=== block 1 ===
Figure 1. Cells colored by class (block 1).
Drawn at 3 px/um.
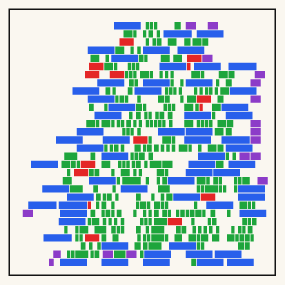

**src/rtl/cmd_frame_rx_if.sv**
```systemverilog
// cmd_frame_rx_if: serial line, enable and decoded command outputs
// of the command frame receiver.
interface cmd_frame_rx_if #(
  parameter int cmd_l = 4
);
  logic             en;
  logic             rx;
  logic [cmd_l-1:0] speed_cmd_o;
  logic [cmd_l-1:0] dir_cmd_o;
  logic [1:0]       mode_o;
  logic             frame_valid;
  logic             frame_err;
  logic             busy;

  modport master (
    output en, rx,
    input  speed_cmd_o, dir_cmd_o, mode_o,
    input  frame_valid, frame_err, busy
  );

  modport slave (
    input  en, rx,
    output speed_cmd_o, dir_cmd_o, mode_o,
    output frame_valid, frame_err, busy
  );
endinterface

```
**src/rtl/cmd_frame_rx.sv**
```systemverilog
// cmd_frame_rx: UART 8N1 byte receiver feeding a 4-byte
// command frame parser (HDR, B1, B2, checksum).
module cmd_frame_rx #(
  parameter int          cmd_l        = 4,
  parameter int          CLKS_PER_BIT = 16,
  parameter logic [7:0]  HDR          = 8'hA5,
  parameter int          BYTE_TO      = 4096,
  parameter int          def_dir_cmd  = 8
) (
  input logic          clk,
  input logic          rst_n,
  cmd_frame_rx_if.slave bus
);

  localparam int CW  = $clog2(CLKS_PER_BIT);
  localparam int TOW = $clog2(BYTE_TO + 1);
  localparam logic [CW-1:0] HALF = CW'(CLKS_PER_BIT / 2 - 1);
  localparam logic [CW-1:0] FULL = CW'(CLKS_PER_BIT - 1);
  localparam logic [TOW-1:0] TO_MAX = TOW'(BYTE_TO - 1);

  typedef enum logic [1:0] {
    R_IDLE, R_START, R_DATA, R_STOP
  } r_st_e;

  typedef enum logic [1:0] {
    HUNT, GET_B1, GET_B2, GET_CK
  } p_st_e;

  logic          rx_s1, rx_s2, rx_d;
  logic          fall;
  r_st_e         r_st, r_nxt;
  logic [CW-1:0] cnt;
  logic [2:0]    bitn;
  logic [7:0]    sr;
  logic          byte_done, byte_bad;

  p_st_e          p_st, p_nxt;
  logic [7:0]     b1, b2;
  logic [TOW-1:0] to_cnt;
  logic           to_hit, ck_ok;
  logic           fv_d, fe_d;

  logic [cmd_l-1:0] speed_q, dir_q;
  logic [1:0]       mode_q;
  logic             fv_q, fe_q;

  // two-flop synchronizer plus one delay stage for edge detect
  always_ff @(posedge clk or negedge rst_n) begin
    if (!rst_n) begin
      rx_s1 <= 1'b1;
      rx_s2 <= 1'b1;
      rx_d  <= 1'b1;
    end else begin
      rx_s1 <= bus.rx;
      rx_s2 <= rx_s1;
      rx_d  <= rx_s2;
    end
  end

  assign fall = rx_d & ~rx_s2;

  // receiver state register
  always_ff @(posedge clk or negedge rst_n) begin
    if (!rst_n) r_st <= R_IDLE;
    else        r_st <= r_nxt;
  end

  // receiver next state; start bit is rechecked at mid-bit
  always_comb begin
    r_nxt = r_st;
    if (!bus.en) begin
      r_nxt = R_IDLE;
    end else begin
      unique case (r_st)
        R_IDLE:  if (fall) r_nxt = R_START;
        R_START: if (cnt == HALF)
                   r_nxt = rx_s2 ? R_IDLE : R_DATA;
        R_DATA:  if (cnt == FULL && bitn == 3'd7)
                   r_nxt = R_STOP;
        R_STOP:  if (cnt == FULL) r_nxt = R_IDLE;
      endcase
    end
  end

  // bit timer, bit index and LSB-first shift register
  always_ff @(posedge clk or negedge rst_n) begin
    if (!rst_n) begin
      cnt  <= '0;
      bitn <= '0;
      sr   <= '0;
    end else if (!bus.en || r_st == R_IDLE) begin
      cnt  <= '0;
      bitn <= '0;
    end else begin
      if (r_st == R_START && cnt == HALF) cnt <= '0;
      else if (cnt == FULL)               cnt <= '0;
      else                                cnt <= cnt + 1'b1;
      if (r_st == R_DATA && cnt == FULL) begin
        sr   <= {rx_s2, sr[7:1]};
        bitn <= bitn + 3'd1;
      end
    end
  end

  // stop-bit sample outcome
  always_comb begin
    byte_done = 1'b0;
    byte_bad  = 1'b0;
    if (bus.en && r_st == R_STOP && cnt == FULL) begin
      byte_done = rx_s2;
      byte_bad  = ~rx_s2;
    end
  end

  assign ck_ok  = (sr == (HDR ^ b1 ^ b2)) && (b2[7:2] == 6'd0);
  assign to_hit = (p_st != HUNT) && !byte_done && !byte_bad
                  && (to_cnt == TO_MAX);

  // parser state register
  always_ff @(posedge clk or negedge rst_n) begin
    if (!rst_n) p_st <= HUNT;
    else        p_st <= p_nxt;
  end

  // parser next state
  always_comb begin
    p_nxt = p_st;
    if (!bus.en) begin
      p_nxt = HUNT;
    end else if (p_st == HUNT) begin
      if (byte_done && sr == HDR) p_nxt = GET_B1;
    end else if (byte_bad || to_hit) begin
      p_nxt = HUNT;
    end else if (byte_done) begin
      unique case (p_st)
        GET_B1:  p_nxt = GET_B2;
        GET_B2:  p_nxt = GET_CK;
        default: p_nxt = HUNT;
      endcase
    end
  end

  // parser pulse decode
  always_comb begin
    fv_d = 1'b0;
    fe_d = 1'b0;
    if (bus.en && p_st != HUNT) begin
      unique case (1'b1)
        byte_bad, to_hit: fe_d = 1'b1;
        byte_done:
          if (p_st == GET_CK) begin
            fv_d = ck_ok;
            fe_d = ~ck_ok;
          end
        default: ;
      endcase
    end
  end

  // byte latches, inter-byte timeout and registered outputs
  always_ff @(posedge clk or negedge rst_n) begin
    if (!rst_n) begin
      b1      <= '0;
      b2      <= '0;
      to_cnt  <= '0;
      speed_q <= '0;
      dir_q   <= cmd_l'(def_dir_cmd);
      mode_q  <= 2'd3;
      fv_q    <= 1'b0;
      fe_q    <= 1'b0;
    end else begin
      if (p_st == GET_B1 && byte_done) b1 <= sr;
      if (p_st == GET_B2 && byte_done) b2 <= sr;
      if (!bus.en || p_st == HUNT || byte_done || byte_bad)
        to_cnt <= '0;
      else
        to_cnt <= to_cnt + 1'b1;
      if (fv_d) begin
        speed_q <= b1[7:4];
        dir_q   <= b1[3:0];
        mode_q  <= b2[1:0];
      end
      fv_q <= fv_d;
      fe_q <= fe_d;
    end
  end

  assign bus.speed_cmd_o = speed_q;
  assign bus.dir_cmd_o   = dir_q;
  assign bus.mode_o      = mode_q;
  assign bus.frame_valid = fv_q;
  assign bus.frame_err   = fe_q;
  assign bus.busy        = (p_st != HUNT);

endmodule

```
**src/flat_wrapper.sv**
```systemverilog
// flat-port wrapper written by rule: the top's interface ports become plain ports
module cmd_frame_rx_flat 
#(
  parameter int          cmd_l        = 4,
  parameter int          CLKS_PER_BIT = 16,
  parameter logic [7:0]  HDR          = 8'hA5,
  parameter int          BYTE_TO      = 4096,
  parameter int          def_dir_cmd  = 8
)
  (clk, rst_n, bus_en, bus_rx, bus_speed_cmd_o, bus_dir_cmd_o, bus_mode_o, bus_frame_valid, bus_frame_err, bus_busy);
  cmd_frame_rx_if #(.cmd_l(cmd_l)) bus_i ();
  input logic clk;
  input logic rst_n;
  input wire logic [$bits(bus_i.en)-1:0] bus_en;
  input wire logic [$bits(bus_i.rx)-1:0] bus_rx;
  output wire logic [$bits(bus_i.speed_cmd_o)-1:0] bus_speed_cmd_o;
  output wire logic [$bits(bus_i.dir_cmd_o)-1:0] bus_dir_cmd_o;
  output wire logic [$bits(bus_i.mode_o)-1:0] bus_mode_o;
  output wire logic [$bits(bus_i.frame_valid)-1:0] bus_frame_valid;
  output wire logic [$bits(bus_i.frame_err)-1:0] bus_frame_err;
  output wire logic [$bits(bus_i.busy)-1:0] bus_busy;
  assign bus_i.en = bus_en;
  assign bus_i.rx = bus_rx;
  assign bus_speed_cmd_o = bus_i.speed_cmd_o;
  assign bus_dir_cmd_o = bus_i.dir_cmd_o;
  assign bus_mode_o = bus_i.mode_o;
  assign bus_frame_valid = bus_i.frame_valid;
  assign bus_frame_err = bus_i.frame_err;
  assign bus_busy = bus_i.busy;
  cmd_frame_rx #(.cmd_l(cmd_l), .CLKS_PER_BIT(CLKS_PER_BIT), .HDR(HDR), .BYTE_TO(BYTE_TO), .def_dir_cmd(def_dir_cmd)) u_core (.clk(clk), .rst_n(rst_n), .bus(bus_i));
endmodule
```
**config.mk**
```make
export PLATFORM = sky130hd
export DESIGN_NAME = cmd_frame_rx_flat
export DESIGN_NICKNAME = d
export VERILOG_FILES = /design/src/rtl/cmd_frame_rx_if.sv /design/src/rtl/cmd_frame_rx.sv /design/src/flat_wrapper.sv
export SDC_FILE = /design/constraint.sdc
export NUM_CORES = 1
export LEC_CHECK = 0
export ABC_AREA = 1
export CORE_MARGIN = 2
export CORE_UTILIZATION = 45
export CTS_CLUSTER_DIAMETER = 120
export DETAILED_ROUTE_END_ITERATION = 10
export PLACE_DENSITY = 0.73
export SYNTH_ARGS = -nofsm -noshare
export SYNTH_HDL_FRONTEND = slang
export SYNTH_SLANG_ARGS = --single-unit
```
**constraint.sdc**
```tcl
create_clock -name clk -period 3.1 [get_ports clk]
set_clock_uncertainty 0.1 [all_clocks]
set_input_delay 0.31 -clock clk [delete_from_list [all_inputs] [get_ports clk]]
set_output_delay 0.31 -clock clk [all_outputs]
set_load 0.01 [all_outputs]
```
=== block 2 ===
[src/rtl/min_detect_cbfp_blk.sv]
// CBFP minimum-leading-zero detector: a registered per-beat lane minimum tree followed by
// block accumulation that emits one exponent candidate per path with a one-cycle valid pulse.
module min_detect_cbfp_blk #(
  parameter int LZC_WIDTH = 5,
  parameter int NUM_LANES = 16,
  parameter int NUM_PATHS = 2,
  parameter int BLK_BEATS = 4,
  parameter int CNT_W     = $clog2(BLK_BEATS) + 1
) (
  input  logic                 clk,
  input  logic                 rst,
  input  logic                 clear,
  input  logic                 mode_joint,
  input  logic                 in_valid,
  input  logic [LZC_WIDTH-1:0] lzc_in  [0:NUM_PATHS-1][0:NUM_LANES-1],
  output logic [LZC_WIDTH-1:0] min_out [0:NUM_PATHS-1],
  output logic                 out_valid,
  output logic [CNT_W-1:0]     beat_cnt
);

  localparam int LVLS = $clog2(NUM_LANES);

  logic [LZC_WIDTH-1:0] w_laneMin [0:NUM_PATHS-1];
  logic [LZC_WIDTH-1:0] w_blk     [0:NUM_PATHS-1];
  logic [LZC_WIDTH-1:0] w_joint;
  logic                 w_last;

  logic [LZC_WIDTH-1:0] r_s1Min   [0:NUM_PATHS-1];
  logic [LZC_WIDTH-1:0] r_acc     [0:NUM_PATHS-1];
  logic [LZC_WIDTH-1:0] r_minOut  [0:NUM_PATHS-1];
  logic                 r_validS1;
  logic                 r_outValid;
  logic [CNT_W-1:0]     r_beatCnt;

  // Pairwise reduction done in place; an odd trailing node is copied up unchanged.
  always_comb begin : laneTree
    logic [LZC_WIDTH-1:0] w_node [0:2*NUM_LANES-1];
    int n;
    for (int p = 0; p < NUM_PATHS; p++) begin
      w_laneMin[p] = '0;
      for (int i = 0; i < 2*NUM_LANES; i++) w_node[i] = '1;
      for (int i = 0; i < NUM_LANES; i++) w_node[i] = lzc_in[p][i];
      n = NUM_LANES;
      for (int l = 0; l < LVLS; l++) begin
        for (int i = 0; i < NUM_LANES; i++) begin
          if (i < (n + 1) / 2) begin
            if (2*i + 1 < n)
              w_node[i] = (w_node[2*i+1] < w_node[2*i]) ? w_node[2*i+1] : w_node[2*i];
            else
              w_node[i] = w_node[2*i];
          end
        end
        n = (n + 1) / 2;
      end
      w_laneMin[p] = w_node[0];
    end
  end

  always_comb begin
    w_joint = '1;
    for (int p = 0; p < NUM_PATHS; p++) begin
      w_blk[p] = r_s1Min[p];
      if (r_beatCnt != '0 && r_acc[p] < r_s1Min[p]) w_blk[p] = r_acc[p];
      if (w_blk[p] < w_joint) w_joint = w_blk[p];
    end
  end

  assign w_last = (r_beatCnt == CNT_W'(BLK_BEATS - 1));

  always_ff @(posedge clk) begin
    if (rst) begin
      for (int p = 0; p < NUM_PATHS; p++) begin
        r_s1Min[p]  <= '0;
        r_acc[p]    <= '0;
        r_minOut[p] <= '0;
      end
      r_validS1  <= 1'b0;
      r_outValid <= 1'b0;
      r_beatCnt  <= '0;
    end else if (clear) begin
      // Both the incoming beat and any block finishing at this edge are dropped.
      r_validS1  <= 1'b0;
      r_outValid <= 1'b0;
      r_beatCnt  <= '0;
    end else begin
      r_validS1 <= in_valid;
      if (in_valid) begin
        for (int p = 0; p < NUM_PATHS; p++) r_s1Min[p] <= w_laneMin[p];
      end
      if (r_validS1) begin
        for (int p = 0; p < NUM_PATHS; p++) r_acc[p] <= w_blk[p];
        if (w_last) begin
          for (int p = 0; p < NUM_PATHS; p++) r_minOut[p] <= mode_joint ? w_joint : w_blk[p];
          r_outValid <= 1'b1;
          r_beatCnt  <= '0;
        end else begin
          r_outValid <= 1'b0;
          r_beatCnt  <= r_beatCnt + CNT_W'(1);
        end
      end else begin
        r_outValid <= 1'b0;
      end
    end
  end

  assign min_out   = r_minOut;
  assign out_valid = r_outValid;
  assign beat_cnt  = r_beatCnt;

endmodule

[config.mk]
export PLATFORM = sky130hd
export DESIGN_NAME = min_detect_cbfp_blk
export DESIGN_NICKNAME = d
export VERILOG_FILES = /design/src/rtl/min_detect_cbfp_blk.sv
export SDC_FILE = /design/constraint.sdc
export NUM_CORES = 1
export LEC_CHECK = 0
export ABC_AREA = 1
export CAP_MARGIN = 0
export CORE_UTILIZATION = 45
export CTS_CLUSTER_DIAMETER = 100
export DETAILED_ROUTE_END_ITERATION = 16
export DONT_BUFFER_PORTS = 1
export GPL_ROUTABILITY_DRIVEN = 0
export GPL_TIMING_DRIVEN = 0
export PLACE_DENSITY_LB_ADDON = 0.12
export SKIP_CTS_REPAIR_TIMING = 1
export SLEW_MARGIN = 20
export SYNTH_ARGS = -nofsm -noshare
export SYNTH_HDL_FRONTEND = slang
export SYNTH_SLANG_ARGS = --single-unit
export TNS_END_PERCENT = 30
[constraint.sdc]
create_clock -name clk -period 7.1 [get_ports clk]
set_input_delay 2.13 -clock clk [delete_from_list [all_inputs] [get_ports clk]]
set_output_delay 2.13 -clock clk [all_outputs]
set_load 0.05 [all_outputs]
=== block 3 ===
==> src/rtl/fetch_unit.sv <==
// fetch_unit: fetch PC generation, single-outstanding imem reads and a 2-entry {pc,inst} queue feeding IF/ID.
// Optional FETCH_BYPASS_EN: a live ack into an empty queue drives the outputs in the ack cycle.
module fetch_unit #(
  parameter logic [31:0] RESET_PC = 32'h0000_3000
) (
  input  logic        clk,
  input  logic        rst,
  input  logic        stall,
  input  logic        redirect,
  input  logic [31:0] redirect_pc,
  output logic        imem_req,
  output logic [31:0] imem_addr,
  input  logic        imem_ack,
  input  logic [31:0] imem_rdata,
  output logic        if_valid,
  output logic [31:0] if_inst,
  output logic [31:0] if_pc,
  output logic [31:0] if_npc
);
  typedef enum logic [1:0] {IDLE, WAIT, DROP} state_t;
  state_t state, state_nx;
  logic [31:0] fpc, req_pc;
  logic [31:0] q_pc [2];
  logic [31:0] q_inst [2];
  logic [1:0] count, count_nx;
  logic live_ack, bypass, pop, push, issue, wr_idx;
  assign live_ack = imem_ack & (state == WAIT) & ~redirect;
`ifdef FETCH_BYPASS_EN
  assign bypass = (count == 2'd0) & imem_ack & (state == WAIT);
`else
  assign bypass = 1'b0;
`endif
  assign if_valid = (count != 2'd0) | bypass;
  assign if_pc = bypass ? req_pc : (count != 2'd0) ? q_pc[0] : 32'd0;
  assign if_inst = bypass ? imem_rdata : (count != 2'd0) ? q_inst[0] : 32'd0;
  assign if_npc = if_pc + 32'd4;
  assign pop = if_valid & ~stall & ~redirect;
  // a bypassed response that is consumed in the same cycle never enters the queue
  assign push = live_ack & ~(bypass & pop);
  assign count_nx = count + {1'b0, push} - {1'b0, pop};
  assign wr_idx = count[0] ^ pop;
  assign issue = ~rst & ~redirect & ((state == IDLE) | ((state == WAIT) & imem_ack)) & (count_nx != 2'd2);
  always_ff @(posedge clk) begin
    if (rst) state <= IDLE;
    else state <= state_nx;
  end
  always_comb begin
    state_nx = state;
    case (state)
      IDLE:    state_nx = issue ? WAIT : IDLE;
      WAIT:    state_nx = imem_ack ? (issue ? WAIT : IDLE) : redirect ? DROP : WAIT;
      DROP:    state_nx = imem_ack ? IDLE : DROP;
      default: state_nx = IDLE;
    endcase
  end
  always_comb begin
    imem_req = issue;
    imem_addr = issue ? fpc : 32'd0;
  end
  always_ff @(posedge clk) begin
    if (rst) begin
      fpc <= RESET_PC;
      req_pc <= 32'd0;
      count <= 2'd0;
    end else begin
      fpc <= redirect ? (redirect_pc & 32'hFFFF_FFFC) : issue ? fpc + 32'd4 : fpc;
      if (issue) req_pc <= fpc;
      count <= redirect ? 2'd0 : count_nx;
      if (pop) begin
        q_pc[0] <= q_pc[1];
        q_inst[0] <= q_inst[1];
      end
      if (push) begin
        q_pc[wr_idx] <= req_pc;
        q_inst[wr_idx] <= imem_rdata;
      end
    end
  end
endmodule

==> config.mk <==
export PLATFORM = sky130hd
export DESIGN_NAME = fetch_unit
export DESIGN_NICKNAME = d
export VERILOG_FILES = /design/src/rtl/fetch_unit.sv
export SDC_FILE = /design/constraint.sdc
export NUM_CORES = 1
export LEC_CHECK = 0
export CAP_MARGIN = 30
export CORE_UTILIZATION = 49
export DETAILED_ROUTE_END_ITERATION = 7
export GPL_ROUTABILITY_DRIVEN = 0
export PLACE_DENSITY = 0.8
export REMOVE_ABC_BUFFERS = 1
export SLEW_MARGIN = 20
export SYNTH_ARGS = -nofsm -noshare
export SYNTH_HDL_FRONTEND = slang
export SYNTH_SLANG_ARGS = --single-unit
==> constraint.sdc <==
create_clock -name clk -period 13.3 [get_ports clk]
set_input_delay 2.66 -clock clk [delete_from_list [all_inputs] [get_ports clk]]
set_output_delay 2.66 -clock clk [all_outputs]
set_load 0.01 [all_outputs]
=== block 4 ===
**config.mk**
```make
export PLATFORM = sky130hd
export DESIGN_NAME = sram_client_arbiter
export DESIGN_NICKNAME = d
export VERILOG_FILES = /design/src/rtl/sram_client_arbiter_pkg.sv /design/src/rtl/sram_client_arbiter_rr_arbiter.sv /design/src/rtl/sram_client_arbiter.sv
export SDC_FILE = /design/constraint.sdc
export NUM_CORES = 1
export LEC_CHECK = 0
export CORE_AREA = 2 2 506 508
export CTS_CLUSTER_SIZE = 10
export DETAILED_ROUTE_END_ITERATION = 8
export DIE_AREA = 0 0 508 510
export GPL_ROUTABILITY_DRIVEN = 0
export SLEW_MARGIN = 20
export SYNTH_ARGS = -nofsm -noshare
export SYNTH_HDL_FRONTEND = slang
export SYNTH_SLANG_ARGS = --single-unit
```
**constraint.sdc**
```tcl
create_clock -name clk -period 1.85 [get_ports clk]
set_input_delay 0.2775 -clock clk [delete_from_list [all_inputs] [get_ports clk]]
set_output_delay 0.2775 -clock clk [all_outputs]
set_load 0.02 [all_outputs]
```
**src/rtl/sram_client_arbiter_pkg.sv**
```systemverilog
// Shared constants for the SRAM client arbiter: default word width, read latency,
// arbiter state encodings and the round-robin pointer advance helper.
package sram_client_arbiter_pkg;

    localparam int unsigned SRAM_WORD     = 256;
    localparam int unsigned SRAM_READ_LAT = 3;

    localparam logic [1:0] ARB_IDLE    = 2'd0;
    localparam logic [1:0] ARB_RD_WAIT = 2'd1;
    localparam logic [1:0] ARB_RD_RET  = 2'd2;

    function automatic int unsigned rr_next(input int unsigned idx, input int unsigned n);
        return (idx + 1 >= n) ? 0 : idx + 1;
    endfunction

endpackage

```
**src/rtl/sram_client_arbiter_rr_arbiter.sv**
```systemverilog
// Combinational round-robin picker: first set request at or after i_ptr, wrapping,
// reported both one-hot and as an index.
module sram_client_arbiter_rr_arbiter #(
    parameter int unsigned N  = 2,
    parameter int unsigned IW = $clog2(N)
) (
    input  logic [N-1:0]  i_req,
    input  logic [IW-1:0] i_ptr,
    input  logic          i_en,
    output logic [N-1:0]  o_gnt,
    output logic [IW-1:0] o_gnt_idx
);

    logic          w_found;
    int unsigned   w_pos;
    logic [IW-1:0] w_sel;

    always_comb begin
        o_gnt     = '0;
        o_gnt_idx = '0;
        w_found   = 1'b0;
        w_pos     = 0;
        w_sel     = '0;
        for (int unsigned i = 0; i < N; i++) begin
            w_pos = 32'(i_ptr) + i;
            if (w_pos >= N) begin
                w_pos = w_pos - N;
            end
            w_sel = IW'(w_pos);
            if (i_en && !w_found && i_req[w_sel]) begin
                o_gnt[w_sel] = 1'b1;
                o_gnt_idx    = w_sel;
                w_found      = 1'b1;
            end
        end
    end

endmodule

```
**src/rtl/sram_client_arbiter.sv**
```systemverilog
// Shares the SRAM controller request/send port between NUM_CLIENT clients: round-robin
// writes (priority) and reads, fixed-latency read return routing, busy-abort of reads.
module sram_client_arbiter
    import sram_client_arbiter_pkg::*;
#(
    parameter int unsigned NUM_CLIENT = 2,
    parameter int unsigned READ_LAT   = SRAM_READ_LAT,
    parameter int unsigned WORD       = SRAM_WORD
) (
    input  logic                       clk,
    input  logic                       rst_n,
    input  logic [NUM_CLIENT-1:0]      i_rd_req,
    output logic [NUM_CLIENT-1:0]      o_rd_ack,
    output logic [NUM_CLIENT-1:0]      o_rd_valid,
    output logic [NUM_CLIENT-1:0]      o_rd_drop,
    output logic [WORD-1:0]            o_rd_data,
    input  logic [NUM_CLIENT-1:0]      i_wr_req,
    input  logic [NUM_CLIENT*WORD-1:0] i_wr_data,
    output logic [NUM_CLIENT-1:0]      o_wr_ack,
    output logic                       o_PE_request,
    input  logic [WORD-1:0]            i_request_data,
    output logic                       o_PE_send,
    output logic [WORD-1:0]            o_send_data,
    input  logic                       i_busy
);

    localparam int unsigned IW = $clog2(NUM_CLIENT);
    localparam int unsigned CW = (READ_LAT > 1) ? $clog2(READ_LAT + 1) : 1;

    logic [1:0]            r_state, w_state_nxt;
    logic [IW-1:0]         r_wp, w_wp_nxt;
    logic [IW-1:0]         r_rp, w_rp_nxt;
    logic [IW-1:0]         r_owner, w_owner_nxt;
    logic [CW-1:0]         r_cnt, w_cnt_nxt;
    logic                  r_pe_request, w_pe_request_nxt;
    logic                  r_pe_send, w_pe_send_nxt;
    logic [WORD-1:0]       r_send_data, w_send_data_nxt;
    logic [NUM_CLIENT-1:0] r_rd_valid, w_rd_valid_nxt;
    logic [NUM_CLIENT-1:0] r_rd_drop, w_rd_drop_nxt;
    logic [WORD-1:0]       r_rd_data, w_rd_data_nxt;

    logic                  w_grant_ok;
    logic [NUM_CLIENT-1:0] w_wr_gnt, w_rd_gnt;
    logic [IW-1:0]         w_wr_idx, w_rd_idx;
    logic [NUM_CLIENT-1:0] w_owner_oh;
    logic [WORD-1:0]       w_wr_sel_data;

    // Grants only from IDLE with the controller free; RD_WAIT/RD_RET reserve the port.
    assign w_grant_ok = (r_state == ARB_IDLE) && !i_busy;

    sram_client_arbiter_rr_arbiter #(
        .N  (NUM_CLIENT),
        .IW (IW)
    ) u_wr_arb (
        .i_req     (i_wr_req),
        .i_ptr     (r_wp),
        .i_en      (w_grant_ok),
        .o_gnt     (w_wr_gnt),
        .o_gnt_idx (w_wr_idx)
    );

    sram_client_arbiter_rr_arbiter #(
        .N  (NUM_CLIENT),
        .IW (IW)
    ) u_rd_arb (
        .i_req     (i_rd_req),
        .i_ptr     (r_rp),
        .i_en      (w_grant_ok && !(|i_wr_req)),
        .o_gnt     (w_rd_gnt),
        .o_gnt_idx (w_rd_idx)
    );

    assign o_wr_ack   = w_wr_gnt;
    assign o_rd_ack   = w_rd_gnt;
    assign w_owner_oh = NUM_CLIENT'(1) << r_owner;

    always_comb begin
        w_wr_sel_data = '0;
        for (int k = 0; k < int'(NUM_CLIENT); k++) begin
            if (w_wr_gnt[k]) begin
                w_wr_sel_data = i_wr_data[k*WORD +: WORD];
            end
        end
    end

    always_comb begin
        w_state_nxt      = r_state;
        w_wp_nxt         = r_wp;
        w_rp_nxt         = r_rp;
        w_owner_nxt      = r_owner;
        w_cnt_nxt        = r_cnt;
        w_pe_request_nxt = 1'b0;
        w_pe_send_nxt    = 1'b0;
        w_send_data_nxt  = r_send_data;
        w_rd_valid_nxt   = '0;
        w_rd_drop_nxt    = '0;
        w_rd_data_nxt    = '0;
        case (r_state)
            ARB_IDLE: begin
                if (|w_wr_gnt) begin
                    w_pe_send_nxt   = 1'b1;
                    w_send_data_nxt = w_wr_sel_data;
                    w_wp_nxt        = IW'(rr_next(32'(w_wr_idx), NUM_CLIENT));
                end else if (|w_rd_gnt) begin
                    w_pe_request_nxt = 1'b1;
                    w_owner_nxt      = w_rd_idx;
                    w_rp_nxt         = IW'(rr_next(32'(w_rd_idx), NUM_CLIENT));
                    w_cnt_nxt        = CW'(READ_LAT);
                    w_state_nxt      = ARB_RD_WAIT;
                end
            end
            ARB_RD_WAIT: begin
                // Busy means T load/init took the controller; the read is lost.
                if (i_busy) begin
                    w_rd_drop_nxt = w_owner_oh;
                    w_cnt_nxt     = '0;
                    w_state_nxt   = ARB_IDLE;
                end else if (r_cnt == '0) begin
                    w_rd_data_nxt  = i_request_data;
                    w_rd_valid_nxt = w_owner_oh;
                    w_state_nxt    = ARB_RD_RET;
                end else begin
                    w_cnt_nxt = r_cnt - CW'(1);
                end
            end
            ARB_RD_RET: begin
                w_state_nxt = ARB_IDLE;
            end
            default: begin
                w_state_nxt = ARB_IDLE;
            end
        endcase
    end

    always_ff @(posedge clk or negedge rst_n) begin
        if (!rst_n) begin
            r_state      <= ARB_IDLE;
            r_wp         <= '0;
            r_rp         <= '0;
            r_owner      <= '0;
            r_cnt        <= '0;
            r_pe_request <= 1'b0;
            r_pe_send    <= 1'b0;
            r_send_data  <= '0;
            r_rd_valid   <= '0;
            r_rd_drop    <= '0;
            r_rd_data    <= '0;
        end else begin
            r_state      <= w_state_nxt;
            r_wp         <= w_wp_nxt;
            r_rp         <= w_rp_nxt;
            r_owner      <= w_owner_nxt;
            r_cnt        <= w_cnt_nxt;
            r_pe_request <= w_pe_request_nxt;
            r_pe_send    <= w_pe_send_nxt;
            r_send_data  <= w_send_data_nxt;
            r_rd_valid   <= w_rd_valid_nxt;
            r_rd_drop    <= w_rd_drop_nxt;
            r_rd_data    <= w_rd_data_nxt;
        end
    end

    assign o_PE_request = r_pe_request;
    assign o_PE_send    = r_pe_send;
    assign o_send_data  = r_send_data;
    assign o_rd_valid   = r_rd_valid;
    assign o_rd_drop    = r_rd_drop;
    assign o_rd_data    = r_rd_data;

endmodule

```

==> gallery <==
The metal 3 layer.
shot_01.png
Drawn at 1 px/um.
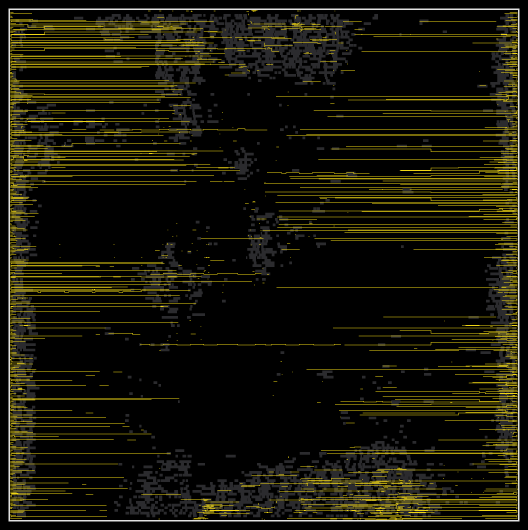
shot_02.png
Drawn at 3 px/um.
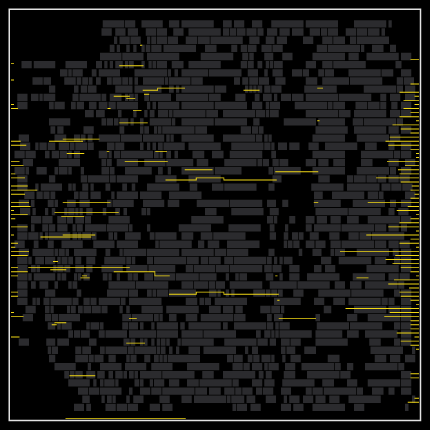
shot_03.png
Drawn at 4 px/um.
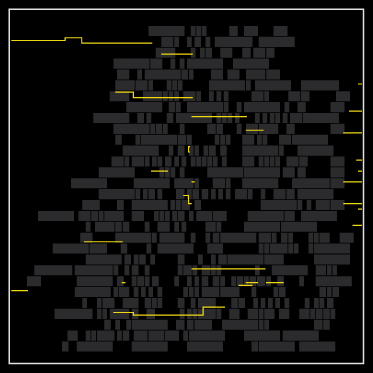
shot_04.png
Drawn at 3 px/um.
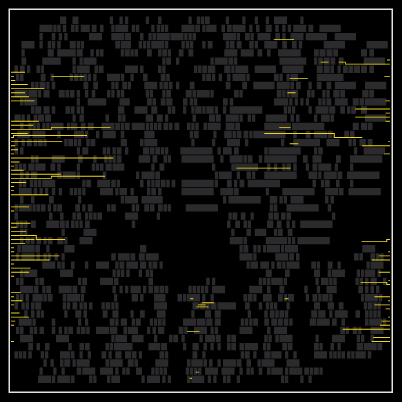
block 3 -> shot_02.png
block 4 -> shot_01.png
block 2 -> shot_04.png
block 1 -> shot_03.png
Of these, smallest die: shot_03.png
Of these, largest die: shot_01.png

Figure 2. Clock wiring as the flow saved it (block 1).
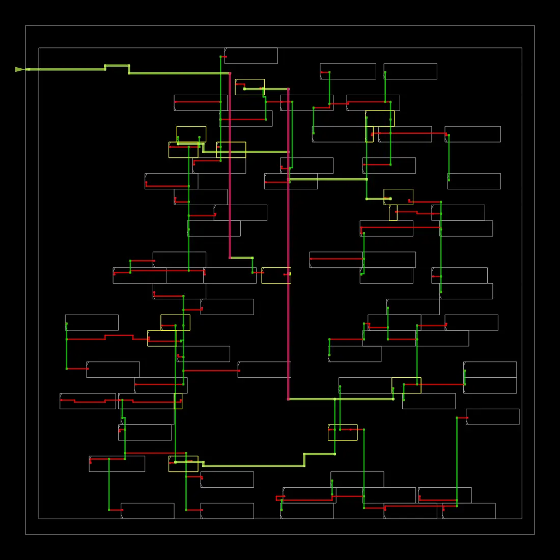
clock group power: 0.649 mW
count of clock tree sinks: 63
Seq Cell Count: 63

About Figure 1:
[flops] blue | cells: 63 | share of their area: 46%
[other buffers and delay cells] purple | cells: 17 | share of their area: 4.7%
[combinational and other logic] green | cells: 302 | share of their area: 45%
[clock drivers and dummy loads] red | cells: 15 | share of their area: 5.1%
row count: 30
Final Cell Area: 3600 sq um
flop share of the area: 44.1%
total core area: 6830 sq um
fin util: 52.6%

==> qor.yml, block 1 <==
ys_sh_adder_pct: 3.14
cts.clk_slew.worst_paths_ns: 0.07
critPathCaptureType: "output port"
status: "complete, no violations"
antenna_found_initial: 0
p_per_area_nw_per_um2: 509
postRouteAntennaNets: 0
layout_min_cycle_time_ns: 2.17
dp_slack_ns: 0.606
flop_area_sq_um: 1580
placed_cell_area_sq_um: 3420
io_buffers: 16
startpoint: "u_core.p_st[0]$_DFFE_PN0P_"
warnings: 29
syn_avg_cell_area_sq_um: 8.60
met3_length_um: 186
startpoint_type: "flip-flop"
inverters: 57
p_switching_mw: 0.519
grt_pass1_wl_um: 9720
use_met3_pct: 6.97
crit_fanout: 4
synth_area_leader_cell: "dfrtp_1"
==> block 1: flip-flops by register name (all words and copies together), names as in the netlist <==
signal,flops
u_core.bitn,3
u_core.bus.frame_err,1
u_core.cnt,4
u_core.b1,8
u_core.to_cnt,13
u_core.rx_s1,1
u_core.bus.dir_cmd_o,4
u_core.b2,8
u_core.r_st,2
u_core.p_st,2
u_core.rx_s2,1
u_core.bus.mode_o,2
u_core.bus.frame_valid,1
u_core.rx_d,1
u_core.sr,8
u_core.bus.speed_cmd_o,4
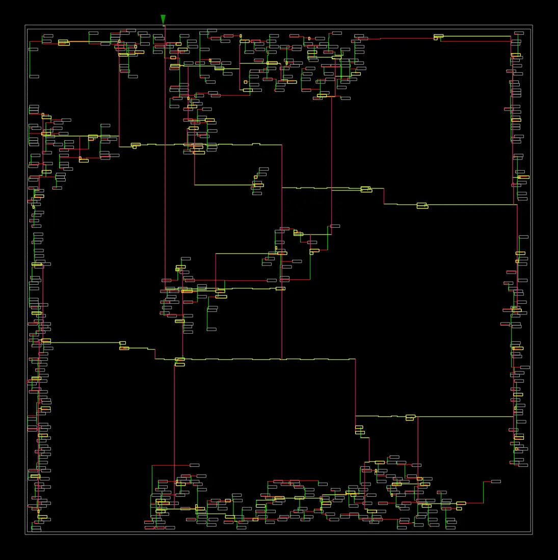
Figure 3: block 4, clock wiring as the flow saved it.
count of clock tree sinks: 525
Clock Latency Late Sink: 0.70 ns
Seq Cell Count: 525

==> qor.yml, block 4 <==
violations: "setup timing"
yosys_warnings: 0
grt_util_met2_pct: 22.6
finalWorstSetupSlack_ns: -0.375
status: "finished, violations left"
drtPass1Iterations: 5
die_w_um: 508
yosys-stat-cells: 1477
seq_share_pct: 31.5
warnings: 30
cts.clk_slew.worst_paths_ns: 0.06
met3_length_um: 38000
placedCellCount: 6099
setup_violations: 257
p_per_area_nw_per_um2: 1030
ys.flops: 525
final_cell_mix: "clkdlybuf4s50_1 (773), dfrtp_1 (524), dlygate4sd2_1 (270)"
min_path_type: "in2async"
antenna_found_initial: 154
syn_avg_cell_area_sq_um: 13.7
drt_iter0_drc: 1516
async_flop_share_pct: 100
regToRegSetupSlack_ns: -0.34
[block 4: logic make-up after synthesis]
family	synth area share [%]
compound gates	22.7
simple gates	8.62
fa+ha+maj	0.0620
flops	65.1
buf+inv	3.57
[block 4: power by group]
group | switching, mW | total (mW) | internal (mW) | leakage (nW)
Sequential | 1.16 | 14.3 | 13.1 | 6.89
Combinational | 8.19 | 14.4 | 6.24 | 10.0
Clock | 6.01 | 14.3 | 8.28 | 1.14
Total | 15.4 | 43.0 | 27.6 | 18.0
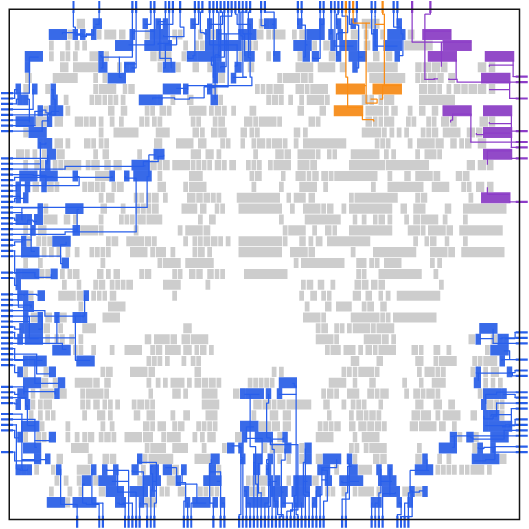
Figure 4: block 2, I/O nets highlighted.
Drawn at 4 px/um.
[beat_cnt] orange | direction: output | edge: top | end cells: 3 | buffers: 0 | wire: 95.6 um
[min_out] purple | direction: output | edge: 8 right, 2 top | end cells: 10 | buffers: 0 | wire: 172 um
[lzc_in] blue | direction: input | edge: 52 left, 51 bottom, 41 top, 16 right | end cells: 262 | buffers: 0 | wire: 2180 um
Buffers on Ports: 0
# IOs: 179

==> qor.yml, block 2 <==
synth-main-ff-cell: "edfxtp_1"
fp_nets: 1447
final_nets: 1456
comb_share_pct: 70.8
tap_cells: 211
grt_pass1_vias: 6587
cts.clk_slew.worst_paths_ns: 0.06
powerSeq_mw: 0.247
clockNetworkAreaShare_pct: 1.96
synthCells: 1161
xor_share_pct: 0
grt_usage_pct: 19.3
critPathTopFamily: "AND-OR/OR-AND gates"
hold_viol_final: 0
ff2ff_path_depth: 12
status: "complete, no violations"
crit_buf_inv: 7
layout_min_cycle_time_ns: 6.59
core.rowCount: 45
-- block 2: per-layer routing --
layer | up-vias | part of all wire (%) | track usage [%]
li1 | 3795 | - | -
met1 | 2947 | 47 | 22.9
met2 | 108 | 49 | 37.4
met3 | 10 | 3.9 | 2.68
met4 | 0 | 0.70 | 2.59
met5 | - | 0 | 0
-- block 2: sequential cells by signal, indices dropped and copies added (netlist names) --
name	cells
min_out	10
r_acc	10
r_s1Min	10
beat_cnt	3
out_valid	1
r_validS1	1
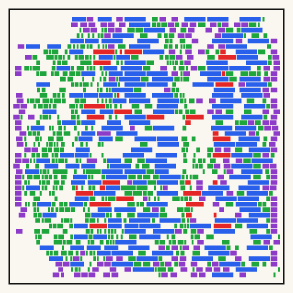
Figure 5: block 3, cells colored by class.
Drawn at 2 px/um.
[clock drivers and dummy loads] red | cells: 32 | share of their area: 5.3%
[combinational and other logic] green | cells: 565 | share of their area: 32%
[flops] blue | cells: 188 | share of their area: 45%
[other buffers and delay cells] purple | cells: 199 | share of their area: 18%
row count: 48
total core area: 17500 sq um
fin util: 65.9%
Final Cell Area: 11500 sq um
flop share of the area: 43.5%

==> qor.yml, block 3 <==
ys_sh_simple_pct: 18.3
worstSetupPathType: "in2out"
ys.flops: 188
dieArea_sq_um: 18600
cts_buffer_depth: 2
placedCellCount: 1176
endpoint: "imem_addr[17]"
final_nets: 1043
cts.clk_slew.worst_paths_ns: 0.06
finalWorstSetupSlack_ns: 4.20
powerSeq_mw: 0.641
worstMarginPinSlew_ns: 0.821
cellLeakagePower_nw: 4.22
top_register: "q_inst"
ff2ff_path_depth: 13
cts_tree: "yes"
status: "complete, no violations"
yosys-stat-cells: 802
ys_sh_adder_pct: 0.423
cts_root_buffer: "clkbuf_16"
r2r-end: "fpc[4]$_SDFFE_PP0P_"
block 3: critical path, stage by stage:
cell	delay [ns]
clkdlybuf4s50_1	0.54
nand3b_1	0.20
xor2_1	0.19
nor2_1	0.10
ha_1	0.16
xor2_1	0.22
a31oi_1	0.13
o31ai_4	0.24
buf_4	0.57
inv_2	0.44
buf_12	0.29
nand2_1	0.13
inv_1	0.06
clkdlybuf4s50_1	0.48
block 3: cell type report:
type,instances,share of cell area (%)
Clock buffer,19,3.76
Clock inverter,13,1.42
Inverter,47,1.53
Multi-Input combinational cell,518,30.2
Sequential cell,188,43.5
Tap cell,225,2.44
Timing Repair Buffer,199,17.2

=== block 5 ===
$ cat src/rtl/serial_parity_receiver.sv
// Receive end of the XOR serial parity link: start bit, DATA_WIDTH data bits LSB first, parity, stop.
// Define SERIAL_PARITY_ERR_COUNT_EN to build the saturating parity-error counter behind err_count.
module serial_parity_receiver #(
    parameter int DATA_WIDTH = 8,
    parameter bit ODD_PARITY = 1'b0
) (
    input  logic                  clk,
    input  logic                  rst,
    input  logic                  bit_valid,
    input  logic                  bit_in,
    input  logic                  flush,
    output logic                  busy,
    output logic [DATA_WIDTH-1:0] data_out,
    output logic                  data_valid,
    output logic                  parity_err,
    output logic                  frame_err,
    output logic [7:0]            err_count
);

    typedef enum logic [1:0] {IDLE, DATA, PARITY, STOP} state_t;

    localparam int CNT_W = (DATA_WIDTH > 1) ? $clog2(DATA_WIDTH) : 1;
    localparam logic [CNT_W-1:0] LAST_BIT = CNT_W'(DATA_WIDTH - 1);

    state_t                  state_q, state_d;
    logic [CNT_W-1:0]        cnt_q, cnt_d;
    logic                    acc_q, acc_d;
    logic                    parity_ok_q, parity_ok_d;
    logic [DATA_WIDTH-1:0]   shift_q, shift_d;
    logic                    busy_q, busy_d;
    logic [DATA_WIDTH-1:0]   data_out_q, data_out_d;
    logic                    data_valid_q, data_valid_d;
    logic                    parity_err_q, parity_err_d;
    logic                    frame_err_q, frame_err_d;
`ifdef SERIAL_PARITY_ERR_COUNT_EN
    logic [7:0]              err_count_q, err_count_d;
`endif

    always_comb begin
        state_d      = state_q;
        cnt_d        = cnt_q;
        acc_d        = acc_q;
        parity_ok_d  = parity_ok_q;
        shift_d      = shift_q;
        data_out_d   = data_out_q;
        data_valid_d = 1'b0;
        parity_err_d = parity_err_q;
        frame_err_d  = frame_err_q;
`ifdef SERIAL_PARITY_ERR_COUNT_EN
        err_count_d  = err_count_q;
`endif

        // flush takes priority and swallows any bit presented in the same cycle
        if (flush) begin
            state_d = IDLE;
            cnt_d   = '0;
            acc_d   = 1'b0;
        end else if (bit_valid) begin
            case (state_q)
                IDLE: begin
                    if (!bit_in) begin
                        state_d = DATA;
                        cnt_d   = '0;
                        acc_d   = 1'b0;
                    end
                end
                DATA: begin
                    shift_d                 = shift_q >> 1;
                    shift_d[DATA_WIDTH-1]   = bit_in;
                    acc_d                   = acc_q ^ bit_in;
                    cnt_d                   = cnt_q + 1'b1;
                    if (cnt_q == LAST_BIT) begin
                        state_d = PARITY;
                    end
                end
                PARITY: begin
                    parity_ok_d = ((acc_q ^ bit_in ^ ODD_PARITY) == 1'b0);
                    state_d     = STOP;
                end
                STOP: begin
                    data_valid_d = 1'b1;
                    data_out_d   = shift_q;
                    parity_err_d = ~parity_ok_q;
                    frame_err_d  = ~bit_in;
                    state_d      = IDLE;
`ifdef SERIAL_PARITY_ERR_COUNT_EN
                    if (!parity_ok_q && (err_count_q != 8'hFF)) begin
                        err_count_d = err_count_q + 8'd1;
                    end
`endif
                end
                default: state_d = IDLE;
            endcase
        end

        busy_d = (state_d != IDLE);
    end

    always_ff @(posedge clk) begin
        shift_q <= shift_d;
        if (rst) begin
            state_q      <= IDLE;
            cnt_q        <= '0;
            acc_q        <= 1'b0;
            parity_ok_q  <= 1'b0;
            busy_q       <= 1'b0;
            data_out_q   <= '0;
            data_valid_q <= 1'b0;
            parity_err_q <= 1'b0;
            frame_err_q  <= 1'b0;
`ifdef SERIAL_PARITY_ERR_COUNT_EN
            err_count_q  <= 8'd0;
`endif
        end else begin
            state_q      <= state_d;
            cnt_q        <= cnt_d;
            acc_q        <= acc_d;
            parity_ok_q  <= parity_ok_d;
            busy_q       <= busy_d;
            data_out_q   <= data_out_d;
            data_valid_q <= data_valid_d;
            parity_err_q <= parity_err_d;
            frame_err_q  <= frame_err_d;
`ifdef SERIAL_PARITY_ERR_COUNT_EN
            err_count_q  <= err_count_d;
`endif
        end
    end

    assign busy       = busy_q;
    assign data_out   = data_out_q;
    assign data_valid = data_valid_q;
    assign parity_err = parity_err_q;
    assign frame_err  = frame_err_q;
`ifdef SERIAL_PARITY_ERR_COUNT_EN
    assign err_count  = err_count_q;
`else
    assign err_count  = 8'd0;
`endif

endmodule

$ cat config.mk
export PLATFORM = sky130hd
export DESIGN_NAME = serial_parity_receiver
export DESIGN_NICKNAME = d
export VERILOG_FILES = /design/src/rtl/serial_parity_receiver.sv
export SDC_FILE = /design/constraint.sdc
export NUM_CORES = 1
export LEC_CHECK = 0
export CAP_MARGIN = 20
export CORE_MARGIN = 3
export CORE_UTILIZATION = 43
export DETAILED_ROUTE_END_ITERATION = 16
export HOLD_SLACK_MARGIN = 0.02
export PLACE_DENSITY = 0.73
export SLEW_MARGIN = 20
export SYNTH_ARGS = -nofsm -noshare
export SYNTH_HDL_FRONTEND = slang
export SYNTH_SLANG_ARGS = --single-unit
$ cat constraint.sdc
create_clock -name clk -period 1.6 [get_ports clk]
set_input_delay 0.24 -clock clk [delete_from_list [all_inputs] [get_ports clk]]
set_output_delay 0.24 -clock clk [all_outputs]
set_load 0.02 [all_outputs]
=== block 6 ===
$ cat config.mk
export PLATFORM = sky130hd
export DESIGN_NAME = cpu_sequencer
export DESIGN_NICKNAME = d
export VERILOG_FILES = /design/src/rtl/cpu_sequencer.sv
export SDC_FILE = /design/constraint.sdc
export NUM_CORES = 1
export LEC_CHECK = 0
export CAP_MARGIN = 20
export CELL_PAD_IN_SITES_DETAIL_PLACEMENT = 1
export CELL_PAD_IN_SITES_GLOBAL_PLACEMENT = 2
export CORE_UTILIZATION = 25
export CTS_BUF_LIST = sky130_fd_sc_hd__clkbuf_8 sky130_fd_sc_hd__clkbuf_16
export DETAILED_ROUTE_END_ITERATION = 10
export PLACE_DENSITY = 0.73
export SETUP_SLACK_MARGIN = 0.3
export SLEW_MARGIN = 10
export SYNTH_ARGS = -nofsm -noshare
export SYNTH_HDL_FRONTEND = slang
export SYNTH_SLANG_ARGS = --single-unit
$ cat constraint.sdc
create_clock -name clk -period 2.14 [get_ports clk]
set_input_delay 0.535 -clock clk [delete_from_list [all_inputs] [get_ports clk]]
set_output_delay 0.535 -clock clk [all_outputs]
set_load 0.02 [all_outputs]
$ cat src/rtl/cpu_sequencer.sv
// rtl/cpu_sequencer.sv - fetch/execute controller for the 8-bit core
//
// Ports:
//   clk, rst_n        rising-edge clock, asynchronous active-low reset
//   run, step         free-run level / single-instruction pulse (honoured only when idle)
//   prog_adr          program memory address, always equal to PC
//   prog_rd_en        program memory read strobe (FETCH)
//   prog_data         program memory read data, valid the cycle after prog_rd_en
//   instruction       instruction register, feeds the decoder
//   dec_wr_en         decoder register-write request
//   dec_cnt_wr_en     decoder unconditional jump request
//   literal_adr       decoder literal / jump target
//   alu_status        combinational ALU flags {C, Z}
//   reg_wr_en         register-file write strobe, EXEC cycle only
//   status_q          latched ALU flags {C, Z}
//   busy              instruction in flight (FETCH/LOAD/EXEC)
//   illegal           sticky reserved-opcode flag, cleared only by reset

module cpu_sequencer #(
    parameter int PC_WIDTH          = 8,
    parameter int PROGRAM_DataWidth = 16,
    parameter int NumOpCodeBits     = 5,
    parameter int NumStatusBits     = 2
) (
    input  logic                         clk,
    input  logic                         rst_n,
    input  logic                         run,
    input  logic                         step,
    input  logic [PROGRAM_DataWidth-1:0] prog_data,
    output logic [PC_WIDTH-1:0]          prog_adr,
    output logic                         prog_rd_en,
    output logic [PROGRAM_DataWidth-1:0] instruction,
    input  logic                         dec_wr_en,
    input  logic                         dec_cnt_wr_en,
    input  logic [PC_WIDTH-1:0]          literal_adr,
    input  logic [NumStatusBits-1:0]     alu_status,
    output logic                         reg_wr_en,
    output logic [NumStatusBits-1:0]     status_q,
    output logic                         busy,
    output logic                         illegal
);

    typedef logic [NumOpCodeBits-1:0] opcode_t;

    localparam opcode_t OP_ALU_FIRST = opcode_t'(5'b00001);
    localparam opcode_t OP_ALU_LAST  = opcode_t'(5'b01000);
    localparam opcode_t OP_RSV_A_LO  = opcode_t'(5'b01010);
    localparam opcode_t OP_RSV_A_HI  = opcode_t'(5'b01111);
    localparam opcode_t OP_RSV_B_LO  = opcode_t'(5'b10110);
    localparam opcode_t OP_GOTO      = opcode_t'(5'b10000);
    localparam opcode_t OP_IFZ       = opcode_t'(5'b10001);
    localparam opcode_t OP_IFNZ      = opcode_t'(5'b10010);
    localparam opcode_t OP_IFEQ      = opcode_t'(5'b10011);
    localparam opcode_t OP_IFST      = opcode_t'(5'b10100);
    localparam opcode_t OP_IFGT      = opcode_t'(5'b10101);

    typedef enum logic [1:0] {
        S_IDLE,
        S_FETCH,
        S_LOAD,
        S_EXEC
    } state_t;

    state_t              state;
    state_t              state_next;
    logic [PC_WIDTH-1:0] pc;
    logic [PC_WIDTH-1:0] pc_next;
    opcode_t             opcode;
    logic                is_alu;
    logic                is_reserved;
    logic                take_jump;

    assign opcode   = instruction[PROGRAM_DataWidth-1 -: NumOpCodeBits];
    assign prog_adr = pc;

    // Opcode classification; the upper reserved range runs to the top of the field.
    always_comb begin
        is_alu      = (opcode >= OP_ALU_FIRST) && (opcode <= OP_ALU_LAST);
        is_reserved = ((opcode >= OP_RSV_A_LO) && (opcode <= OP_RSV_A_HI))
                   || (opcode >= OP_RSV_B_LO);
    end

    // Conditional jumps look at the flags latched by the previous ALU op,
    // never at the live alu_status.
    always_comb begin
        take_jump = 1'b0;
        if (!is_reserved) begin
            case (opcode)
                OP_GOTO: take_jump = 1'b1;
                OP_IFZ:  take_jump = status_q[0];
                OP_IFNZ: take_jump = !status_q[0];
                OP_IFEQ: take_jump = status_q[0];
                OP_IFST: take_jump = status_q[1];
                OP_IFGT: take_jump = !status_q[1] && !status_q[0];
                default: take_jump = 1'b0;
            endcase
            if (dec_cnt_wr_en) begin
                take_jump = 1'b1;
            end
        end
        pc_next = take_jump ? literal_adr : pc + PC_WIDTH'(1);
    end

    always_comb begin
        state_next = state;
        prog_rd_en = 1'b0;
        reg_wr_en  = 1'b0;
        busy       = 1'b1;
        case (state)
            S_IDLE: begin
                busy = 1'b0;
                if (run || step) begin
                    state_next = S_FETCH;
                end
            end
            S_FETCH: begin
                prog_rd_en = 1'b1;
                state_next = S_LOAD;
            end
            S_LOAD: begin
                state_next = S_EXEC;
            end
            S_EXEC: begin
                // Reserved opcodes behave as NOP, so the decoder's write request is dropped.
                reg_wr_en  = dec_wr_en && !is_reserved;
                state_next = run ? S_FETCH : S_IDLE;
            end
            default: begin
                state_next = S_IDLE;
            end
        endcase
    end

    always_ff @(posedge clk or negedge rst_n) begin
        if (!rst_n) begin
            state <= S_IDLE;
        end else begin
            state <= state_next;
        end
    end

    always_ff @(posedge clk or negedge rst_n) begin
        if (!rst_n) begin
            pc          <= '0;
            instruction <= '0;
            status_q    <= '0;
            illegal     <= 1'b0;
        end else begin
            if (state == S_LOAD) begin
                instruction <= prog_data;
            end
            if (state == S_EXEC) begin
                pc <= pc_next;
                if (is_alu) begin
                    status_q <= alu_status;
                end
                if (is_reserved) begin
                    illegal <= 1'b1;
                end
            end
        end
    end

endmodule

=== block 7 ===
File: src/rtl/mem_ctrl_pkg.sv
// ---------------------------------------------------------------------------
// mem_ctrl_pkg
// Shared constants and types for the memory port arbiter slice.
//   DATA_W  - default memory data width
//   DEPTH   - default number of memory words
//   AW      - memory word address width derived from DEPTH
//   state_e - arbiter FSM state encoding (IDLE, ISSUE, WAIT, RESP)
// ---------------------------------------------------------------------------
package mem_ctrl_pkg;

    localparam int DATA_W = 32;
    localparam int DEPTH  = 1024;
    localparam int AW     = $clog2(DEPTH);

    typedef enum logic [1:0] {
        IDLE  = 2'd0,
        ISSUE = 2'd1,
        WAIT  = 2'd2,
        RESP  = 2'd3
    } state_e;

endpackage

File: src/rtl/rr_arbiter.sv
// ---------------------------------------------------------------------------
// rr_arbiter
// Round-robin grant selection for the memory port arbiter.
// Ports:
//   clk            - clock, rising edge
//   reset_n        - asynchronous active-low reset (pointer returns to 0)
//   req_valid_i    - per-requester request valid
//   enable_i       - arbitration allowed this cycle (owner FSM is idle)
//   grant_any_o    - some requester is granted this cycle
//   grant_onehot_o - one-hot grant vector (all zero when nothing granted)
//   grant_idx_o    - binary index of the granted requester
// ---------------------------------------------------------------------------
module rr_arbiter #(
    parameter  int N_REQ = 2,
    localparam int IW    = $clog2(N_REQ)
) (
    input  logic             clk,
    input  logic             reset_n,
    input  logic [N_REQ-1:0] req_valid_i,
    input  logic             enable_i,
    output logic             grant_any_o,
    output logic [N_REQ-1:0] grant_onehot_o,
    output logic [IW-1:0]    grant_idx_o
);

    logic [IW-1:0] rr_ptr_q, rr_ptr_d;

    // Scan upward from the round-robin pointer with wrap; the first valid
    // requester found wins, so the most recent winner has lowest priority.
    always_comb begin
        int  idx;
        logic found;
        idx            = 0;
        found          = 1'b0;
        grant_any_o    = 1'b0;
        grant_onehot_o = '0;
        grant_idx_o    = '0;
        for (int k = 0; k < N_REQ; k++) begin
            idx = (int'(rr_ptr_q) + k) % N_REQ;
            if (!found && enable_i && req_valid_i[IW'(idx)]) begin
                found                       = 1'b1;
                grant_any_o                 = 1'b1;
                grant_onehot_o[IW'(idx)]    = 1'b1;
                grant_idx_o                 = IW'(idx);
            end
        end
    end

    // The pointer only moves on an actual grant, landing just past the winner.
    always_comb begin
        rr_ptr_d = rr_ptr_q;
        if (grant_any_o) begin
            rr_ptr_d = (grant_idx_o == IW'(N_REQ - 1)) ? '0 : grant_idx_o + 1'b1;
        end
    end

    // Pointer register.
    always_ff @(posedge clk or negedge reset_n) begin
        if (!reset_n) begin
            rr_ptr_q <= '0;
        end else begin
            rr_ptr_q <= rr_ptr_d;
        end
    end

endmodule

File: src/rtl/mem_port_arbiter.sv
// ---------------------------------------------------------------------------
// mem_port_arbiter
// Shares one single-port word memory between N_REQ requesters, one
// transaction at a time, granted in round-robin order.
// Optional feature macro: MEM_ARB_ADDR_CHECK_EN
//   defined   - addresses >= DEPTH get no memory access and rsp_err=1
//   undefined - addresses are truncated to AW bits, rsp_err tied to 0
// Ports:
//   clk, reset_n                  - clock / asynchronous active-low reset
//   req_valid/req_ready           - per-requester request handshake
//   req_write/req_addr/req_wdata  - request fields (packed per requester)
//   rsp_valid/rsp_ready           - per-requester response handshake
//   rsp_data/rsp_err              - response payload (shared by all)
//   mem_address/mem_write_data    - memory port address / write data
//   mem_write_enable/read_enable  - one-cycle memory strobes
//   mem_read_data                 - memory read data, one cycle after strobe
// ---------------------------------------------------------------------------
module mem_port_arbiter #(
    parameter  int N_REQ  = 2,
    parameter  int DATA_W = mem_ctrl_pkg::DATA_W,
    parameter  int DEPTH  = mem_ctrl_pkg::DEPTH,
    localparam int AW     = $clog2(DEPTH),
    localparam int IW     = $clog2(N_REQ)
) (
    input  logic                    clk,
    input  logic                    reset_n,
    input  logic [N_REQ-1:0]        req_valid,
    output logic [N_REQ-1:0]        req_ready,
    input  logic [N_REQ-1:0]        req_write,
    input  logic [N_REQ*32-1:0]     req_addr,
    input  logic [N_REQ*DATA_W-1:0] req_wdata,
    output logic [N_REQ-1:0]        rsp_valid,
    input  logic [N_REQ-1:0]        rsp_ready,
    output logic [DATA_W-1:0]       rsp_data,
    output logic                    rsp_err,
    output logic [AW-1:0]           mem_address,
    output logic [DATA_W-1:0]       mem_write_data,
    output logic                    mem_write_enable,
    output logic                    mem_read_enable,
    input  logic [DATA_W-1:0]       mem_read_data
);

    import mem_ctrl_pkg::*;

    state_e            state_q, state_d;
    logic              write_q, write_d;
    logic [31:0]       addr_q, addr_d;
    logic [DATA_W-1:0] wdata_q, wdata_d;
    logic [DATA_W-1:0] rsp_data_q, rsp_data_d;
    logic [IW-1:0]     gnt_q, gnt_d;
    logic              grant_any;
    logic [N_REQ-1:0]  grant_onehot;
    logic [IW-1:0]     grant_idx;
    logic              addr_bad;

    rr_arbiter #(.N_REQ(N_REQ)) u_rr_arbiter (
        .clk            (clk),
        .reset_n        (reset_n),
        .req_valid_i    (req_valid),
        .enable_i       (state_q == IDLE),
        .grant_any_o    (grant_any),
        .grant_onehot_o (grant_onehot),
        .grant_idx_o    (grant_idx)
    );

    // Accept is combinational: the arbiter only grants while idle.
    assign req_ready = grant_onehot;
    assign rsp_data  = rsp_data_q;

`ifdef MEM_ARB_ADDR_CHECK_EN
    logic rsp_err_q, rsp_err_d;
    assign addr_bad = (addr_q >= 32'(DEPTH));
    assign rsp_err  = rsp_err_q;
`else
    logic unused_addr_hi;
    assign addr_bad       = 1'b0;
    assign rsp_err        = 1'b0;
    assign unused_addr_hi = ^addr_q[31:AW];
`endif

    // Next-state and output decode. Memory port outputs are only driven in
    // ISSUE so the port reads as all-zero whenever no access is happening.
    always_comb begin
        state_d          = state_q;
        write_d          = write_q;
        addr_d           = addr_q;
        wdata_d          = wdata_q;
        gnt_d            = gnt_q;
        rsp_data_d       = rsp_data_q;
`ifdef MEM_ARB_ADDR_CHECK_EN
        rsp_err_d        = rsp_err_q;
`endif
        mem_write_enable = 1'b0;
        mem_read_enable  = 1'b0;
        mem_address      = '0;
        mem_write_data   = '0;
        rsp_valid        = '0;
        unique case (state_q)
            IDLE: begin
                if (grant_any) begin
                    for (int i = 0; i < N_REQ; i++) begin
                        if (grant_onehot[i]) begin
                            write_d = req_write[i];
                            addr_d  = req_addr[32*i +: 32];
                            wdata_d = req_wdata[DATA_W*i +: DATA_W];
                        end
                    end
                    gnt_d   = grant_idx;
                    state_d = ISSUE;
                end
            end
            ISSUE: begin
                rsp_data_d = '0;
`ifdef MEM_ARB_ADDR_CHECK_EN
                rsp_err_d  = addr_bad;
`endif
                if (addr_bad) begin
                    state_d = RESP;
                end else if (write_q) begin
                    mem_write_enable = 1'b1;
                    mem_address      = addr_q[AW-1:0];
                    mem_write_data   = wdata_q;
                    state_d          = RESP;
                end else begin
                    mem_read_enable  = 1'b1;
                    mem_address      = addr_q[AW-1:0];
                    state_d          = WAIT;
                end
            end
            WAIT: begin
                rsp_data_d = mem_read_data;
                state_d    = RESP;
            end
            RESP: begin
                rsp_valid = N_REQ'(1) << gnt_q;
                if (rsp_ready[gnt_q]) begin
                    state_d = IDLE;
                end
            end
            default: state_d = IDLE;
        endcase
    end

    // State and transaction registers; reset abandons any in-flight access.
    always_ff @(posedge clk or negedge reset_n) begin
        if (!reset_n) begin
            state_q    <= IDLE;
            write_q    <= 1'b0;
            addr_q     <= '0;
            wdata_q    <= '0;
            gnt_q      <= '0;
            rsp_data_q <= '0;
`ifdef MEM_ARB_ADDR_CHECK_EN
            rsp_err_q  <= 1'b0;
`endif
        end else begin
            state_q    <= state_d;
            write_q    <= write_d;
            addr_q     <= addr_d;
            wdata_q    <= wdata_d;
            gnt_q      <= gnt_d;
            rsp_data_q <= rsp_data_d;
`ifdef MEM_ARB_ADDR_CHECK_EN
            rsp_err_q  <= rsp_err_d;
`endif
        end
    end

endmodule

File: config.mk
export PLATFORM = sky130hd
export DESIGN_NAME = mem_port_arbiter
export DESIGN_NICKNAME = d
export VERILOG_FILES = /design/src/rtl/mem_ctrl_pkg.sv /design/src/rtl/rr_arbiter.sv /design/src/rtl/mem_port_arbiter.sv
export SDC_FILE = /design/constraint.sdc
export NUM_CORES = 1
export LEC_CHECK = 0
export ABC_AREA = 1
export CAP_MARGIN = 20
export CORE_ASPECT_RATIO = 0.7
export CORE_MARGIN = 2
export CORE_UTILIZATION = 32
export DETAILED_ROUTE_END_ITERATION = 8
export PLACE_DENSITY_LB_ADDON = 0.12
export SYNTH_ARGS = -nofsm -noshare
export SYNTH_HDL_FRONTEND = slang
export SYNTH_SLANG_ARGS = --single-unit
File: constraint.sdc
create_clock -name clk -period 1.3 [get_ports clk]
set_input_delay 0.13 -clock clk [delete_from_list [all_inputs] [get_ports clk]]
set_output_delay 0.13 -clock clk [all_outputs]
set_load 0.005 [all_outputs]
Figure 6. The metal 3 layer (block 6).
Drawn at 4 px/um.
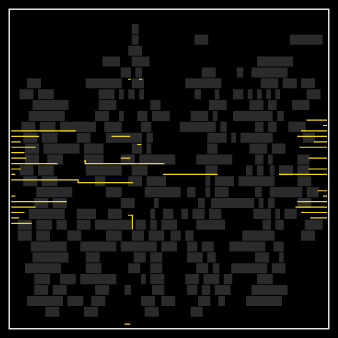
longest straight run: 19.5 um
nets with wire on the layer: 36
share of all routed wire: 5.3%
GR Layer Usage met3: 4.00%
via count: 1312
Total Wirelength: 4410 um

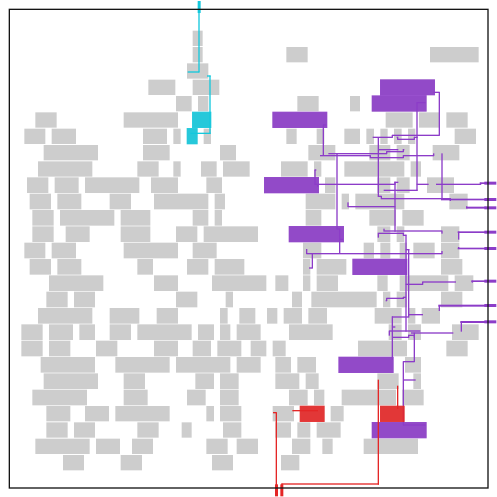
Figure 7: block 6, I/O nets highlighted.
Drawn at 6 px/um.
[prog_adr] purple | direction: output | edge: right | end cells: 8 | buffers: 8 | wire: 350 um
[run] cyan | direction: input | edge: top | end cells: 2 | buffers: 1 | wire: 25.1 um
[alu_status] red | direction: input | edge: bottom | end cells: 2 | buffers: 2 | wire: 54.0 um
# IOs: 62
Buffers on Ports: 61

==> qor.yml, block 6 <==
status: "complete, no violations"
top_register: "instruction"
crit_buf_inv: 2
aoi_share_pct: 12.5
placedCellCount: 267
powerSeq_mw: 1.09
grt_usage_pct: 14.6
inverters: 11
logic_gate_count: 87
comb_share_pct: 31.0
ys.flops: 29
syn_avg_cell_area_sq_um: 11.4
worstPathCellList: "buf_6 -> or3b_4 -> a21oi_2 -> o32a_4 -> buf_12 -> mux2i_1 -> a22oi_1"
vias_per_cell: 4.65
p_per_area_nw_per_um2: 1690
nFillCells: 606
min_to: "illegal$_DFFE_PN0P_"
core_sq_um: 5640
finalClockPeriodUsage_pct: 88.0
syn_area_sq_um: 1500
xor_share_pct: 0.583
required_ns: 2.29
postRouteAntennaNets: 0
regToRegSetupSlack_ns: 0.26
die_w_um: 79.5
bufAreaShareNonClock_pct: 29.6
-- block 6: metal layers --
metal  GRT usage (%)  part of all wire, %
met1            15.6                   39
met2            27.9                   54
met3            4.00                  5.3
met4            3.82                  1.6
met5               0                    0
-- block 6: timing repair --
action | CTS | global route
endpoints found under the setup margin | 25 | 15
gates cloned | 1 | 0
gates resized | 29 | 12
setup buffers | 4 | 2
pin swaps | 5 | 4
hold buffers | 0 | 0
-- block 6: kinds of logic after synthesis --
group,Yosys count
buf+inv,16
xor+xnor,1
mux,25
fa+ha+maj,6
simple gates,29
flops,29
compound gates,26
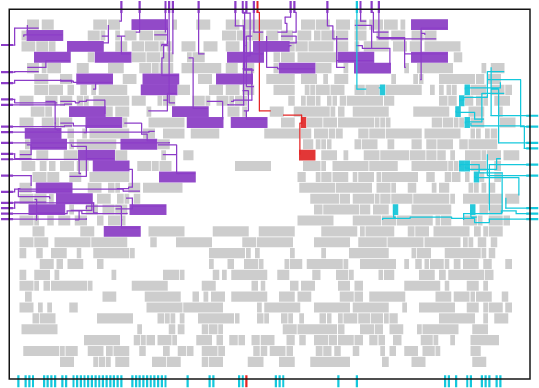
Figure 8: block 7, I/O nets highlighted.
Drawn at 4 px/um.
[req_valid] red | direction: input | edge: 1 top, 1 bottom | end cells: 2 | buffers: 1 | wire: 43.3 um
[req_addr] cyan | direction: input | edge: 54 bottom, 9 right, 1 top | end cells: 10 | buffers: 10 | wire: 321 um
[rsp_data] purple | direction: output | edge: 16 left, 16 top | end cells: 32 | buffers: 32 | wire: 986 um
Buffers on Ports: 158
# IOs: 249

==> qor.yml, block 7 <==
violations: "setup timing"
logic_gate_count: 235
post_cts_buffers: 16
crit_top_cell: "buf_12"
setup_violations: 126
antenna_found_initial: 0
p_clk_mw: 2.17
grt_max_degree: 80
design_area_sq_um: 6650
biggestCellCategory: "non-clock buffers"
min_to: "addr_q[1]$_DFFE_PN0P_"
final_max_slew_viol_count: 0
finalWorstSetupSlack_ns: -0.356
synth.distinct_cells: 16
grt_util_met2_pct: 29.6
seq_share_pct: 29.7
place_hpwl_um: 6380
synthToLayoutAreaGrowth_pct: 87.5
status: "finished, violations left"
p_switching_mw: 6.12
layout_min_cycle_time_ns: 1.66
rsz0062_at_grt: "yes"
fmax_mhz: 604
grt_pass1_vias: 3416
cts_tree: "yes"
endpoint: "mem_write_data[12]"
route.detailed.drc: 0
r2r-end: "addr_q[9]$_DFFE_PN0P_"
met3_length_um: 781
regToRegSetupSlack_ns: -0.34
==> block 7: synthesized netlist by cell type (all sizes together) <==
master  instances  share of area, %
nand2          88               9.3
nor2           35               3.9
nand3          40               5.6
conb            1              0.11
clkbuf         10               1.2
inv            86               9.1
o21ai          64                10
a21oi           1              0.14
dfrtp          79                56
buf            15               3.0
ha              5               1.8
==> block 7: critical path, delay by kind of cell (launching register included) <==
kind | cells | cell delay (ns)
fa+ha+maj | 1 | 0.15
flops | 1 | 0.39
buf+inv | 4 | 0.48
simple gates | 2 | 0.16
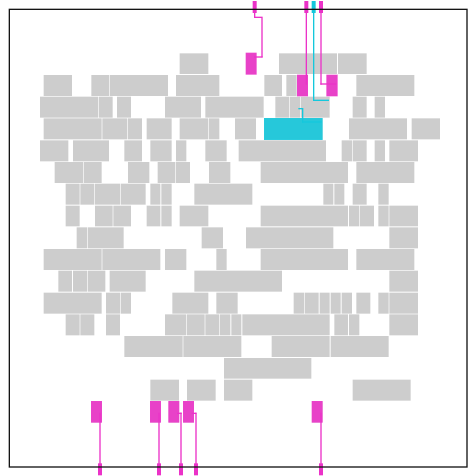
Figure 9: block 5, I/O nets highlighted.
Drawn at 8 px/um.
[err_count] magenta | direction: output | edge: 5 bottom, 3 top | end cells: 8 | buffers: 0 | wire: 59.7 um
[parity_err] cyan | direction: output | edge: top | end cells: 1 | buffers: 1 | wire: 17.4 um
# IOs: 25
Buffers on Ports: 16

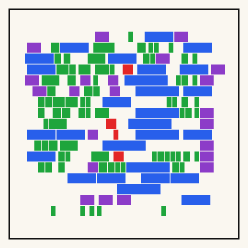
Figure 10: block 5, cells colored by class.
Drawn at 4 px/um.
[other buffers and delay cells] purple | cells: 22 | share of their area: 16%
[combinational and other logic] green | cells: 77 | share of their area: 33%
[clock drivers and dummy loads] red | cells: 4 | share of their area: 2.1%
[flops] blue | cells: 27 | share of their area: 48%
Final Cell Area: 1320 sq um
flop share of the area: 47.2%

==> qor.yml, block 5 <==
status: "complete, no violations"
cts_root_buffer: "clkbuf_4"
p_clk_mw: 0.274
n_all_buffers: 22
wire_per_inst_um: 11.6
cts.clk_slew.worst_paths_ns: 0.13
grt_util_met2_pct: 20.2
critPathMaxStageDelay_ns: 0.61
grt_util_met1_pct: 14.4
grt_usage_pct: 12.1
top_area_share_pct: 34.0
cts.htree.levels: 1
nFillCells: 227
powerComb_mw: 0.0677
r2r_start: "state_q[0]$_SDFF_PP0_"
drt_iter0_drc: 16
finalClockPeriodUsage_pct: 95.0
clockNetworkAreaShare_pct: 2.00
synth-edff-count: 8
[block 5: worst max path at each step]
| stage | depth (start not counted) | to | slack, ns |
|---|---|---|---|
| after floorplan | 3 | shift_q[0]$_DFFE_PP_ | 0.05 |
| after global placement | 4 | shift_q[7]$_DFFE_PP_ | 0.08 |
| after detailed placement | 4 | shift_q[5]$_DFFE_PP_ | 0.03 |
| after CTS | 1 | frame_err | 0.06 |
| after global routing | 1 | data_out[6] | 0.001 |
| final | 1 | frame_err | 0.08 |

==> layout pictures side by side <==
Clock distribution.
panel A
Drawn at 6 px/um.
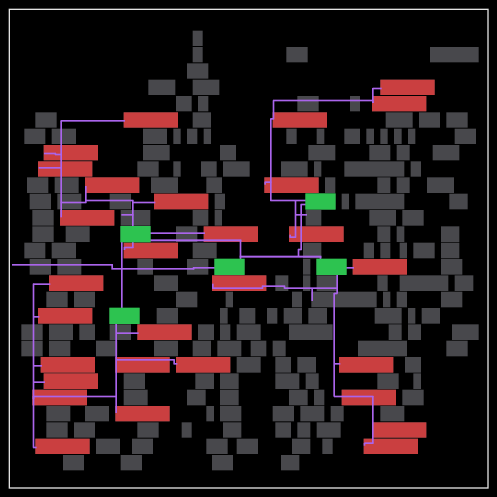
panel B
Drawn at 4 px/um.
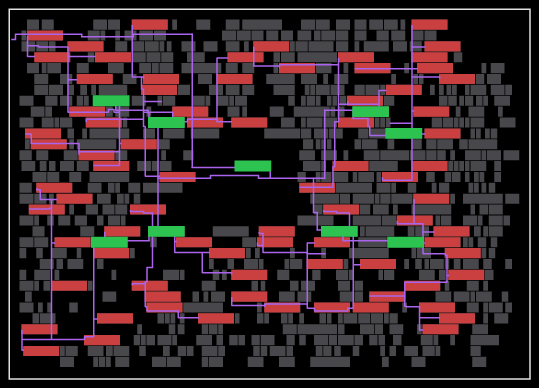
panel C
Drawn at 8 px/um.
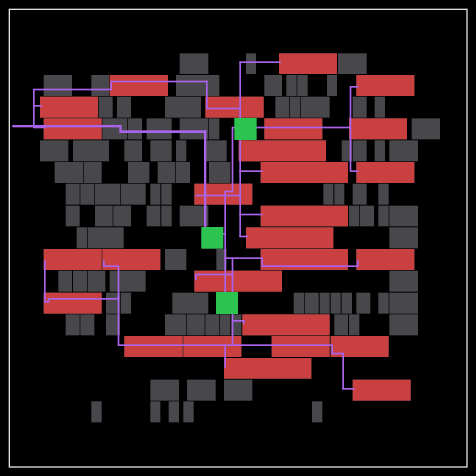
For block 7, see panel B.
For block 5, see panel C.
For block 6, see panel A.
The one with the smallest die is panel C.
The one with the largest die is panel B.

Key to panel B:
[clock wires] purple | length: 1040 um
[clock drivers] green | count: 9
[flip-flops] red | count: 79
flops lie: all over the die
routed clock nets: 10


=== block 8 ===
## config.mk

```make
export PLATFORM = sky130hd
export DESIGN_NAME = cache_refill_ctrl
export DESIGN_NICKNAME = d
export VERILOG_FILES = /design/src/rtl/cache_pkg.sv /design/src/rtl/refill_timeout.sv /design/src/rtl/cache_refill_ctrl.sv
export SDC_FILE = /design/constraint.sdc
export NUM_CORES = 1
export LEC_CHECK = 0
export CAP_MARGIN = 25
export CORE_ASPECT_RATIO = 1.25
export CORE_MARGIN = 10
export CORE_UTILIZATION = 45
export CTS_BUF_LIST = sky130_fd_sc_hd__clkbuf_8
export CTS_CLUSTER_SIZE = 8
export DETAILED_ROUTE_END_ITERATION = 8
export GPL_ROUTABILITY_DRIVEN = 0
export GPL_TIMING_DRIVEN = 1
export PLACE_DENSITY = 0.9
export SLEW_MARGIN = 25
export SYNTH_ARGS = -nofsm -noshare
export SYNTH_HDL_FRONTEND = slang
export SYNTH_SLANG_ARGS = --single-unit
```

## constraint.sdc

```tcl
create_clock -name clk_1 -period 1.9 [get_ports clk_1]
set_clock_uncertainty 0.1 [all_clocks]
set_input_delay 0.475 -clock clk_1 [delete_from_list [all_inputs] [get_ports clk_1]]
set_output_delay 0.475 -clock clk_1 [all_outputs]
set_load 0.02 [all_outputs]
```

## src/rtl/cache_pkg.sv

```systemverilog
// Shared definitions for the cache line refill controller.
// Holds the default geometry, the refill FSM state encoding and the
// line-base mask helper. Optional feature macro used by the controller:
// CACHE_REFILL_CRITICAL_FIRST_EN.
package cache_pkg;

  localparam int DEF_LINE_BYTES  = 4;
  localparam int DEF_ADDR_W      = 16;
  localparam int DEF_DATA_W      = 8;
  localparam int DEF_TIMEOUT_CYC = 255;
  localparam int DEF_OFF_W       = $clog2(DEF_LINE_BYTES);

  typedef enum logic [2:0] {
    IDLE  = 3'd0,
    FETCH = 3'd1,
    WRITE = 3'd2,
    DONE  = 3'd3,
    ERR   = 3'd4
  } state_e;

  // Mask that clears the low off_w (line offset) bits of an address of up
  // to 32 bits; callers truncate to their own address width.
  function automatic logic [31:0] base_mask(input int off_w);
    return ~((32'd1 << off_w) - 32'd1);
  endfunction

endpackage

```

## src/rtl/refill_timeout.sv

```systemverilog
// Per-byte wait counter for the refill controller. Counts cycles while
// enabled, clears on request, and flags the enabled cycle that would make
// the count reach TIMEOUT_CYC.
module refill_timeout #(
  parameter int TIMEOUT_CYC = 255
) (
  input  logic clk_i,
  input  logic rst_i,
  input  logic clear_i,
  input  logic en_i,
  output logic expired_o
);

  localparam logic [7:0] LAST_CNT = 8'(TIMEOUT_CYC - 1);

  logic [7:0] cnt_q;
  logic [7:0] cnt_d;

  // Next count: clear has priority over counting.
  always_comb begin
    cnt_d = cnt_q;
    if (clear_i) begin
      cnt_d = 8'd0;
    end else if (en_i) begin
      cnt_d = cnt_q + 8'd1;
    end else begin
      cnt_d = cnt_q;
    end
  end

  // Count register with synchronous reset.
  always_ff @(posedge clk_i) begin
    if (rst_i) begin
      cnt_q <= 8'd0;
    end else begin
      cnt_q <= cnt_d;
    end
  end

  // Expiry is flagged on the waiting cycle whose increment hits the limit,
  // so the FSM can leave on that same edge.
  assign expired_o = en_i && !clear_i && (cnt_q == LAST_CNT);

endmodule

```

## src/rtl/cache_refill_ctrl.sv

```systemverilog
// Cache miss refill controller: fetches one line byte by byte from backing
// memory over a req/ack handshake and writes each byte into the cache fill
// port, ending with a fill_done pulse (or fill_err on a memory timeout).
// Optional macro CACHE_REFILL_CRITICAL_FIRST_EN: fetch starts at the missed
// byte and wraps, and that byte is forwarded early on crit_valid/crit_data.
// All outputs are registered; the address width is assumed to be <= 32.
module cache_refill_ctrl
  import cache_pkg::*;
#(
  parameter int LINE_BYTES  = DEF_LINE_BYTES,
  parameter int ADDR_W      = DEF_ADDR_W,
  parameter int DATA_W      = DEF_DATA_W,
  parameter int TIMEOUT_CYC = DEF_TIMEOUT_CYC
) (
  input  logic              clk_1,
  input  logic              rst,
  input  logic              miss,
  input  logic [ADDR_W-1:0] miss_addr,
  output logic              mem_req,
  output logic [ADDR_W-1:0] mem_addr,
  input  logic              mem_ack,
  input  logic [DATA_W-1:0] mem_rdata,
  output logic              fill_we,
  output logic [ADDR_W-1:0] fill_addr,
  output logic [DATA_W-1:0] fill_data,
  output logic              fill_done,
  output logic              fill_err,
  output logic              busy,
  output logic              crit_valid,
  output logic [DATA_W-1:0] crit_data
);

  localparam int               OFF_W     = $clog2(LINE_BYTES);
  localparam logic [OFF_W-1:0] LAST_BYTE = OFF_W'(LINE_BYTES - 1);
  localparam logic [ADDR_W-1:0] BASE_MASK = ADDR_W'(base_mask(OFF_W));

  state_e            state_q, state_d;
  logic [ADDR_W-1:0] base_q, base_d;
  logic [OFF_W-1:0]  off_q, off_d;
  logic [OFF_W-1:0]  cnt_q, cnt_d;
  logic [OFF_W-1:0]  start_off_s;
  logic              tmo_clr_s, tmo_en_s, tmo_exp_s, cap_s;

  logic              mem_req_q, fill_we_q, fill_done_q, fill_err_q, busy_q;
  logic [ADDR_W-1:0] mem_addr_q, fill_addr_q;
  logic [DATA_W-1:0] fill_data_q;

`ifdef CACHE_REFILL_CRITICAL_FIRST_EN
  assign start_off_s = miss_addr[OFF_W-1:0];
`else
  assign start_off_s = {OFF_W{1'b0}};
`endif

  refill_timeout #(
    .TIMEOUT_CYC(TIMEOUT_CYC)
  ) u_timeout (
    .clk_i    (clk_1),
    .rst_i    (rst),
    .clear_i  (tmo_clr_s),
    .en_i     (tmo_en_s),
    .expired_o(tmo_exp_s)
  );

  // Refill FSM next-state, line pointer and timeout control.
  always_comb begin
    state_d   = state_q;
    base_d    = base_q;
    off_d     = off_q;
    cnt_d     = cnt_q;
    tmo_clr_s = 1'b0;
    tmo_en_s  = 1'b0;
    cap_s     = 1'b0;
    case (state_q)
      IDLE: begin
        if (miss) begin
          base_d    = miss_addr & BASE_MASK;
          off_d     = start_off_s;
          cnt_d     = {OFF_W{1'b0}};
          tmo_clr_s = 1'b1;
          state_d   = FETCH;
        end else begin
          state_d = IDLE;
        end
      end
      FETCH: begin
        if (mem_ack) begin
          cap_s   = 1'b1;
          state_d = WRITE;
        end else begin
          tmo_en_s = 1'b1;
          if (tmo_exp_s) begin
            state_d = ERR;
          end else begin
            state_d = FETCH;
          end
        end
      end
      WRITE: begin
        off_d     = off_q + {{(OFF_W-1){1'b0}}, 1'b1};
        cnt_d     = cnt_q + {{(OFF_W-1){1'b0}}, 1'b1};
        tmo_clr_s = 1'b1;
        if (cnt_q == LAST_BYTE) begin
          state_d = DONE;
        end else begin
          state_d = FETCH;
        end
      end
      DONE:    state_d = IDLE;
      ERR:     state_d = IDLE;
      default: state_d = IDLE;
    endcase
  end

  // State and line pointer registers.
  always_ff @(posedge clk_1) begin
    if (rst) begin
      state_q <= IDLE;
      base_q  <= {ADDR_W{1'b0}};
      off_q   <= {OFF_W{1'b0}};
      cnt_q   <= {OFF_W{1'b0}};
    end else begin
      state_q <= state_d;
      base_q  <= base_d;
      off_q   <= off_d;
      cnt_q   <= cnt_d;
    end
  end

  // Output registers decoded from the next state so they align with it.
  always_ff @(posedge clk_1) begin
    if (rst) begin
      mem_req_q   <= 1'b0;
      mem_addr_q  <= {ADDR_W{1'b0}};
      fill_we_q   <= 1'b0;
      fill_addr_q <= {ADDR_W{1'b0}};
      fill_data_q <= {DATA_W{1'b0}};
      fill_done_q <= 1'b0;
      fill_err_q  <= 1'b0;
      busy_q      <= 1'b0;
    end else begin
      mem_req_q   <= (state_d == FETCH);
      fill_we_q   <= (state_d == WRITE);
      fill_done_q <= (state_d == DONE);
      fill_err_q  <= (state_d == ERR);
      busy_q      <= (state_d != IDLE);
      if (state_d == FETCH) begin
        mem_addr_q <= base_d | ADDR_W'(off_d);
      end
      if (cap_s) begin
        fill_addr_q <= mem_addr_q;
        fill_data_q <= mem_rdata;
      end
    end
  end

`ifdef CACHE_REFILL_CRITICAL_FIRST_EN
  logic              crit_valid_q;
  logic [DATA_W-1:0] crit_data_q;

  // Forward the first fetched byte (the missed one) alongside its write.
  always_ff @(posedge clk_1) begin
    if (rst) begin
      crit_valid_q <= 1'b0;
      crit_data_q  <= {DATA_W{1'b0}};
    end else begin
      crit_valid_q <= cap_s && (cnt_q == {OFF_W{1'b0}});
      if (cap_s && (cnt_q == {OFF_W{1'b0}})) begin
        crit_data_q <= mem_rdata;
      end
    end
  end

  assign crit_valid = crit_valid_q;
  assign crit_data  = crit_data_q;
`else
  assign crit_valid = 1'b0;
  assign crit_data  = {DATA_W{1'b0}};
`endif

  assign mem_req   = mem_req_q;
  assign mem_addr  = mem_addr_q;
  assign fill_we   = fill_we_q;
  assign fill_addr = fill_addr_q;
  assign fill_data = fill_data_q;
  assign fill_done = fill_done_q;
  assign fill_err  = fill_err_q;
  assign busy      = busy_q;

endmodule
```

=== block 9 ===
## config.mk

```make
export PLATFORM = sky130hd
export DESIGN_NAME = adc_frame_deserializer
export DESIGN_NICKNAME = d
export VERILOG_FILES = /design/src/rtl/adc_frame_deserializer.sv
export SDC_FILE = /design/constraint.sdc
export NUM_CORES = 1
export LEC_CHECK = 0
export CAP_MARGIN = 30
export CORE_MARGIN = 4
export CORE_UTILIZATION = 30
export CTS_BUF_LIST = sky130_fd_sc_hd__clkbuf_2
export DETAILED_ROUTE_END_ITERATION = 12
export SYNTH_ARGS = -nofsm -noshare
export SYNTH_HDL_FRONTEND = slang
export SYNTH_SLANG_ARGS = --single-unit
```

## constraint.sdc

```tcl
create_clock -name clk -period 3.75 [get_ports clk]
set_input_delay 0.5625 -clock clk [delete_from_list [all_inputs] [get_ports clk]]
set_output_delay 0.5625 -clock clk [all_outputs]
set_load 0.02 [all_outputs]
```

## src/rtl/adc_frame_deserializer.sv

```systemverilog
// Multi-lane serial-to-parallel deserializer for LVDS ADC lanes with a shared frame lane
// and bit-slip word alignment (automatic training FSM or manual slip).
module adc_frame_deserializer #(
    parameter int              WIDTH         = 8,
    parameter int              CHANNELS      = 2,
    parameter logic [WIDTH-1:0] FRAME_PATTERN = 8'hF0,
    parameter int              LOCK_COUNT    = 4,
    parameter int              SLIP_WAIT     = 2
) (
    input  logic                        clk,
    input  logic                        rst,
    input  logic                        bit_en,
    input  logic [CHANNELS-1:0]         D,
    input  logic                        FR,
    input  logic                        auto_align,
    input  logic                        bit_slip,
    output logic [CHANNELS*WIDTH-1:0]   Q,
    output logic                        q_valid,
    output logic                        locked,
    output logic [$clog2(WIDTH)-1:0]    slip_count,
    output logic                        align_err
);

    localparam int CW = $clog2(WIDTH);

    typedef enum logic [1:0] {ST_SEARCH, ST_WAIT, ST_LOCKED} state_t;

    // Only WIDTH-1 history bits are kept; the live input bit completes the word.
    logic [CHANNELS-1:0][WIDTH-2:0] sr;
    logic [CHANNELS-1:0][WIDTH-1:0] q_r;
    logic [WIDTH-2:0]               fr_sr;
    logic [WIDTH-1:0]               frame_q;
    logic [CW-1:0]                  cnt;
    logic                           slip_pend;
    logic                           bit_slip_q;
    logic                           boundary;
    logic                           slip_req;
    logic                           fsm_slip;
    logic                           frame_match;

    state_t     state_q, state_d;
    logic [7:0] match_q, match_d;
    logic [7:0] tries_q, tries_d;
    logic [7:0] wait_q, wait_d;
    logic       miss_q, miss_d;
    logic       err_d;

    assign boundary    = bit_en && !slip_pend && (cnt == CW'(WIDTH-1));
    assign slip_req    = auto_align ? fsm_slip : (bit_slip && !bit_slip_q);
    assign frame_match = (frame_q == FRAME_PATTERN);
    assign Q           = q_r;
    assign locked      = (state_q == ST_LOCKED);

    always_ff @(posedge clk) begin
        if (rst) begin
            sr         <= '0;
            q_r        <= '0;
            fr_sr      <= '0;
            frame_q    <= '0;
            cnt        <= '0;
            slip_pend  <= 1'b0;
            slip_count <= '0;
            bit_slip_q <= 1'b0;
            q_valid    <= 1'b0;
        end else begin
            bit_slip_q <= bit_slip;
            q_valid    <= boundary;
            if (bit_en) begin
                fr_sr <= {fr_sr[WIDTH-3:0], FR};
                for (int k = 0; k < CHANNELS; k++)
                    sr[k] <= {sr[k][WIDTH-3:0], D[k]};
                // A pending slip swallows this bit: the counter holds, pushing boundaries out by one.
                if (slip_pend) begin
                    slip_pend  <= 1'b0;
                    slip_count <= (slip_count == CW'(WIDTH-1)) ? '0 : slip_count + 1'b1;
                end else begin
                    cnt <= (cnt == CW'(WIDTH-1)) ? '0 : cnt + 1'b1;
                end
            end
            if (boundary) begin
                frame_q <= {fr_sr, FR};
                for (int k = 0; k < CHANNELS; k++)
                    q_r[k] <= {sr[k], D[k]};
            end
            if (slip_req && !slip_pend)
                slip_pend <= 1'b1;
        end
    end

    always_ff @(posedge clk) begin
        if (rst) begin
            state_q   <= ST_SEARCH;
            match_q   <= '0;
            tries_q   <= '0;
            wait_q    <= '0;
            miss_q    <= 1'b0;
            align_err <= 1'b0;
        end else begin
            state_q   <= state_d;
            match_q   <= match_d;
            tries_q   <= tries_d;
            wait_q    <= wait_d;
            miss_q    <= miss_d;
            align_err <= err_d;
        end
    end

    // The FSM sees each captured frame word once, in the cycle q_valid is high.
    always_comb begin
        state_d  = state_q;
        match_d  = match_q;
        tries_d  = tries_q;
        wait_d   = wait_q;
        miss_d   = miss_q;
        err_d    = align_err;
        fsm_slip = 1'b0;
        if (!auto_align) begin
            state_d = ST_SEARCH;
            match_d = '0;
            tries_d = '0;
            wait_d  = '0;
            miss_d  = 1'b0;
        end else if (q_valid) begin
            case (state_q)
                ST_SEARCH: begin
                    if (frame_match) begin
                        if (match_q == 8'(LOCK_COUNT-1)) begin
                            state_d = ST_LOCKED;
                            match_d = '0;
                            tries_d = '0;
                            miss_d  = 1'b0;
                        end else begin
                            match_d = match_q + 8'd1;
                        end
                    end else begin
                        fsm_slip = 1'b1;
                        match_d  = '0;
                        wait_d   = '0;
                        state_d  = (SLIP_WAIT == 0) ? ST_SEARCH : ST_WAIT;
                        if (tries_q == 8'(WIDTH-1)) begin
                            err_d   = 1'b1;
                            tries_d = '0;
                        end else begin
                            tries_d = tries_q + 8'd1;
                        end
                    end
                end
                ST_WAIT: begin
                    if (wait_q == 8'(SLIP_WAIT-1)) begin
                        state_d = ST_SEARCH;
                        wait_d  = '0;
                    end else begin
                        wait_d = wait_q + 8'd1;
                    end
                end
                ST_LOCKED: begin
                    if (frame_match) begin
                        miss_d = 1'b0;
                    end else if (miss_q) begin
                        state_d = ST_SEARCH;
                        miss_d  = 1'b0;
                        match_d = '0;
                    end else begin
                        miss_d = 1'b1;
                    end
                end
                default: state_d = ST_SEARCH;
            endcase
        end
    end

endmodule

```

Figure 11. Clock wiring as the flow saved it (block 9).
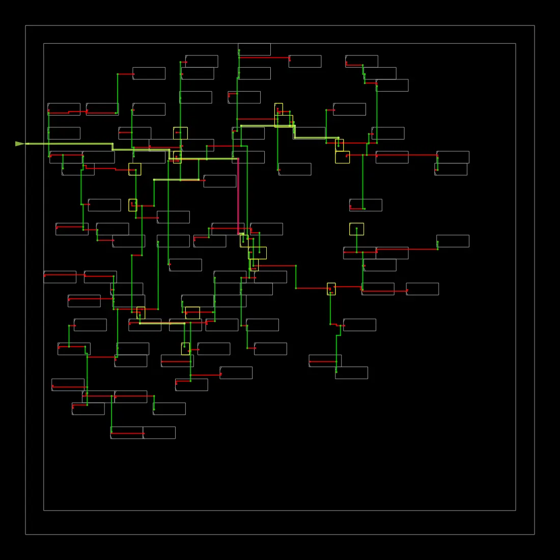
clock buffer count in the final layout: 9
clk_skew: 0.0552 ns
clock group power: 0.452 mW
count of clock tree sinks: 82

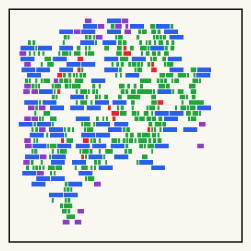
Figure 12: block 9, cells colored by class.
Drawn at 2 px/um.
[clock drivers and dummy loads] red | cells: 16 | share of their area: 2.9%
[combinational and other logic] green | cells: 296 | share of their area: 46%
[other buffers and delay cells] purple | cells: 30 | share of their area: 7.7%
[flops] blue | cells: 82 | share of their area: 43%
flop share of the area: 41.3%
total core area: 11400 sq um

==> qor.yml, block 9 <==
async_flop_share_pct: 0
cts_buffer_depth: 2
status: "complete, no violations"
min_path_type: "reg2reg"
r2r-end: "match_q[6]$_SDFFE_PP0P_"
regToRegSetupSlack_ns: 1.60
powerSeq_mw: 0.889
fin_tns_setup_ns: 0
power_frac_seq_pct: 63.8
cts_root_buffer: "clkbuf_2"
arrival_ns: 2.38
place_congestion: 0.798
placedCellCount: 551
p_per_area_nw_per_um2: 350
design_area_sq_um: 3980
synthToLayoutAreaGrowth_pct: 14.4
finalClockPeriodUsage_pct: 78.5
critPathCaptureType: "output port"
[block 9: layout by cell type (no fill, tap or decap), types with 4 or more instances in the layout]
cell type	netlist	final
inv_6	0	4
nor2b_1	4	4
mux2i_1	23	23
dfxtp_1	82	82
xnor2_1	6	6
clkdlybuf4s50_1	0	28
a21oi_1	43	43
nand4_1	4	4
nor2_1	50	50
nand2_1	67	67
clkbuf_2	0	9
nand2b_1	5	5
nand3b_1	4	4
nor3_1	9	9
nand3_1	6	6
or3_1	5	5
o21ai_0	9	9
ha_1	8	8
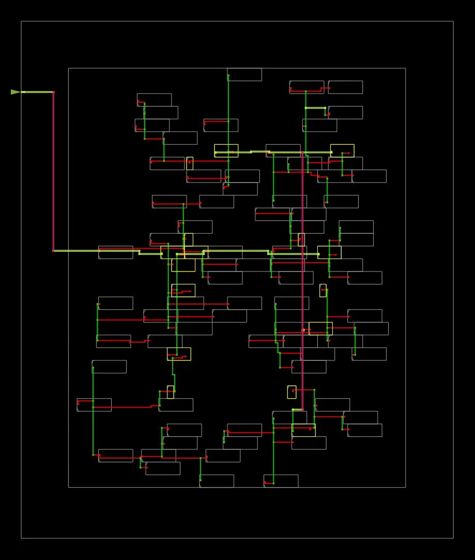
Figure 13: block 8, clock wiring as the flow saved it.
Clock Latency Late Sink: 0.33 ns
clock group power: 1.02 mW
count of clock tree sinks: 76
Seq Cell Count: 76
clock buffer count in the final layout: 10

==> qor.yml, block 8 <==
io_buffers: 70
powerComb_mw: 0.657
r2r_start: "cnt_q[0]$_SDFFE_PP0P_"
finalWorstSetupSlack_ns: -0.0588
setup_violations: 12
endpoint: "mem_addr[9]$_SDFFE_PP0N_"
worstSetupPathType: "reg2reg"
top_layer: "met4"
grt_max_degree: 58
wire_per_inst_um: 15.3
synth-main-ff-cell: "dfxtp_1"
crit_cells: 7
critPathCaptureType: "flip-flop"
status: "finished, violations left"
synthCells: 310
top_area_share_pct: 51.4
met3_length_um: 447
peakVddDrop_uv: 465
route.detailed.drc: 0
cts_root_buffer: "clkbuf_8"
ys_sh_adder_pct: 1.27
violations: "setup timing"
final_common_cell: "dfxtp_1"
grt-ovfl-total: 0
drive_above_1_share_pct: 19.5
## block 8: stage by stage
stage	util, %	setup WS (ns)	std cells	power [mW]	TNS (ns)
floorplan	-	0.0922	318	2.14	0
global placement	58.9	-0.279	464	2.37	-9.23
detailed placement	58.9	-0.321	464	2.39	-10.61
CTS	62.5	-0.0267	486	3.43	-0.132
global route	63.5	-0.101	487	3.55	-1.16
finish	63.5	-0.0588	487	3.41	-0.208
## block 8: registers in the layout, summed over array words and instances (netlist names), 2 cells and up
signal and flops:
base_q 16, cnt_q 2, fill_addr 16, fill_data 8, mem_addr 16, off_q 2, state_q 3, u_timeout.cnt_q 8

=== block 10 ===
Figure 14. Clock distribution (block 10).
Drawn at 2 px/um.
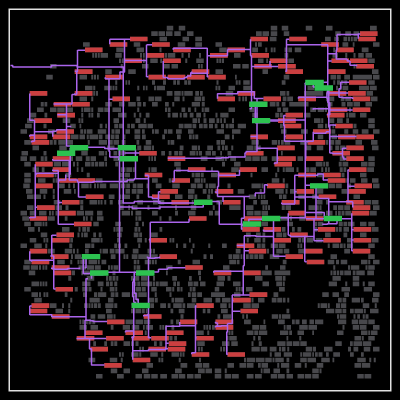

--- src/rtl/branch_ctrl_pkg.sv ---
// Shared encodings for the EX-stage branch controller: FSM states and
// RISC-V conditional-branch funct3 codes.
package branch_ctrl_pkg;

    typedef enum logic [1:0] {
        ST_IDLE     = 2'd0,
        ST_WAIT     = 2'd1,
        ST_REDIRECT = 2'd2
    } state_e;

    localparam logic [2:0] F3_BEQ  = 3'b000;
    localparam logic [2:0] F3_BNE  = 3'b001;
    localparam logic [2:0] F3_BLT  = 3'b100;
    localparam logic [2:0] F3_BGE  = 3'b101;
    localparam logic [2:0] F3_BLTU = 3'b110;
    localparam logic [2:0] F3_BGEU = 3'b111;

    // The only holes in the branch funct3 space are 010 and 011.
    function automatic logic f3_is_legal(input logic [2:0] f3);
        return (f3 != 3'b010) && (f3 != 3'b011);
    endfunction

endpackage

--- src/rtl/branch_ctrl_cmp.sv ---
// Pure combinational branch-condition evaluator, shared by pipeline variants.
module br_cmp
    import branch_ctrl_pkg::*;
#(
    parameter int DATA_WIDTH = 32
) (
    input  logic [2:0]            funct3_i,
    input  logic [DATA_WIDTH-1:0] rs1_i,
    input  logic [DATA_WIDTH-1:0] rs2_i,
    output logic                  taken_o,
    output logic                  illegal_o
);

    always_comb begin
        taken_o   = 1'b0;
        illegal_o = ~f3_is_legal(funct3_i);
        case (funct3_i)
            F3_BEQ:  taken_o = (rs1_i == rs2_i);
            F3_BNE:  taken_o = (rs1_i != rs2_i);
            F3_BLT:  taken_o = ($signed(rs1_i) <  $signed(rs2_i));
            F3_BGE:  taken_o = ($signed(rs1_i) >= $signed(rs2_i));
            F3_BLTU: taken_o = (rs1_i <  rs2_i);
            F3_BGEU: taken_o = (rs1_i >= rs2_i);
            default: taken_o = 1'b0;
        endcase
    end

endmodule

--- src/rtl/branch_ctrl.sv ---
// EX-stage conditional-branch controller: operand wait, resolution, mispredict
// redirect/flush sequencing and branch/mispredict event counters.
module branch_ctrl
    import branch_ctrl_pkg::*;
#(
    parameter int DATA_WIDTH   = 32,
    parameter int ADDR_WIDTH   = 32,
    parameter int FLUSH_CYCLES = 2
) (
    input  logic                  clk,
    input  logic                  rst_n,
    input  logic                  br_valid,
    output logic                  br_ready,
    input  logic [2:0]            br_funct3,
    input  logic [ADDR_WIDTH-1:0] br_pc,
    input  logic [ADDR_WIDTH-1:0] br_imm,
    input  logic                  br_pred_taken,
    input  logic                  opnd_ready,
    input  logic [DATA_WIDTH-1:0] rs1_data,
    input  logic [DATA_WIDTH-1:0] rs2_data,
    input  logic                  kill,
    output logic                  stall,
    output logic                  redirect_valid,
    output logic [ADDR_WIDTH-1:0] redirect_pc,
    output logic                  flush,
    output logic                  illegal_br,
    output logic [31:0]           br_count,
    output logic [31:0]           mispred_count
);

    localparam int CNT_W = (FLUSH_CYCLES > 1) ? $clog2(FLUSH_CYCLES) : 1;

    state_e                  state_q, state_d;
    logic [CNT_W-1:0]        flush_cnt_q, flush_cnt_d;
    logic [2:0]              funct3_q;
    logic [ADDR_WIDTH-1:0]   pc_q, imm_q;
    logic                    pred_q;
    logic                    redirect_valid_q, illegal_q;
    logic [ADDR_WIDTH-1:0]   redirect_pc_q;
    logic [31:0]             br_count_q, mispred_count_q;

    logic                    in_idle, in_wait, accept, resolve;
    logic [2:0]              sel_funct3;
    logic [ADDR_WIDTH-1:0]   sel_pc, sel_imm, target;
    logic                    sel_pred, taken, illegal, mispredict;

    assign in_idle  = (state_q == ST_IDLE);
    assign in_wait  = (state_q == ST_WAIT);
    assign br_ready = in_idle & ~kill;
    assign accept   = br_valid & br_ready;

    // In WAIT the branch fields come from the latch; upstream may have moved on.
    assign sel_funct3 = in_wait ? funct3_q : br_funct3;
    assign sel_pc     = in_wait ? pc_q     : br_pc;
    assign sel_imm    = in_wait ? imm_q    : br_imm;
    assign sel_pred   = in_wait ? pred_q   : br_pred_taken;

    br_cmp #(
        .DATA_WIDTH(DATA_WIDTH)
    ) u_cmp (
        .funct3_i  (sel_funct3),
        .rs1_i     (rs1_data),
        .rs2_i     (rs2_data),
        .taken_o   (taken),
        .illegal_o (illegal)
    );

    assign resolve    = (accept | in_wait) & opnd_ready & ~kill;
    assign mispredict = (taken != sel_pred);
    assign target     = taken ? (sel_pc + sel_imm) : (sel_pc + ADDR_WIDTH'(4));

    always_comb begin
        state_d     = state_q;
        flush_cnt_d = '0;
        case (state_q)
            ST_IDLE: begin
                if (accept) begin
                    if (!opnd_ready)     state_d = ST_WAIT;
                    else if (mispredict) state_d = ST_REDIRECT;
                end
            end
            ST_WAIT: begin
                if (opnd_ready) state_d = mispredict ? ST_REDIRECT : ST_IDLE;
            end
            ST_REDIRECT: begin
                if (flush_cnt_q == CNT_W'(FLUSH_CYCLES - 1)) state_d = ST_IDLE;
                else flush_cnt_d = flush_cnt_q + CNT_W'(1);
            end
            default: state_d = ST_IDLE;
        endcase
        if (kill) state_d = ST_IDLE;
    end

    always_ff @(posedge clk or negedge rst_n) begin
        if (!rst_n) begin
            state_q          <= ST_IDLE;
            flush_cnt_q      <= '0;
            funct3_q         <= '0;
            pc_q             <= '0;
            imm_q            <= '0;
            pred_q           <= 1'b0;
            redirect_valid_q <= 1'b0;
            illegal_q        <= 1'b0;
            redirect_pc_q    <= '0;
            br_count_q       <= '0;
            mispred_count_q  <= '0;
        end else begin
            state_q          <= state_d;
            flush_cnt_q      <= flush_cnt_d;
            redirect_valid_q <= resolve & mispredict;
            illegal_q        <= resolve & illegal;
            if (accept) begin
                funct3_q <= br_funct3;
                pc_q     <= br_pc;
                imm_q    <= br_imm;
                pred_q   <= br_pred_taken;
            end
            if (resolve) br_count_q <= br_count_q + 32'd1;
            // redirect_pc only moves on a real mispredict so it stays stable through the flush.
            if (resolve && mispredict) begin
                redirect_pc_q   <= target;
                mispred_count_q <= mispred_count_q + 32'd1;
            end
        end
    end

    assign stall          = in_wait & ~opnd_ready;
    assign flush          = (state_q == ST_REDIRECT);
    assign redirect_valid = redirect_valid_q;
    assign redirect_pc    = redirect_pc_q;
    assign illegal_br     = illegal_q;
    assign br_count       = br_count_q;
    assign mispred_count  = mispred_count_q;

endmodule
--- config.mk ---
export PLATFORM = sky130hd
export DESIGN_NAME = branch_ctrl
export DESIGN_NICKNAME = d
export VERILOG_FILES = /design/src/rtl/branch_ctrl_pkg.sv /design/src/rtl/branch_ctrl_cmp.sv /design/src/rtl/branch_ctrl.sv
export SDC_FILE = /design/constraint.sdc
export NUM_CORES = 1
export LEC_CHECK = 0
export CAP_MARGIN = 20
export CELL_PAD_IN_SITES_DETAIL_PLACEMENT = 0
export CELL_PAD_IN_SITES_GLOBAL_PLACEMENT = 2
export CORE_MARGIN = 5
export CORE_UTILIZATION = 34
export DETAILED_ROUTE_END_ITERATION = 7
export GPL_TIMING_DRIVEN = 0
export PLACE_DENSITY = 0.87
export SLEW_MARGIN = 40
export SYNTH_ARGS = -nofsm -noshare
export SYNTH_HDL_FRONTEND = slang
export SYNTH_SLANG_ARGS = --single-unit
--- constraint.sdc ---
create_clock -name clk -period 7.3 [get_ports clk]
set_clock_uncertainty 0.2 [all_clocks]
set_input_delay 0.73 -clock clk [delete_from_list [all_inputs] [get_ports clk]]
set_output_delay 0.73 -clock clk [all_outputs]
set_load 0.005 [all_outputs]
=== block 11 ===
[src/rtl/platform_collapse_seq.sv]
// Frame-synchronous platform collapse sequencer: blinks and then hides segments 0..3 in order.
// State table:  IDLE | all segments shown, waiting for a request
//               BLINK | toggling ctl[idx] every BLINK_FRAMES ticks
//               HOLD | ctl[idx] removed, waiting STEP_FRAMES ticks
//               DONE | all segments hidden until restore
module platform_collapse_seq #(
  parameter int BLINK_FRAMES  = 8,
  parameter int BLINK_TOGGLES = 5,
  parameter int STEP_FRAMES   = 30
) (
  input  logic       clk,
  input  logic       rst_n,
  input  logic       start_game,
  input  logic       vblnk,
  input  logic       collapse_req,
  input  logic       restore_req,
  output logic [3:0] ctl,
  output logic       busy,
  output logic       done
);

  localparam int FMAX = (BLINK_FRAMES > STEP_FRAMES) ? BLINK_FRAMES : STEP_FRAMES;
  localparam int FW   = $clog2(FMAX) + 1;
  localparam int TW   = $clog2(BLINK_TOGGLES) + 1;

  typedef enum logic [1:0] {IDLE, BLINK, HOLD, DONE} state_t;

  state_t          state;
  logic            vblnk_q;
  logic            tick;
  logic [FW-1:0]   frame_cnt;
  logic [TW-1:0]   tog_cnt;
  logic [1:0]      idx;

  assign tick = vblnk & ~vblnk_q;

  always_ff @(posedge clk or negedge rst_n) begin
    if (!rst_n) begin
      state     <= IDLE;
      vblnk_q   <= 1'b0;
      frame_cnt <= '0;
      tog_cnt   <= '0;
      idx       <= '0;
      ctl       <= '0;
      busy      <= 1'b0;
      done      <= 1'b0;
    end else begin
      vblnk_q <= vblnk;
      done    <= 1'b0;
      // Dropping start_game overrides ticks, requests and every state.
      if (!start_game) begin
        state     <= IDLE;
        frame_cnt <= '0;
        tog_cnt   <= '0;
        idx       <= '0;
        ctl       <= '0;
        busy      <= 1'b0;
      end else begin
        case (state)
          IDLE: begin
            ctl  <= '0;
            busy <= 1'b0;
            if (collapse_req) begin
              state     <= BLINK;
              idx       <= '0;
              frame_cnt <= '0;
              tog_cnt   <= '0;
              busy      <= 1'b1;
            end
          end
          BLINK: begin
            if (tick) begin
              if (frame_cnt == FW'(BLINK_FRAMES - 1)) begin
                frame_cnt <= '0;
                tog_cnt   <= tog_cnt + TW'(1);
                if ((tog_cnt + TW'(1)) == TW'(BLINK_TOGGLES)) begin
                  ctl[idx] <= 1'b1;
                  state    <= HOLD;
                end else begin
                  ctl[idx] <= ~ctl[idx];
                end
              end else begin
                frame_cnt <= frame_cnt + FW'(1);
              end
            end
          end
          HOLD: begin
            if (tick) begin
              if (frame_cnt == FW'(STEP_FRAMES - 1)) begin
                frame_cnt <= '0;
                tog_cnt   <= '0;
                if (idx == 2'd3) begin
                  state <= DONE;
                  ctl   <= 4'hF;
                  busy  <= 1'b0;
                  done  <= 1'b1;
                end else begin
                  idx   <= idx + 2'd1;
                  state <= BLINK;
                end
              end else begin
                frame_cnt <= frame_cnt + FW'(1);
              end
            end
          end
          DONE: begin
            ctl  <= 4'hF;
            busy <= 1'b0;
            if (restore_req) begin
              state <= IDLE;
              ctl   <= '0;
            end
          end
        endcase
      end
    end
  end

endmodule

[config.mk]
export PLATFORM = sky130hd
export DESIGN_NAME = platform_collapse_seq
export DESIGN_NICKNAME = d
export VERILOG_FILES = /design/src/rtl/platform_collapse_seq.sv
export SDC_FILE = /design/constraint.sdc
export NUM_CORES = 1
export LEC_CHECK = 0
export CAP_MARGIN = 25
export CORE_MARGIN = 1
export CORE_UTILIZATION = 45
export CTS_CLUSTER_DIAMETER = 30
export DETAILED_ROUTE_END_ITERATION = 16
export PLACE_DENSITY = 0.79
export SLEW_MARGIN = 20
export SYNTH_ARGS = -nofsm -noshare
export SYNTH_HDL_FRONTEND = slang
export SYNTH_SLANG_ARGS = --single-unit
export TNS_END_PERCENT = 10
[constraint.sdc]
create_clock -name clk -period 1.6 [get_ports clk]
set_input_delay 0.16 -clock clk [delete_from_list [all_inputs] [get_ports clk]]
set_output_delay 0.16 -clock clk [all_outputs]
set_load 0.02 [all_outputs]
=== block 12 ===
File: src/rtl/run_stuffer_pkg.sv
// ----------------------------------------------------------------------------
// run_stuffer_pkg
//
// Shared definitions for the run-length bit stuffer:
//   - default word width and maximum run length
//   - FSM state encoding (IDLE / SHIFT / STUFF)
//   - per-cycle action encoding used by the top-level FSM and the run tracker
//   - width helper for counters
// ----------------------------------------------------------------------------
package run_stuffer_pkg;

    localparam int unsigned DEFAULT_DATA_W  = 8;
    localparam int unsigned DEFAULT_RUN_MAX = 3;

    // The state names what is on the line in the current cycle.
    typedef enum logic [1:0] {
        StIdle  = 2'd0,
        StShift = 2'd1,
        StStuff = 2'd2
    } state_e;

    // What the block does at the coming clock edge.
    typedef enum logic [1:0] {
        ActIdle  = 2'd0,  // drop to (or stay in) IDLE
        ActLoad  = 2'd1,  // capture in_data and drive its MSB
        ActShift = 2'd2,  // drive the next data bit of the current word
        ActStuff = 2'd3   // drive the complement of the last line bit
    } action_e;

    // Number of bits needed to hold the values 0..max_val.
    function automatic int unsigned width_for(input int unsigned max_val);
        return (max_val < 2) ? 1 : $clog2(max_val + 1);
    endfunction

endpackage

File: src/rtl/run_tracker.sv
// ----------------------------------------------------------------------------
// run_tracker
//
// Tracks the run of identical bits on the serial line and flags when the
// bit currently on the line completes a run of RUN_MAX.
//
// Ports:
//   clk           in   clock, rising edge
//   reset         in   asynchronous reset, active low
//   clear         in   forget the run (line going idle)
//   data_en       in   a data bit is placed on the line at this edge
//   data_bit      in   value of that data bit
//   stuff_en      in   a stuff bit is placed on the line at this edge
//   last_bit      out  value of the bit currently on the line
//   stuff_needed  out  current line bit completed a run, next must be stuffed
// ----------------------------------------------------------------------------
module run_tracker
    import run_stuffer_pkg::*;
#(
    parameter int unsigned RUN_MAX = DEFAULT_RUN_MAX
) (
    input  logic clk,
    input  logic reset,
    input  logic clear,
    input  logic data_en,
    input  logic data_bit,
    input  logic stuff_en,
    output logic last_bit,
    output logic stuff_needed
);

    localparam int unsigned RUN_W = width_for(RUN_MAX);

    logic             last_q;
    logic [RUN_W-1:0] run_cnt_q;

    always_ff @(posedge clk or negedge reset) begin
        if (!reset) begin
            last_q    <= 1'b0;
            run_cnt_q <= '0;
        end else if (clear) begin
            last_q    <= 1'b0;
            run_cnt_q <= '0;
        end else if (stuff_en) begin
            // A stuff bit starts a fresh run of its own value.
            last_q    <= ~last_q;
            run_cnt_q <= RUN_W'(1);
        end else if (data_en) begin
            // run_cnt_q == 0 means nothing has been sent since idle.
            if (run_cnt_q != '0 && data_bit == last_q) begin
                run_cnt_q <= run_cnt_q + RUN_W'(1);
            end else begin
                run_cnt_q <= RUN_W'(1);
            end
            last_q <= data_bit;
        end
    end

    assign last_bit     = last_q;
    assign stuff_needed = (run_cnt_q == RUN_W'(RUN_MAX));

endmodule

File: src/rtl/run_stuffer.sv
// ----------------------------------------------------------------------------
// run_stuffer
//
// Serialises DATA_W-bit words MSB first onto a one-bit line and inserts the
// complement of the previous bit after every RUN_MAX identical line bits.
// A new word may be accepted while the final bit of the previous word is on
// the line, giving gap-free back-to-back transmission with the run carried
// across the word boundary.
//
// Ports:
//   clk       in   clock, rising edge
//   reset     in   asynchronous reset, active low
//   in_data   in   DATA_W  word to transmit, MSB first
//   in_valid  in   in_data valid
//   in_ready  out  in_data accepted this cycle if in_valid is high
//   y         out  serial line bit
//   y_valid   out  y carries a data or stuff bit
//   y_stuff   out  y is an inserted stuff bit
//   busy      out  FSM not in IDLE
// ----------------------------------------------------------------------------
module run_stuffer
    import run_stuffer_pkg::*;
#(
    parameter int unsigned DATA_W  = DEFAULT_DATA_W,
    parameter int unsigned RUN_MAX = DEFAULT_RUN_MAX
) (
    input  logic              clk,
    input  logic              reset,
    input  logic [DATA_W-1:0] in_data,
    input  logic              in_valid,
    output logic              in_ready,
    output logic              y,
    output logic              y_valid,
    output logic              y_stuff,
    output logic              busy
);

    localparam int unsigned CNT_W = width_for(DATA_W - 1);

    state_e            state_q;
    logic [DATA_W-1:0] shreg_q;    // remaining data bits, next one at the MSB
    logic [CNT_W-1:0]  bit_cnt_q;  // data bits still to send after the current one
    logic              y_q;
    logic              y_valid_q;
    logic              y_stuff_q;

    logic    accept;
    logic    bits_left;
    logic    last_bit;
    logic    stuff_needed;
    action_e action;

    logic trk_clear;
    logic trk_data_en;
    logic trk_data_bit;
    logic trk_stuff_en;

    assign bits_left = (bit_cnt_q != '0);
    assign accept    = in_valid & in_ready;

    // Ready when the current line bit is the last one the current word needs.
    always_comb begin
        in_ready = 1'b0;
        unique case (state_q)
            StIdle:  in_ready = 1'b1;
            StShift: in_ready = !bits_left && !stuff_needed;
            StStuff: in_ready = !bits_left;
            default: in_ready = 1'b1;
        endcase
    end

    // Decide what happens at the next edge; shared by the FSM and the tracker.
    always_comb begin
        action = ActIdle;
        unique case (state_q)
            StIdle: begin
                if (accept) action = ActLoad;
            end
            StShift: begin
                if (stuff_needed)   action = ActStuff;
                else if (bits_left) action = ActShift;
                else if (accept)    action = ActLoad;
                else                action = ActIdle;
            end
            StStuff: begin
                if (bits_left)   action = ActShift;
                else if (accept) action = ActLoad;
                else             action = ActIdle;
            end
            default: action = ActIdle;
        endcase
    end

    always_comb begin
        trk_clear    = 1'b0;
        trk_data_en  = 1'b0;
        trk_data_bit = 1'b0;
        trk_stuff_en = 1'b0;
        unique case (action)
            ActIdle: trk_clear = 1'b1;
            ActLoad: begin
                trk_data_en  = 1'b1;
                trk_data_bit = in_data[DATA_W-1];
            end
            ActShift: begin
                trk_data_en  = 1'b1;
                trk_data_bit = shreg_q[DATA_W-1];
            end
            ActStuff: trk_stuff_en = 1'b1;
            default:  trk_clear = 1'b1;
        endcase
    end

    run_tracker #(
        .RUN_MAX (RUN_MAX)
    ) u_run_tracker (
        .clk          (clk),
        .reset        (reset),
        .clear        (trk_clear),
        .data_en      (trk_data_en),
        .data_bit     (trk_data_bit),
        .stuff_en     (trk_stuff_en),
        .last_bit     (last_bit),
        .stuff_needed (stuff_needed)
    );

    always_ff @(posedge clk or negedge reset) begin
        if (!reset) begin
            state_q   <= StIdle;
            shreg_q   <= '0;
            bit_cnt_q <= '0;
            y_q       <= 1'b0;
            y_valid_q <= 1'b0;
            y_stuff_q <= 1'b0;
        end else begin
            unique case (action)
                ActLoad: begin
                    state_q   <= StShift;
                    y_q       <= in_data[DATA_W-1];
                    shreg_q   <= {in_data[DATA_W-2:0], 1'b0};
                    bit_cnt_q <= CNT_W'(DATA_W - 1);
                    y_valid_q <= 1'b1;
                    y_stuff_q <= 1'b0;
                end
                ActShift: begin
                    state_q   <= StShift;
                    y_q       <= shreg_q[DATA_W-1];
                    shreg_q   <= {shreg_q[DATA_W-2:0], 1'b0};
                    bit_cnt_q <= bit_cnt_q - CNT_W'(1);
                    y_valid_q <= 1'b1;
                    y_stuff_q <= 1'b0;
                end
                ActStuff: begin
                    // Word position is held; only the line bit changes.
                    state_q   <= StStuff;
                    y_q       <= ~last_bit;
                    y_valid_q <= 1'b1;
                    y_stuff_q <= 1'b1;
                end
                ActIdle: begin
                    state_q   <= StIdle;
                    shreg_q   <= '0;
                    bit_cnt_q <= '0;
                    y_q       <= 1'b0;
                    y_valid_q <= 1'b0;
                    y_stuff_q <= 1'b0;
                end
                default: begin
                    state_q   <= StIdle;
                    y_valid_q <= 1'b0;
                    y_stuff_q <= 1'b0;
                    y_q       <= 1'b0;
                end
            endcase
        end
    end

    assign y       = y_q;
    assign y_valid = y_valid_q;
    assign y_stuff = y_stuff_q;
    assign busy    = (state_q != StIdle);

endmodule

File: config.mk
export PLATFORM = sky130hd
export DESIGN_NAME = run_stuffer
export DESIGN_NICKNAME = d
export VERILOG_FILES = /design/src/rtl/run_stuffer_pkg.sv /design/src/rtl/run_tracker.sv /design/src/rtl/run_stuffer.sv
export SDC_FILE = /design/constraint.sdc
export NUM_CORES = 1
export LEC_CHECK = 0
export CORE_MARGIN = 2
export CORE_UTILIZATION = 49
export DETAILED_ROUTE_END_ITERATION = 10
export GPL_TIMING_DRIVEN = 0
export HOLD_SLACK_MARGIN = 0.12
export PLACE_DENSITY = 0.74
export SLEW_MARGIN = 10
export SYNTH_ARGS = -nofsm -noshare
export SYNTH_HDL_FRONTEND = slang
export SYNTH_SLANG_ARGS = --single-unit
File: constraint.sdc
create_clock -name clk -period 2.7 [get_ports clk]
set_clock_uncertainty 0.2 [all_clocks]
set_input_delay 0.54 -clock clk [delete_from_list [all_inputs] [get_ports clk]]
set_output_delay 0.54 -clock clk [all_outputs]
set_load 0.005 [all_outputs]

==> screenshots <==
The metal 3 layer.
Plate I
Drawn at 2 px/um.
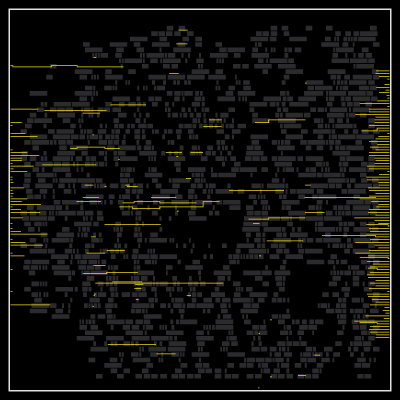
Plate II
Drawn at 6 px/um.
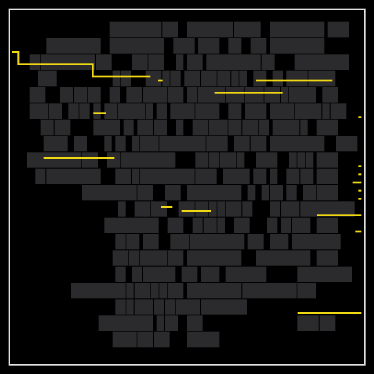
Plate III
Drawn at 6 px/um.
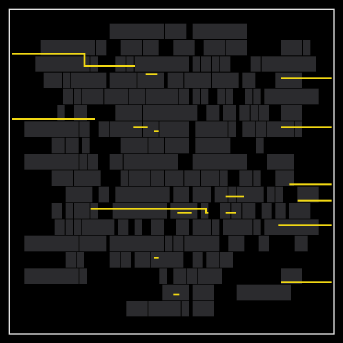
For block 11, see Plate II.
For block 10, see Plate I.
For block 12, see Plate III.
Of these, smallest die: Plate III
Of these, largest die: Plate I

Figure 15. Cells colored by class (block 10).
Drawn at 1.5 px/um.
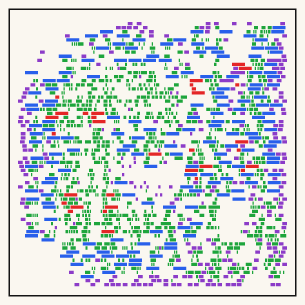
[flops] blue | cells: 169 | share of their area: 30%
[combinational and other logic] green | cells: 990 | share of their area: 47%
[other buffers and delay cells] purple | cells: 286 | share of their area: 19%
[clock drivers and dummy loads] red | cells: 32 | share of their area: 4.1%
row count: 65
Final Cell Area: 14600 sq um
fin util: 46.0%

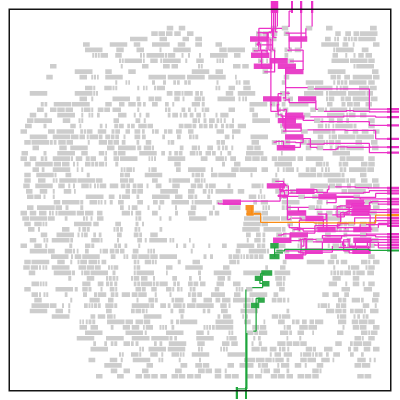
Figure 16: block 10, I/O nets highlighted.
Drawn at 2 px/um.
[mispred_count] magenta | direction: output | edge: 25 right, 7 top | end cells: 32 | buffers: 32 | wire: 1720 um
[br_funct3] green | direction: input | edge: 2 bottom, 1 right | end cells: 7 | buffers: 3 | wire: 187 um
[br_pred_taken] orange | direction: input | edge: right | end cells: 2 | buffers: 1 | wire: 87.4 um
# IOs: 238
Buffers on Ports: 237

Notes on Figure 14 above:
[clock wires] purple | length: 2580 um
[clock drivers] green | count: 17
[flip-flops] red | count: 169
flops lie: all over the die
routed clock nets: 18
clock network fraction of total power: 26.6%
clock group power: 0.911 mW
Clock Latency Late Sink: 0.44 ns

==> qor.yml, block 10 <==
min-delay-start: "flush_cnt_q$_DFF_PN0_"
status: "complete, no violations"
dp_slack_ns: 0.341
ys_area_sq_um: 11000
min_path_type: "reg2reg"
grt-ovfl-total: 0
bufAreaShareNonClock_pct: 18.2
flop-count: 169
ff2ff_path_depth: 19
instances_no_fill: 1913
top_cell: "nand2_1"
synth-edff-count: 0
biggestCellCategory: "multi-input combinational cells"
required_ns: 7.43
die_y_um: 190
-- block 10: report_power, final --
part,internal [mW],switching [mW],total [mW]
combinational,0.626,0.594,1.22
clock,0.457,0.454,0.911
sequential,1.14,0.154,1.29
-- block 10: layer usage --
layer	track usage [%]	vias up
met5	0	-
met4	4.79	0
met3	3.52	36
met2	31.4	236
met1	26.6	4633
li1	-	4727
-- block 10: layout by cell type (no fill, tap or decap), types with 42 or more instances in the layout --
cell             count
a21oi_1             43
inv_1               52
nand2_1            218
o21ai_0             54
ha_1                66
xnor2_1             74
xor2_1              42
dfrtp_1            169
nor2_1              60
mux2_2              78
clkdlybuf4s50_1    236
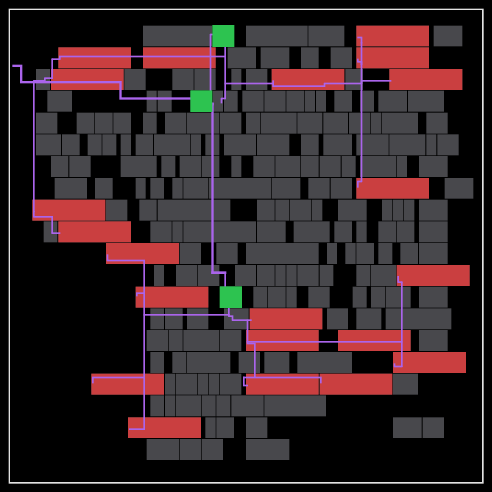
Figure 17: block 11, clock distribution.
Drawn at 8 px/um.
[flip-flops] red | count: 21
[clock drivers] green | count: 3
[clock wires] purple | length: 267 um
routed clock nets: 4
flops lie: all over the die
clk_skew: 0.00362 ns
clock group power: 0.263 mW
Clock Latency Late Sink: 0.31 ns
clock network fraction of total power: 10.2%

==> qor.yml, block 11 <==
setup_violations: 18
finalWorstSetupSlack_ns: -0.216
grt_pass1_wl_um: 6020
core.rowCount: 20
drtPass1Iterations: 4
power-top-group: "combinational cells"
synth_area_leader_cell: "dfrtp_1"
tap_cells: 44
status: "finished, violations left"
route.vias.total: 1359
cts_tree: "yes"
initCoreUtil_pct: 47.5
grt-ovfl-total: 0
route.detailed.drc: 0
hold_ws_ns: 0.179
violations: "setup timing"
place_hpwl_um: 2800
cap_violations: 0
top_cell: "dfrtp_1"
worstSetupPathType: "reg2reg"
warnings: 37
cts_hold_buf: 0
ys_area_sq_um: 1460
==> block 11: path summary, 6_finish.rpt <==
check	end	slack, ns	startpoint
min reg2reg	ctl[0]$_DFFE_PN0P_	0.59	ctl[0]$_DFFE_PN0P_
max reg2reg	tog_cnt[3]$_DFFE_PN0P_	-0.22	state[1]$_DFFE_PN0P_
max	tog_cnt[3]$_DFFE_PN0P_	-0.22	state[1]$_DFFE_PN0P_
max in group asynchronous	frame_cnt[2]$_DFFE_PN0P_	1.20	rst_n
min in group clk	vblnk_q$_DFF_PN0_	0.31	vblnk
min	ctl[0]$_DFFE_PN0P_	0.18	rst_n
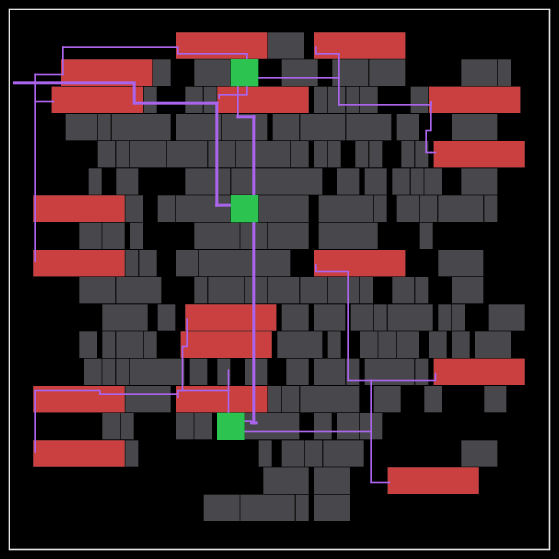
Figure 18: block 12, clock distribution.
Drawn at 10 px/um.
[flip-flops] red | count: 17
[clock drivers] green | count: 3
[clock wires] purple | length: 251 um
routed clock nets: 4
flops lie: all over the die
clock network fraction of total power: 6.3%
Clock Latency Late Sink: 0.30 ns
clock group power: 0.141 mW

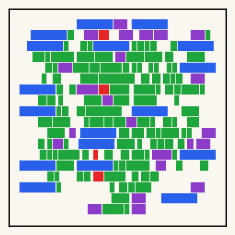
Figure 19: block 12, cells colored by class.
Drawn at 4 px/um.
[other buffers and delay cells] purple | cells: 23 | share of their area: 14%
[combinational and other logic] green | cells: 121 | share of their area: 57%
[flops] blue | cells: 17 | share of their area: 27%
[clock drivers and dummy loads] red | cells: 4 | share of their area: 1.7%
total core area: 2410 sq um
fin util: 65.9%
flop share of the area: 26.8%
Final Cell Area: 1590 sq um
row count: 18

==> qor.yml, block 12 <==
p_per_area_nw_per_um2: 1410
antenna_found_initial: 0
critPathTopFamily: "AND-OR/OR-AND gates"
min_to: "u_run_tracker.run_cnt_q[0]$_DFFE_PN0P_"
gr-max-usage-layer: "met2"
route.vias.total: 1102
top_cell: "nand2_1"
synth_area_leader_cell: "dfrtp_1"
synthToLayoutAreaGrowth_pct: 30.3
dp_slack_ns: -0.386
ctsResizeCount: 13
status: "complete, no violations"
hold_ws_ns: 0.328
drtPass1Iterations: 4
yosys_warnings: 0
comb_power_share_pct: 73.4
synthCells: 143
setup_violations: 0
cts.htree.levels: 1
comb_share_pct: 52.1
powerComb_mw: 1.64
flop-count: 17
ys.flops: 17
m1WireLength_um: 1250
worstPathCellList: "inv_2 -> ha_2 -> nor4bb_2 -> a221o_2 -> a21oi_4 -> nor2_4 -> ha_2 -> a22oi_2 -> nor2_4 -> xnor2_2 -> a32o_1"
==> block 12: kinds of logic after synthesis <==
logic type,after synthesis
DFF,17
adders and majority gates,14
xor gates and xnor gates,1
and+or+nand+nor,50
AOI/OAI and AO/OA,41
muxes,1
buffers and inverters,19
==> block 12: flip-flops by register name, indices dropped and copies added, names as in the netlist <==
signal,cells
y_stuff,1
u_run_tracker.last_bit,1
y_valid,1
shreg_q,7
state_q,1
bit_cnt_q,3
u_run_tracker.run_cnt_q,2
y,1


==> screenshots <==
Clock distribution.
image #1
Drawn at 3 px/um.
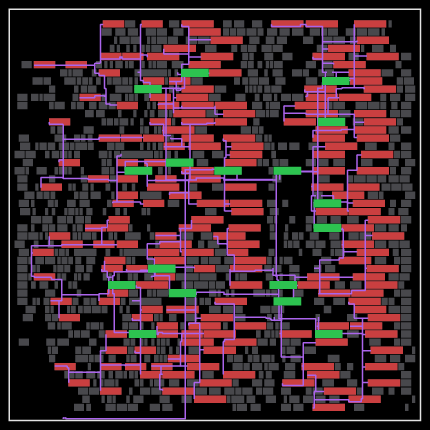
image #2
Drawn at 4 px/um.
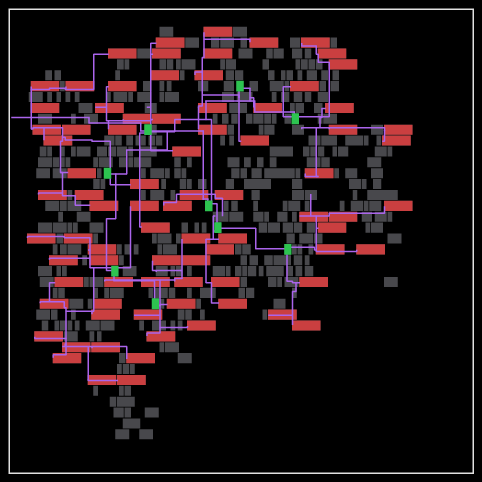
image #3
Drawn at 6 px/um.
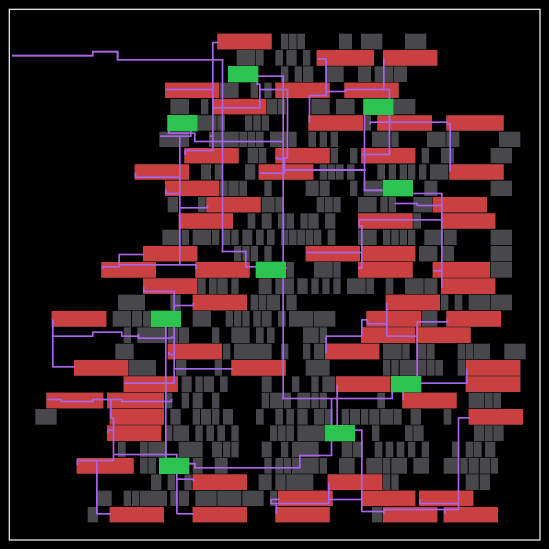
image #4
Drawn at 4 px/um.
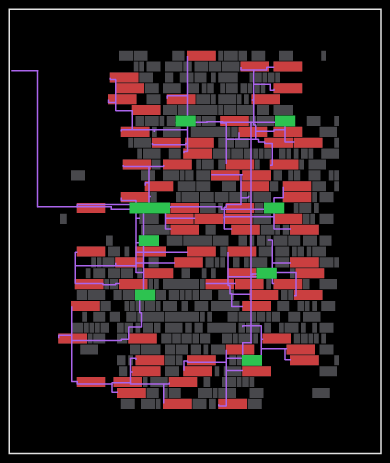
image #5
Drawn at 4 px/um.
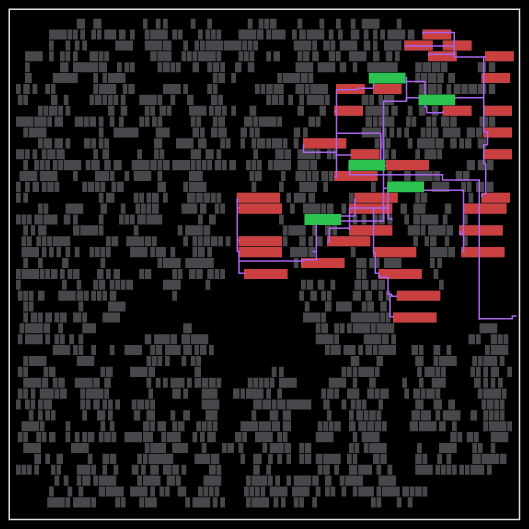
image #6
Drawn at 1 px/um.
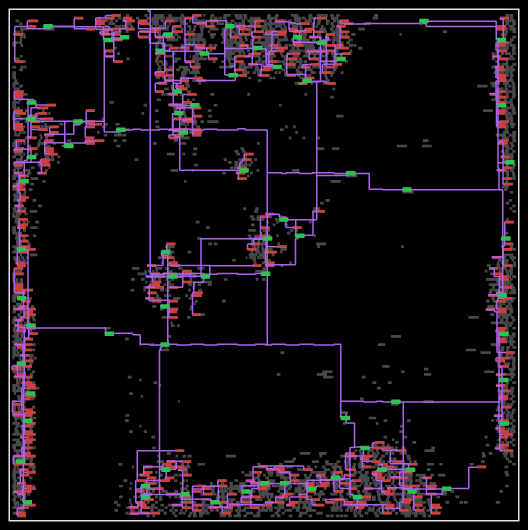
| from | picture |
|---|---|
| block 4 | image #6 |
| block 1 | image #3 |
| block 3 | image #1 |
| block 8 | image #4 |
| block 9 | image #2 |
| block 2 | image #5 |


==> notes/layouts.md <==
Pictures saved along the way, in no particular order.

Cells colored by class.
(a)
Drawn at 1 px/um.
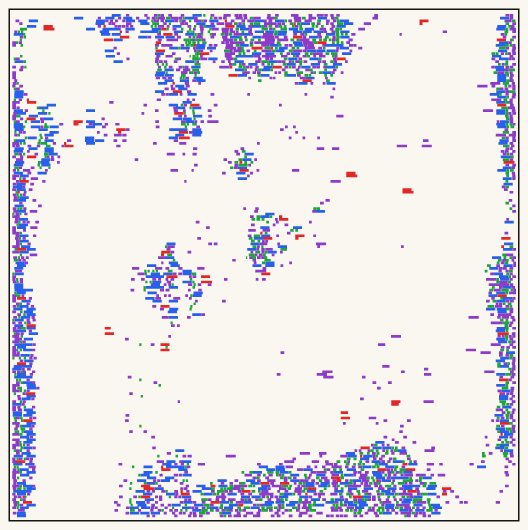
(b)
Drawn at 2 px/um.
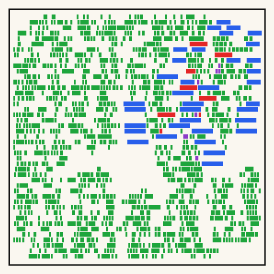
(c)
Drawn at 2 px/um.
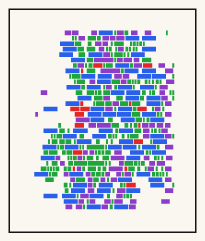
(d)
Drawn at 2 px/um.
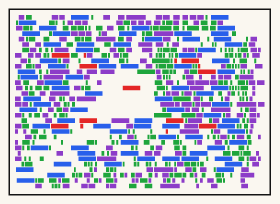
(e)
Drawn at 3 px/um.
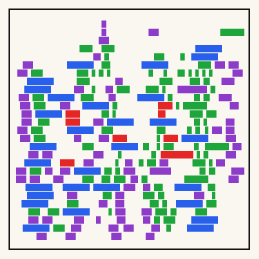
(f)
Drawn at 4 px/um.
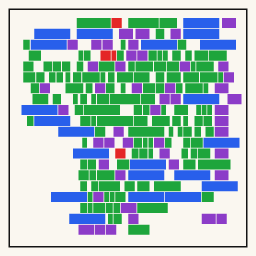
| picture | from |
|---|---|
| (f) | block 11 |
| (c) | block 8 |
| (e) | block 6 |
| (a) | block 4 |
| (b) | block 2 |
| (d) | block 7 |

Key to (b):
[flops] blue | cells: 35 | share of their area: 12%
[clock drivers and dummy loads] red | cells: 8 | share of their area: 2.0%
[combinational and other logic] green | cells: 1121 | share of their area: 85%
[other buffers and delay cells] purple | cells: 7 | share of their area: 0.45%

No activity file was given, so power comes from the tool's default toggle rates.
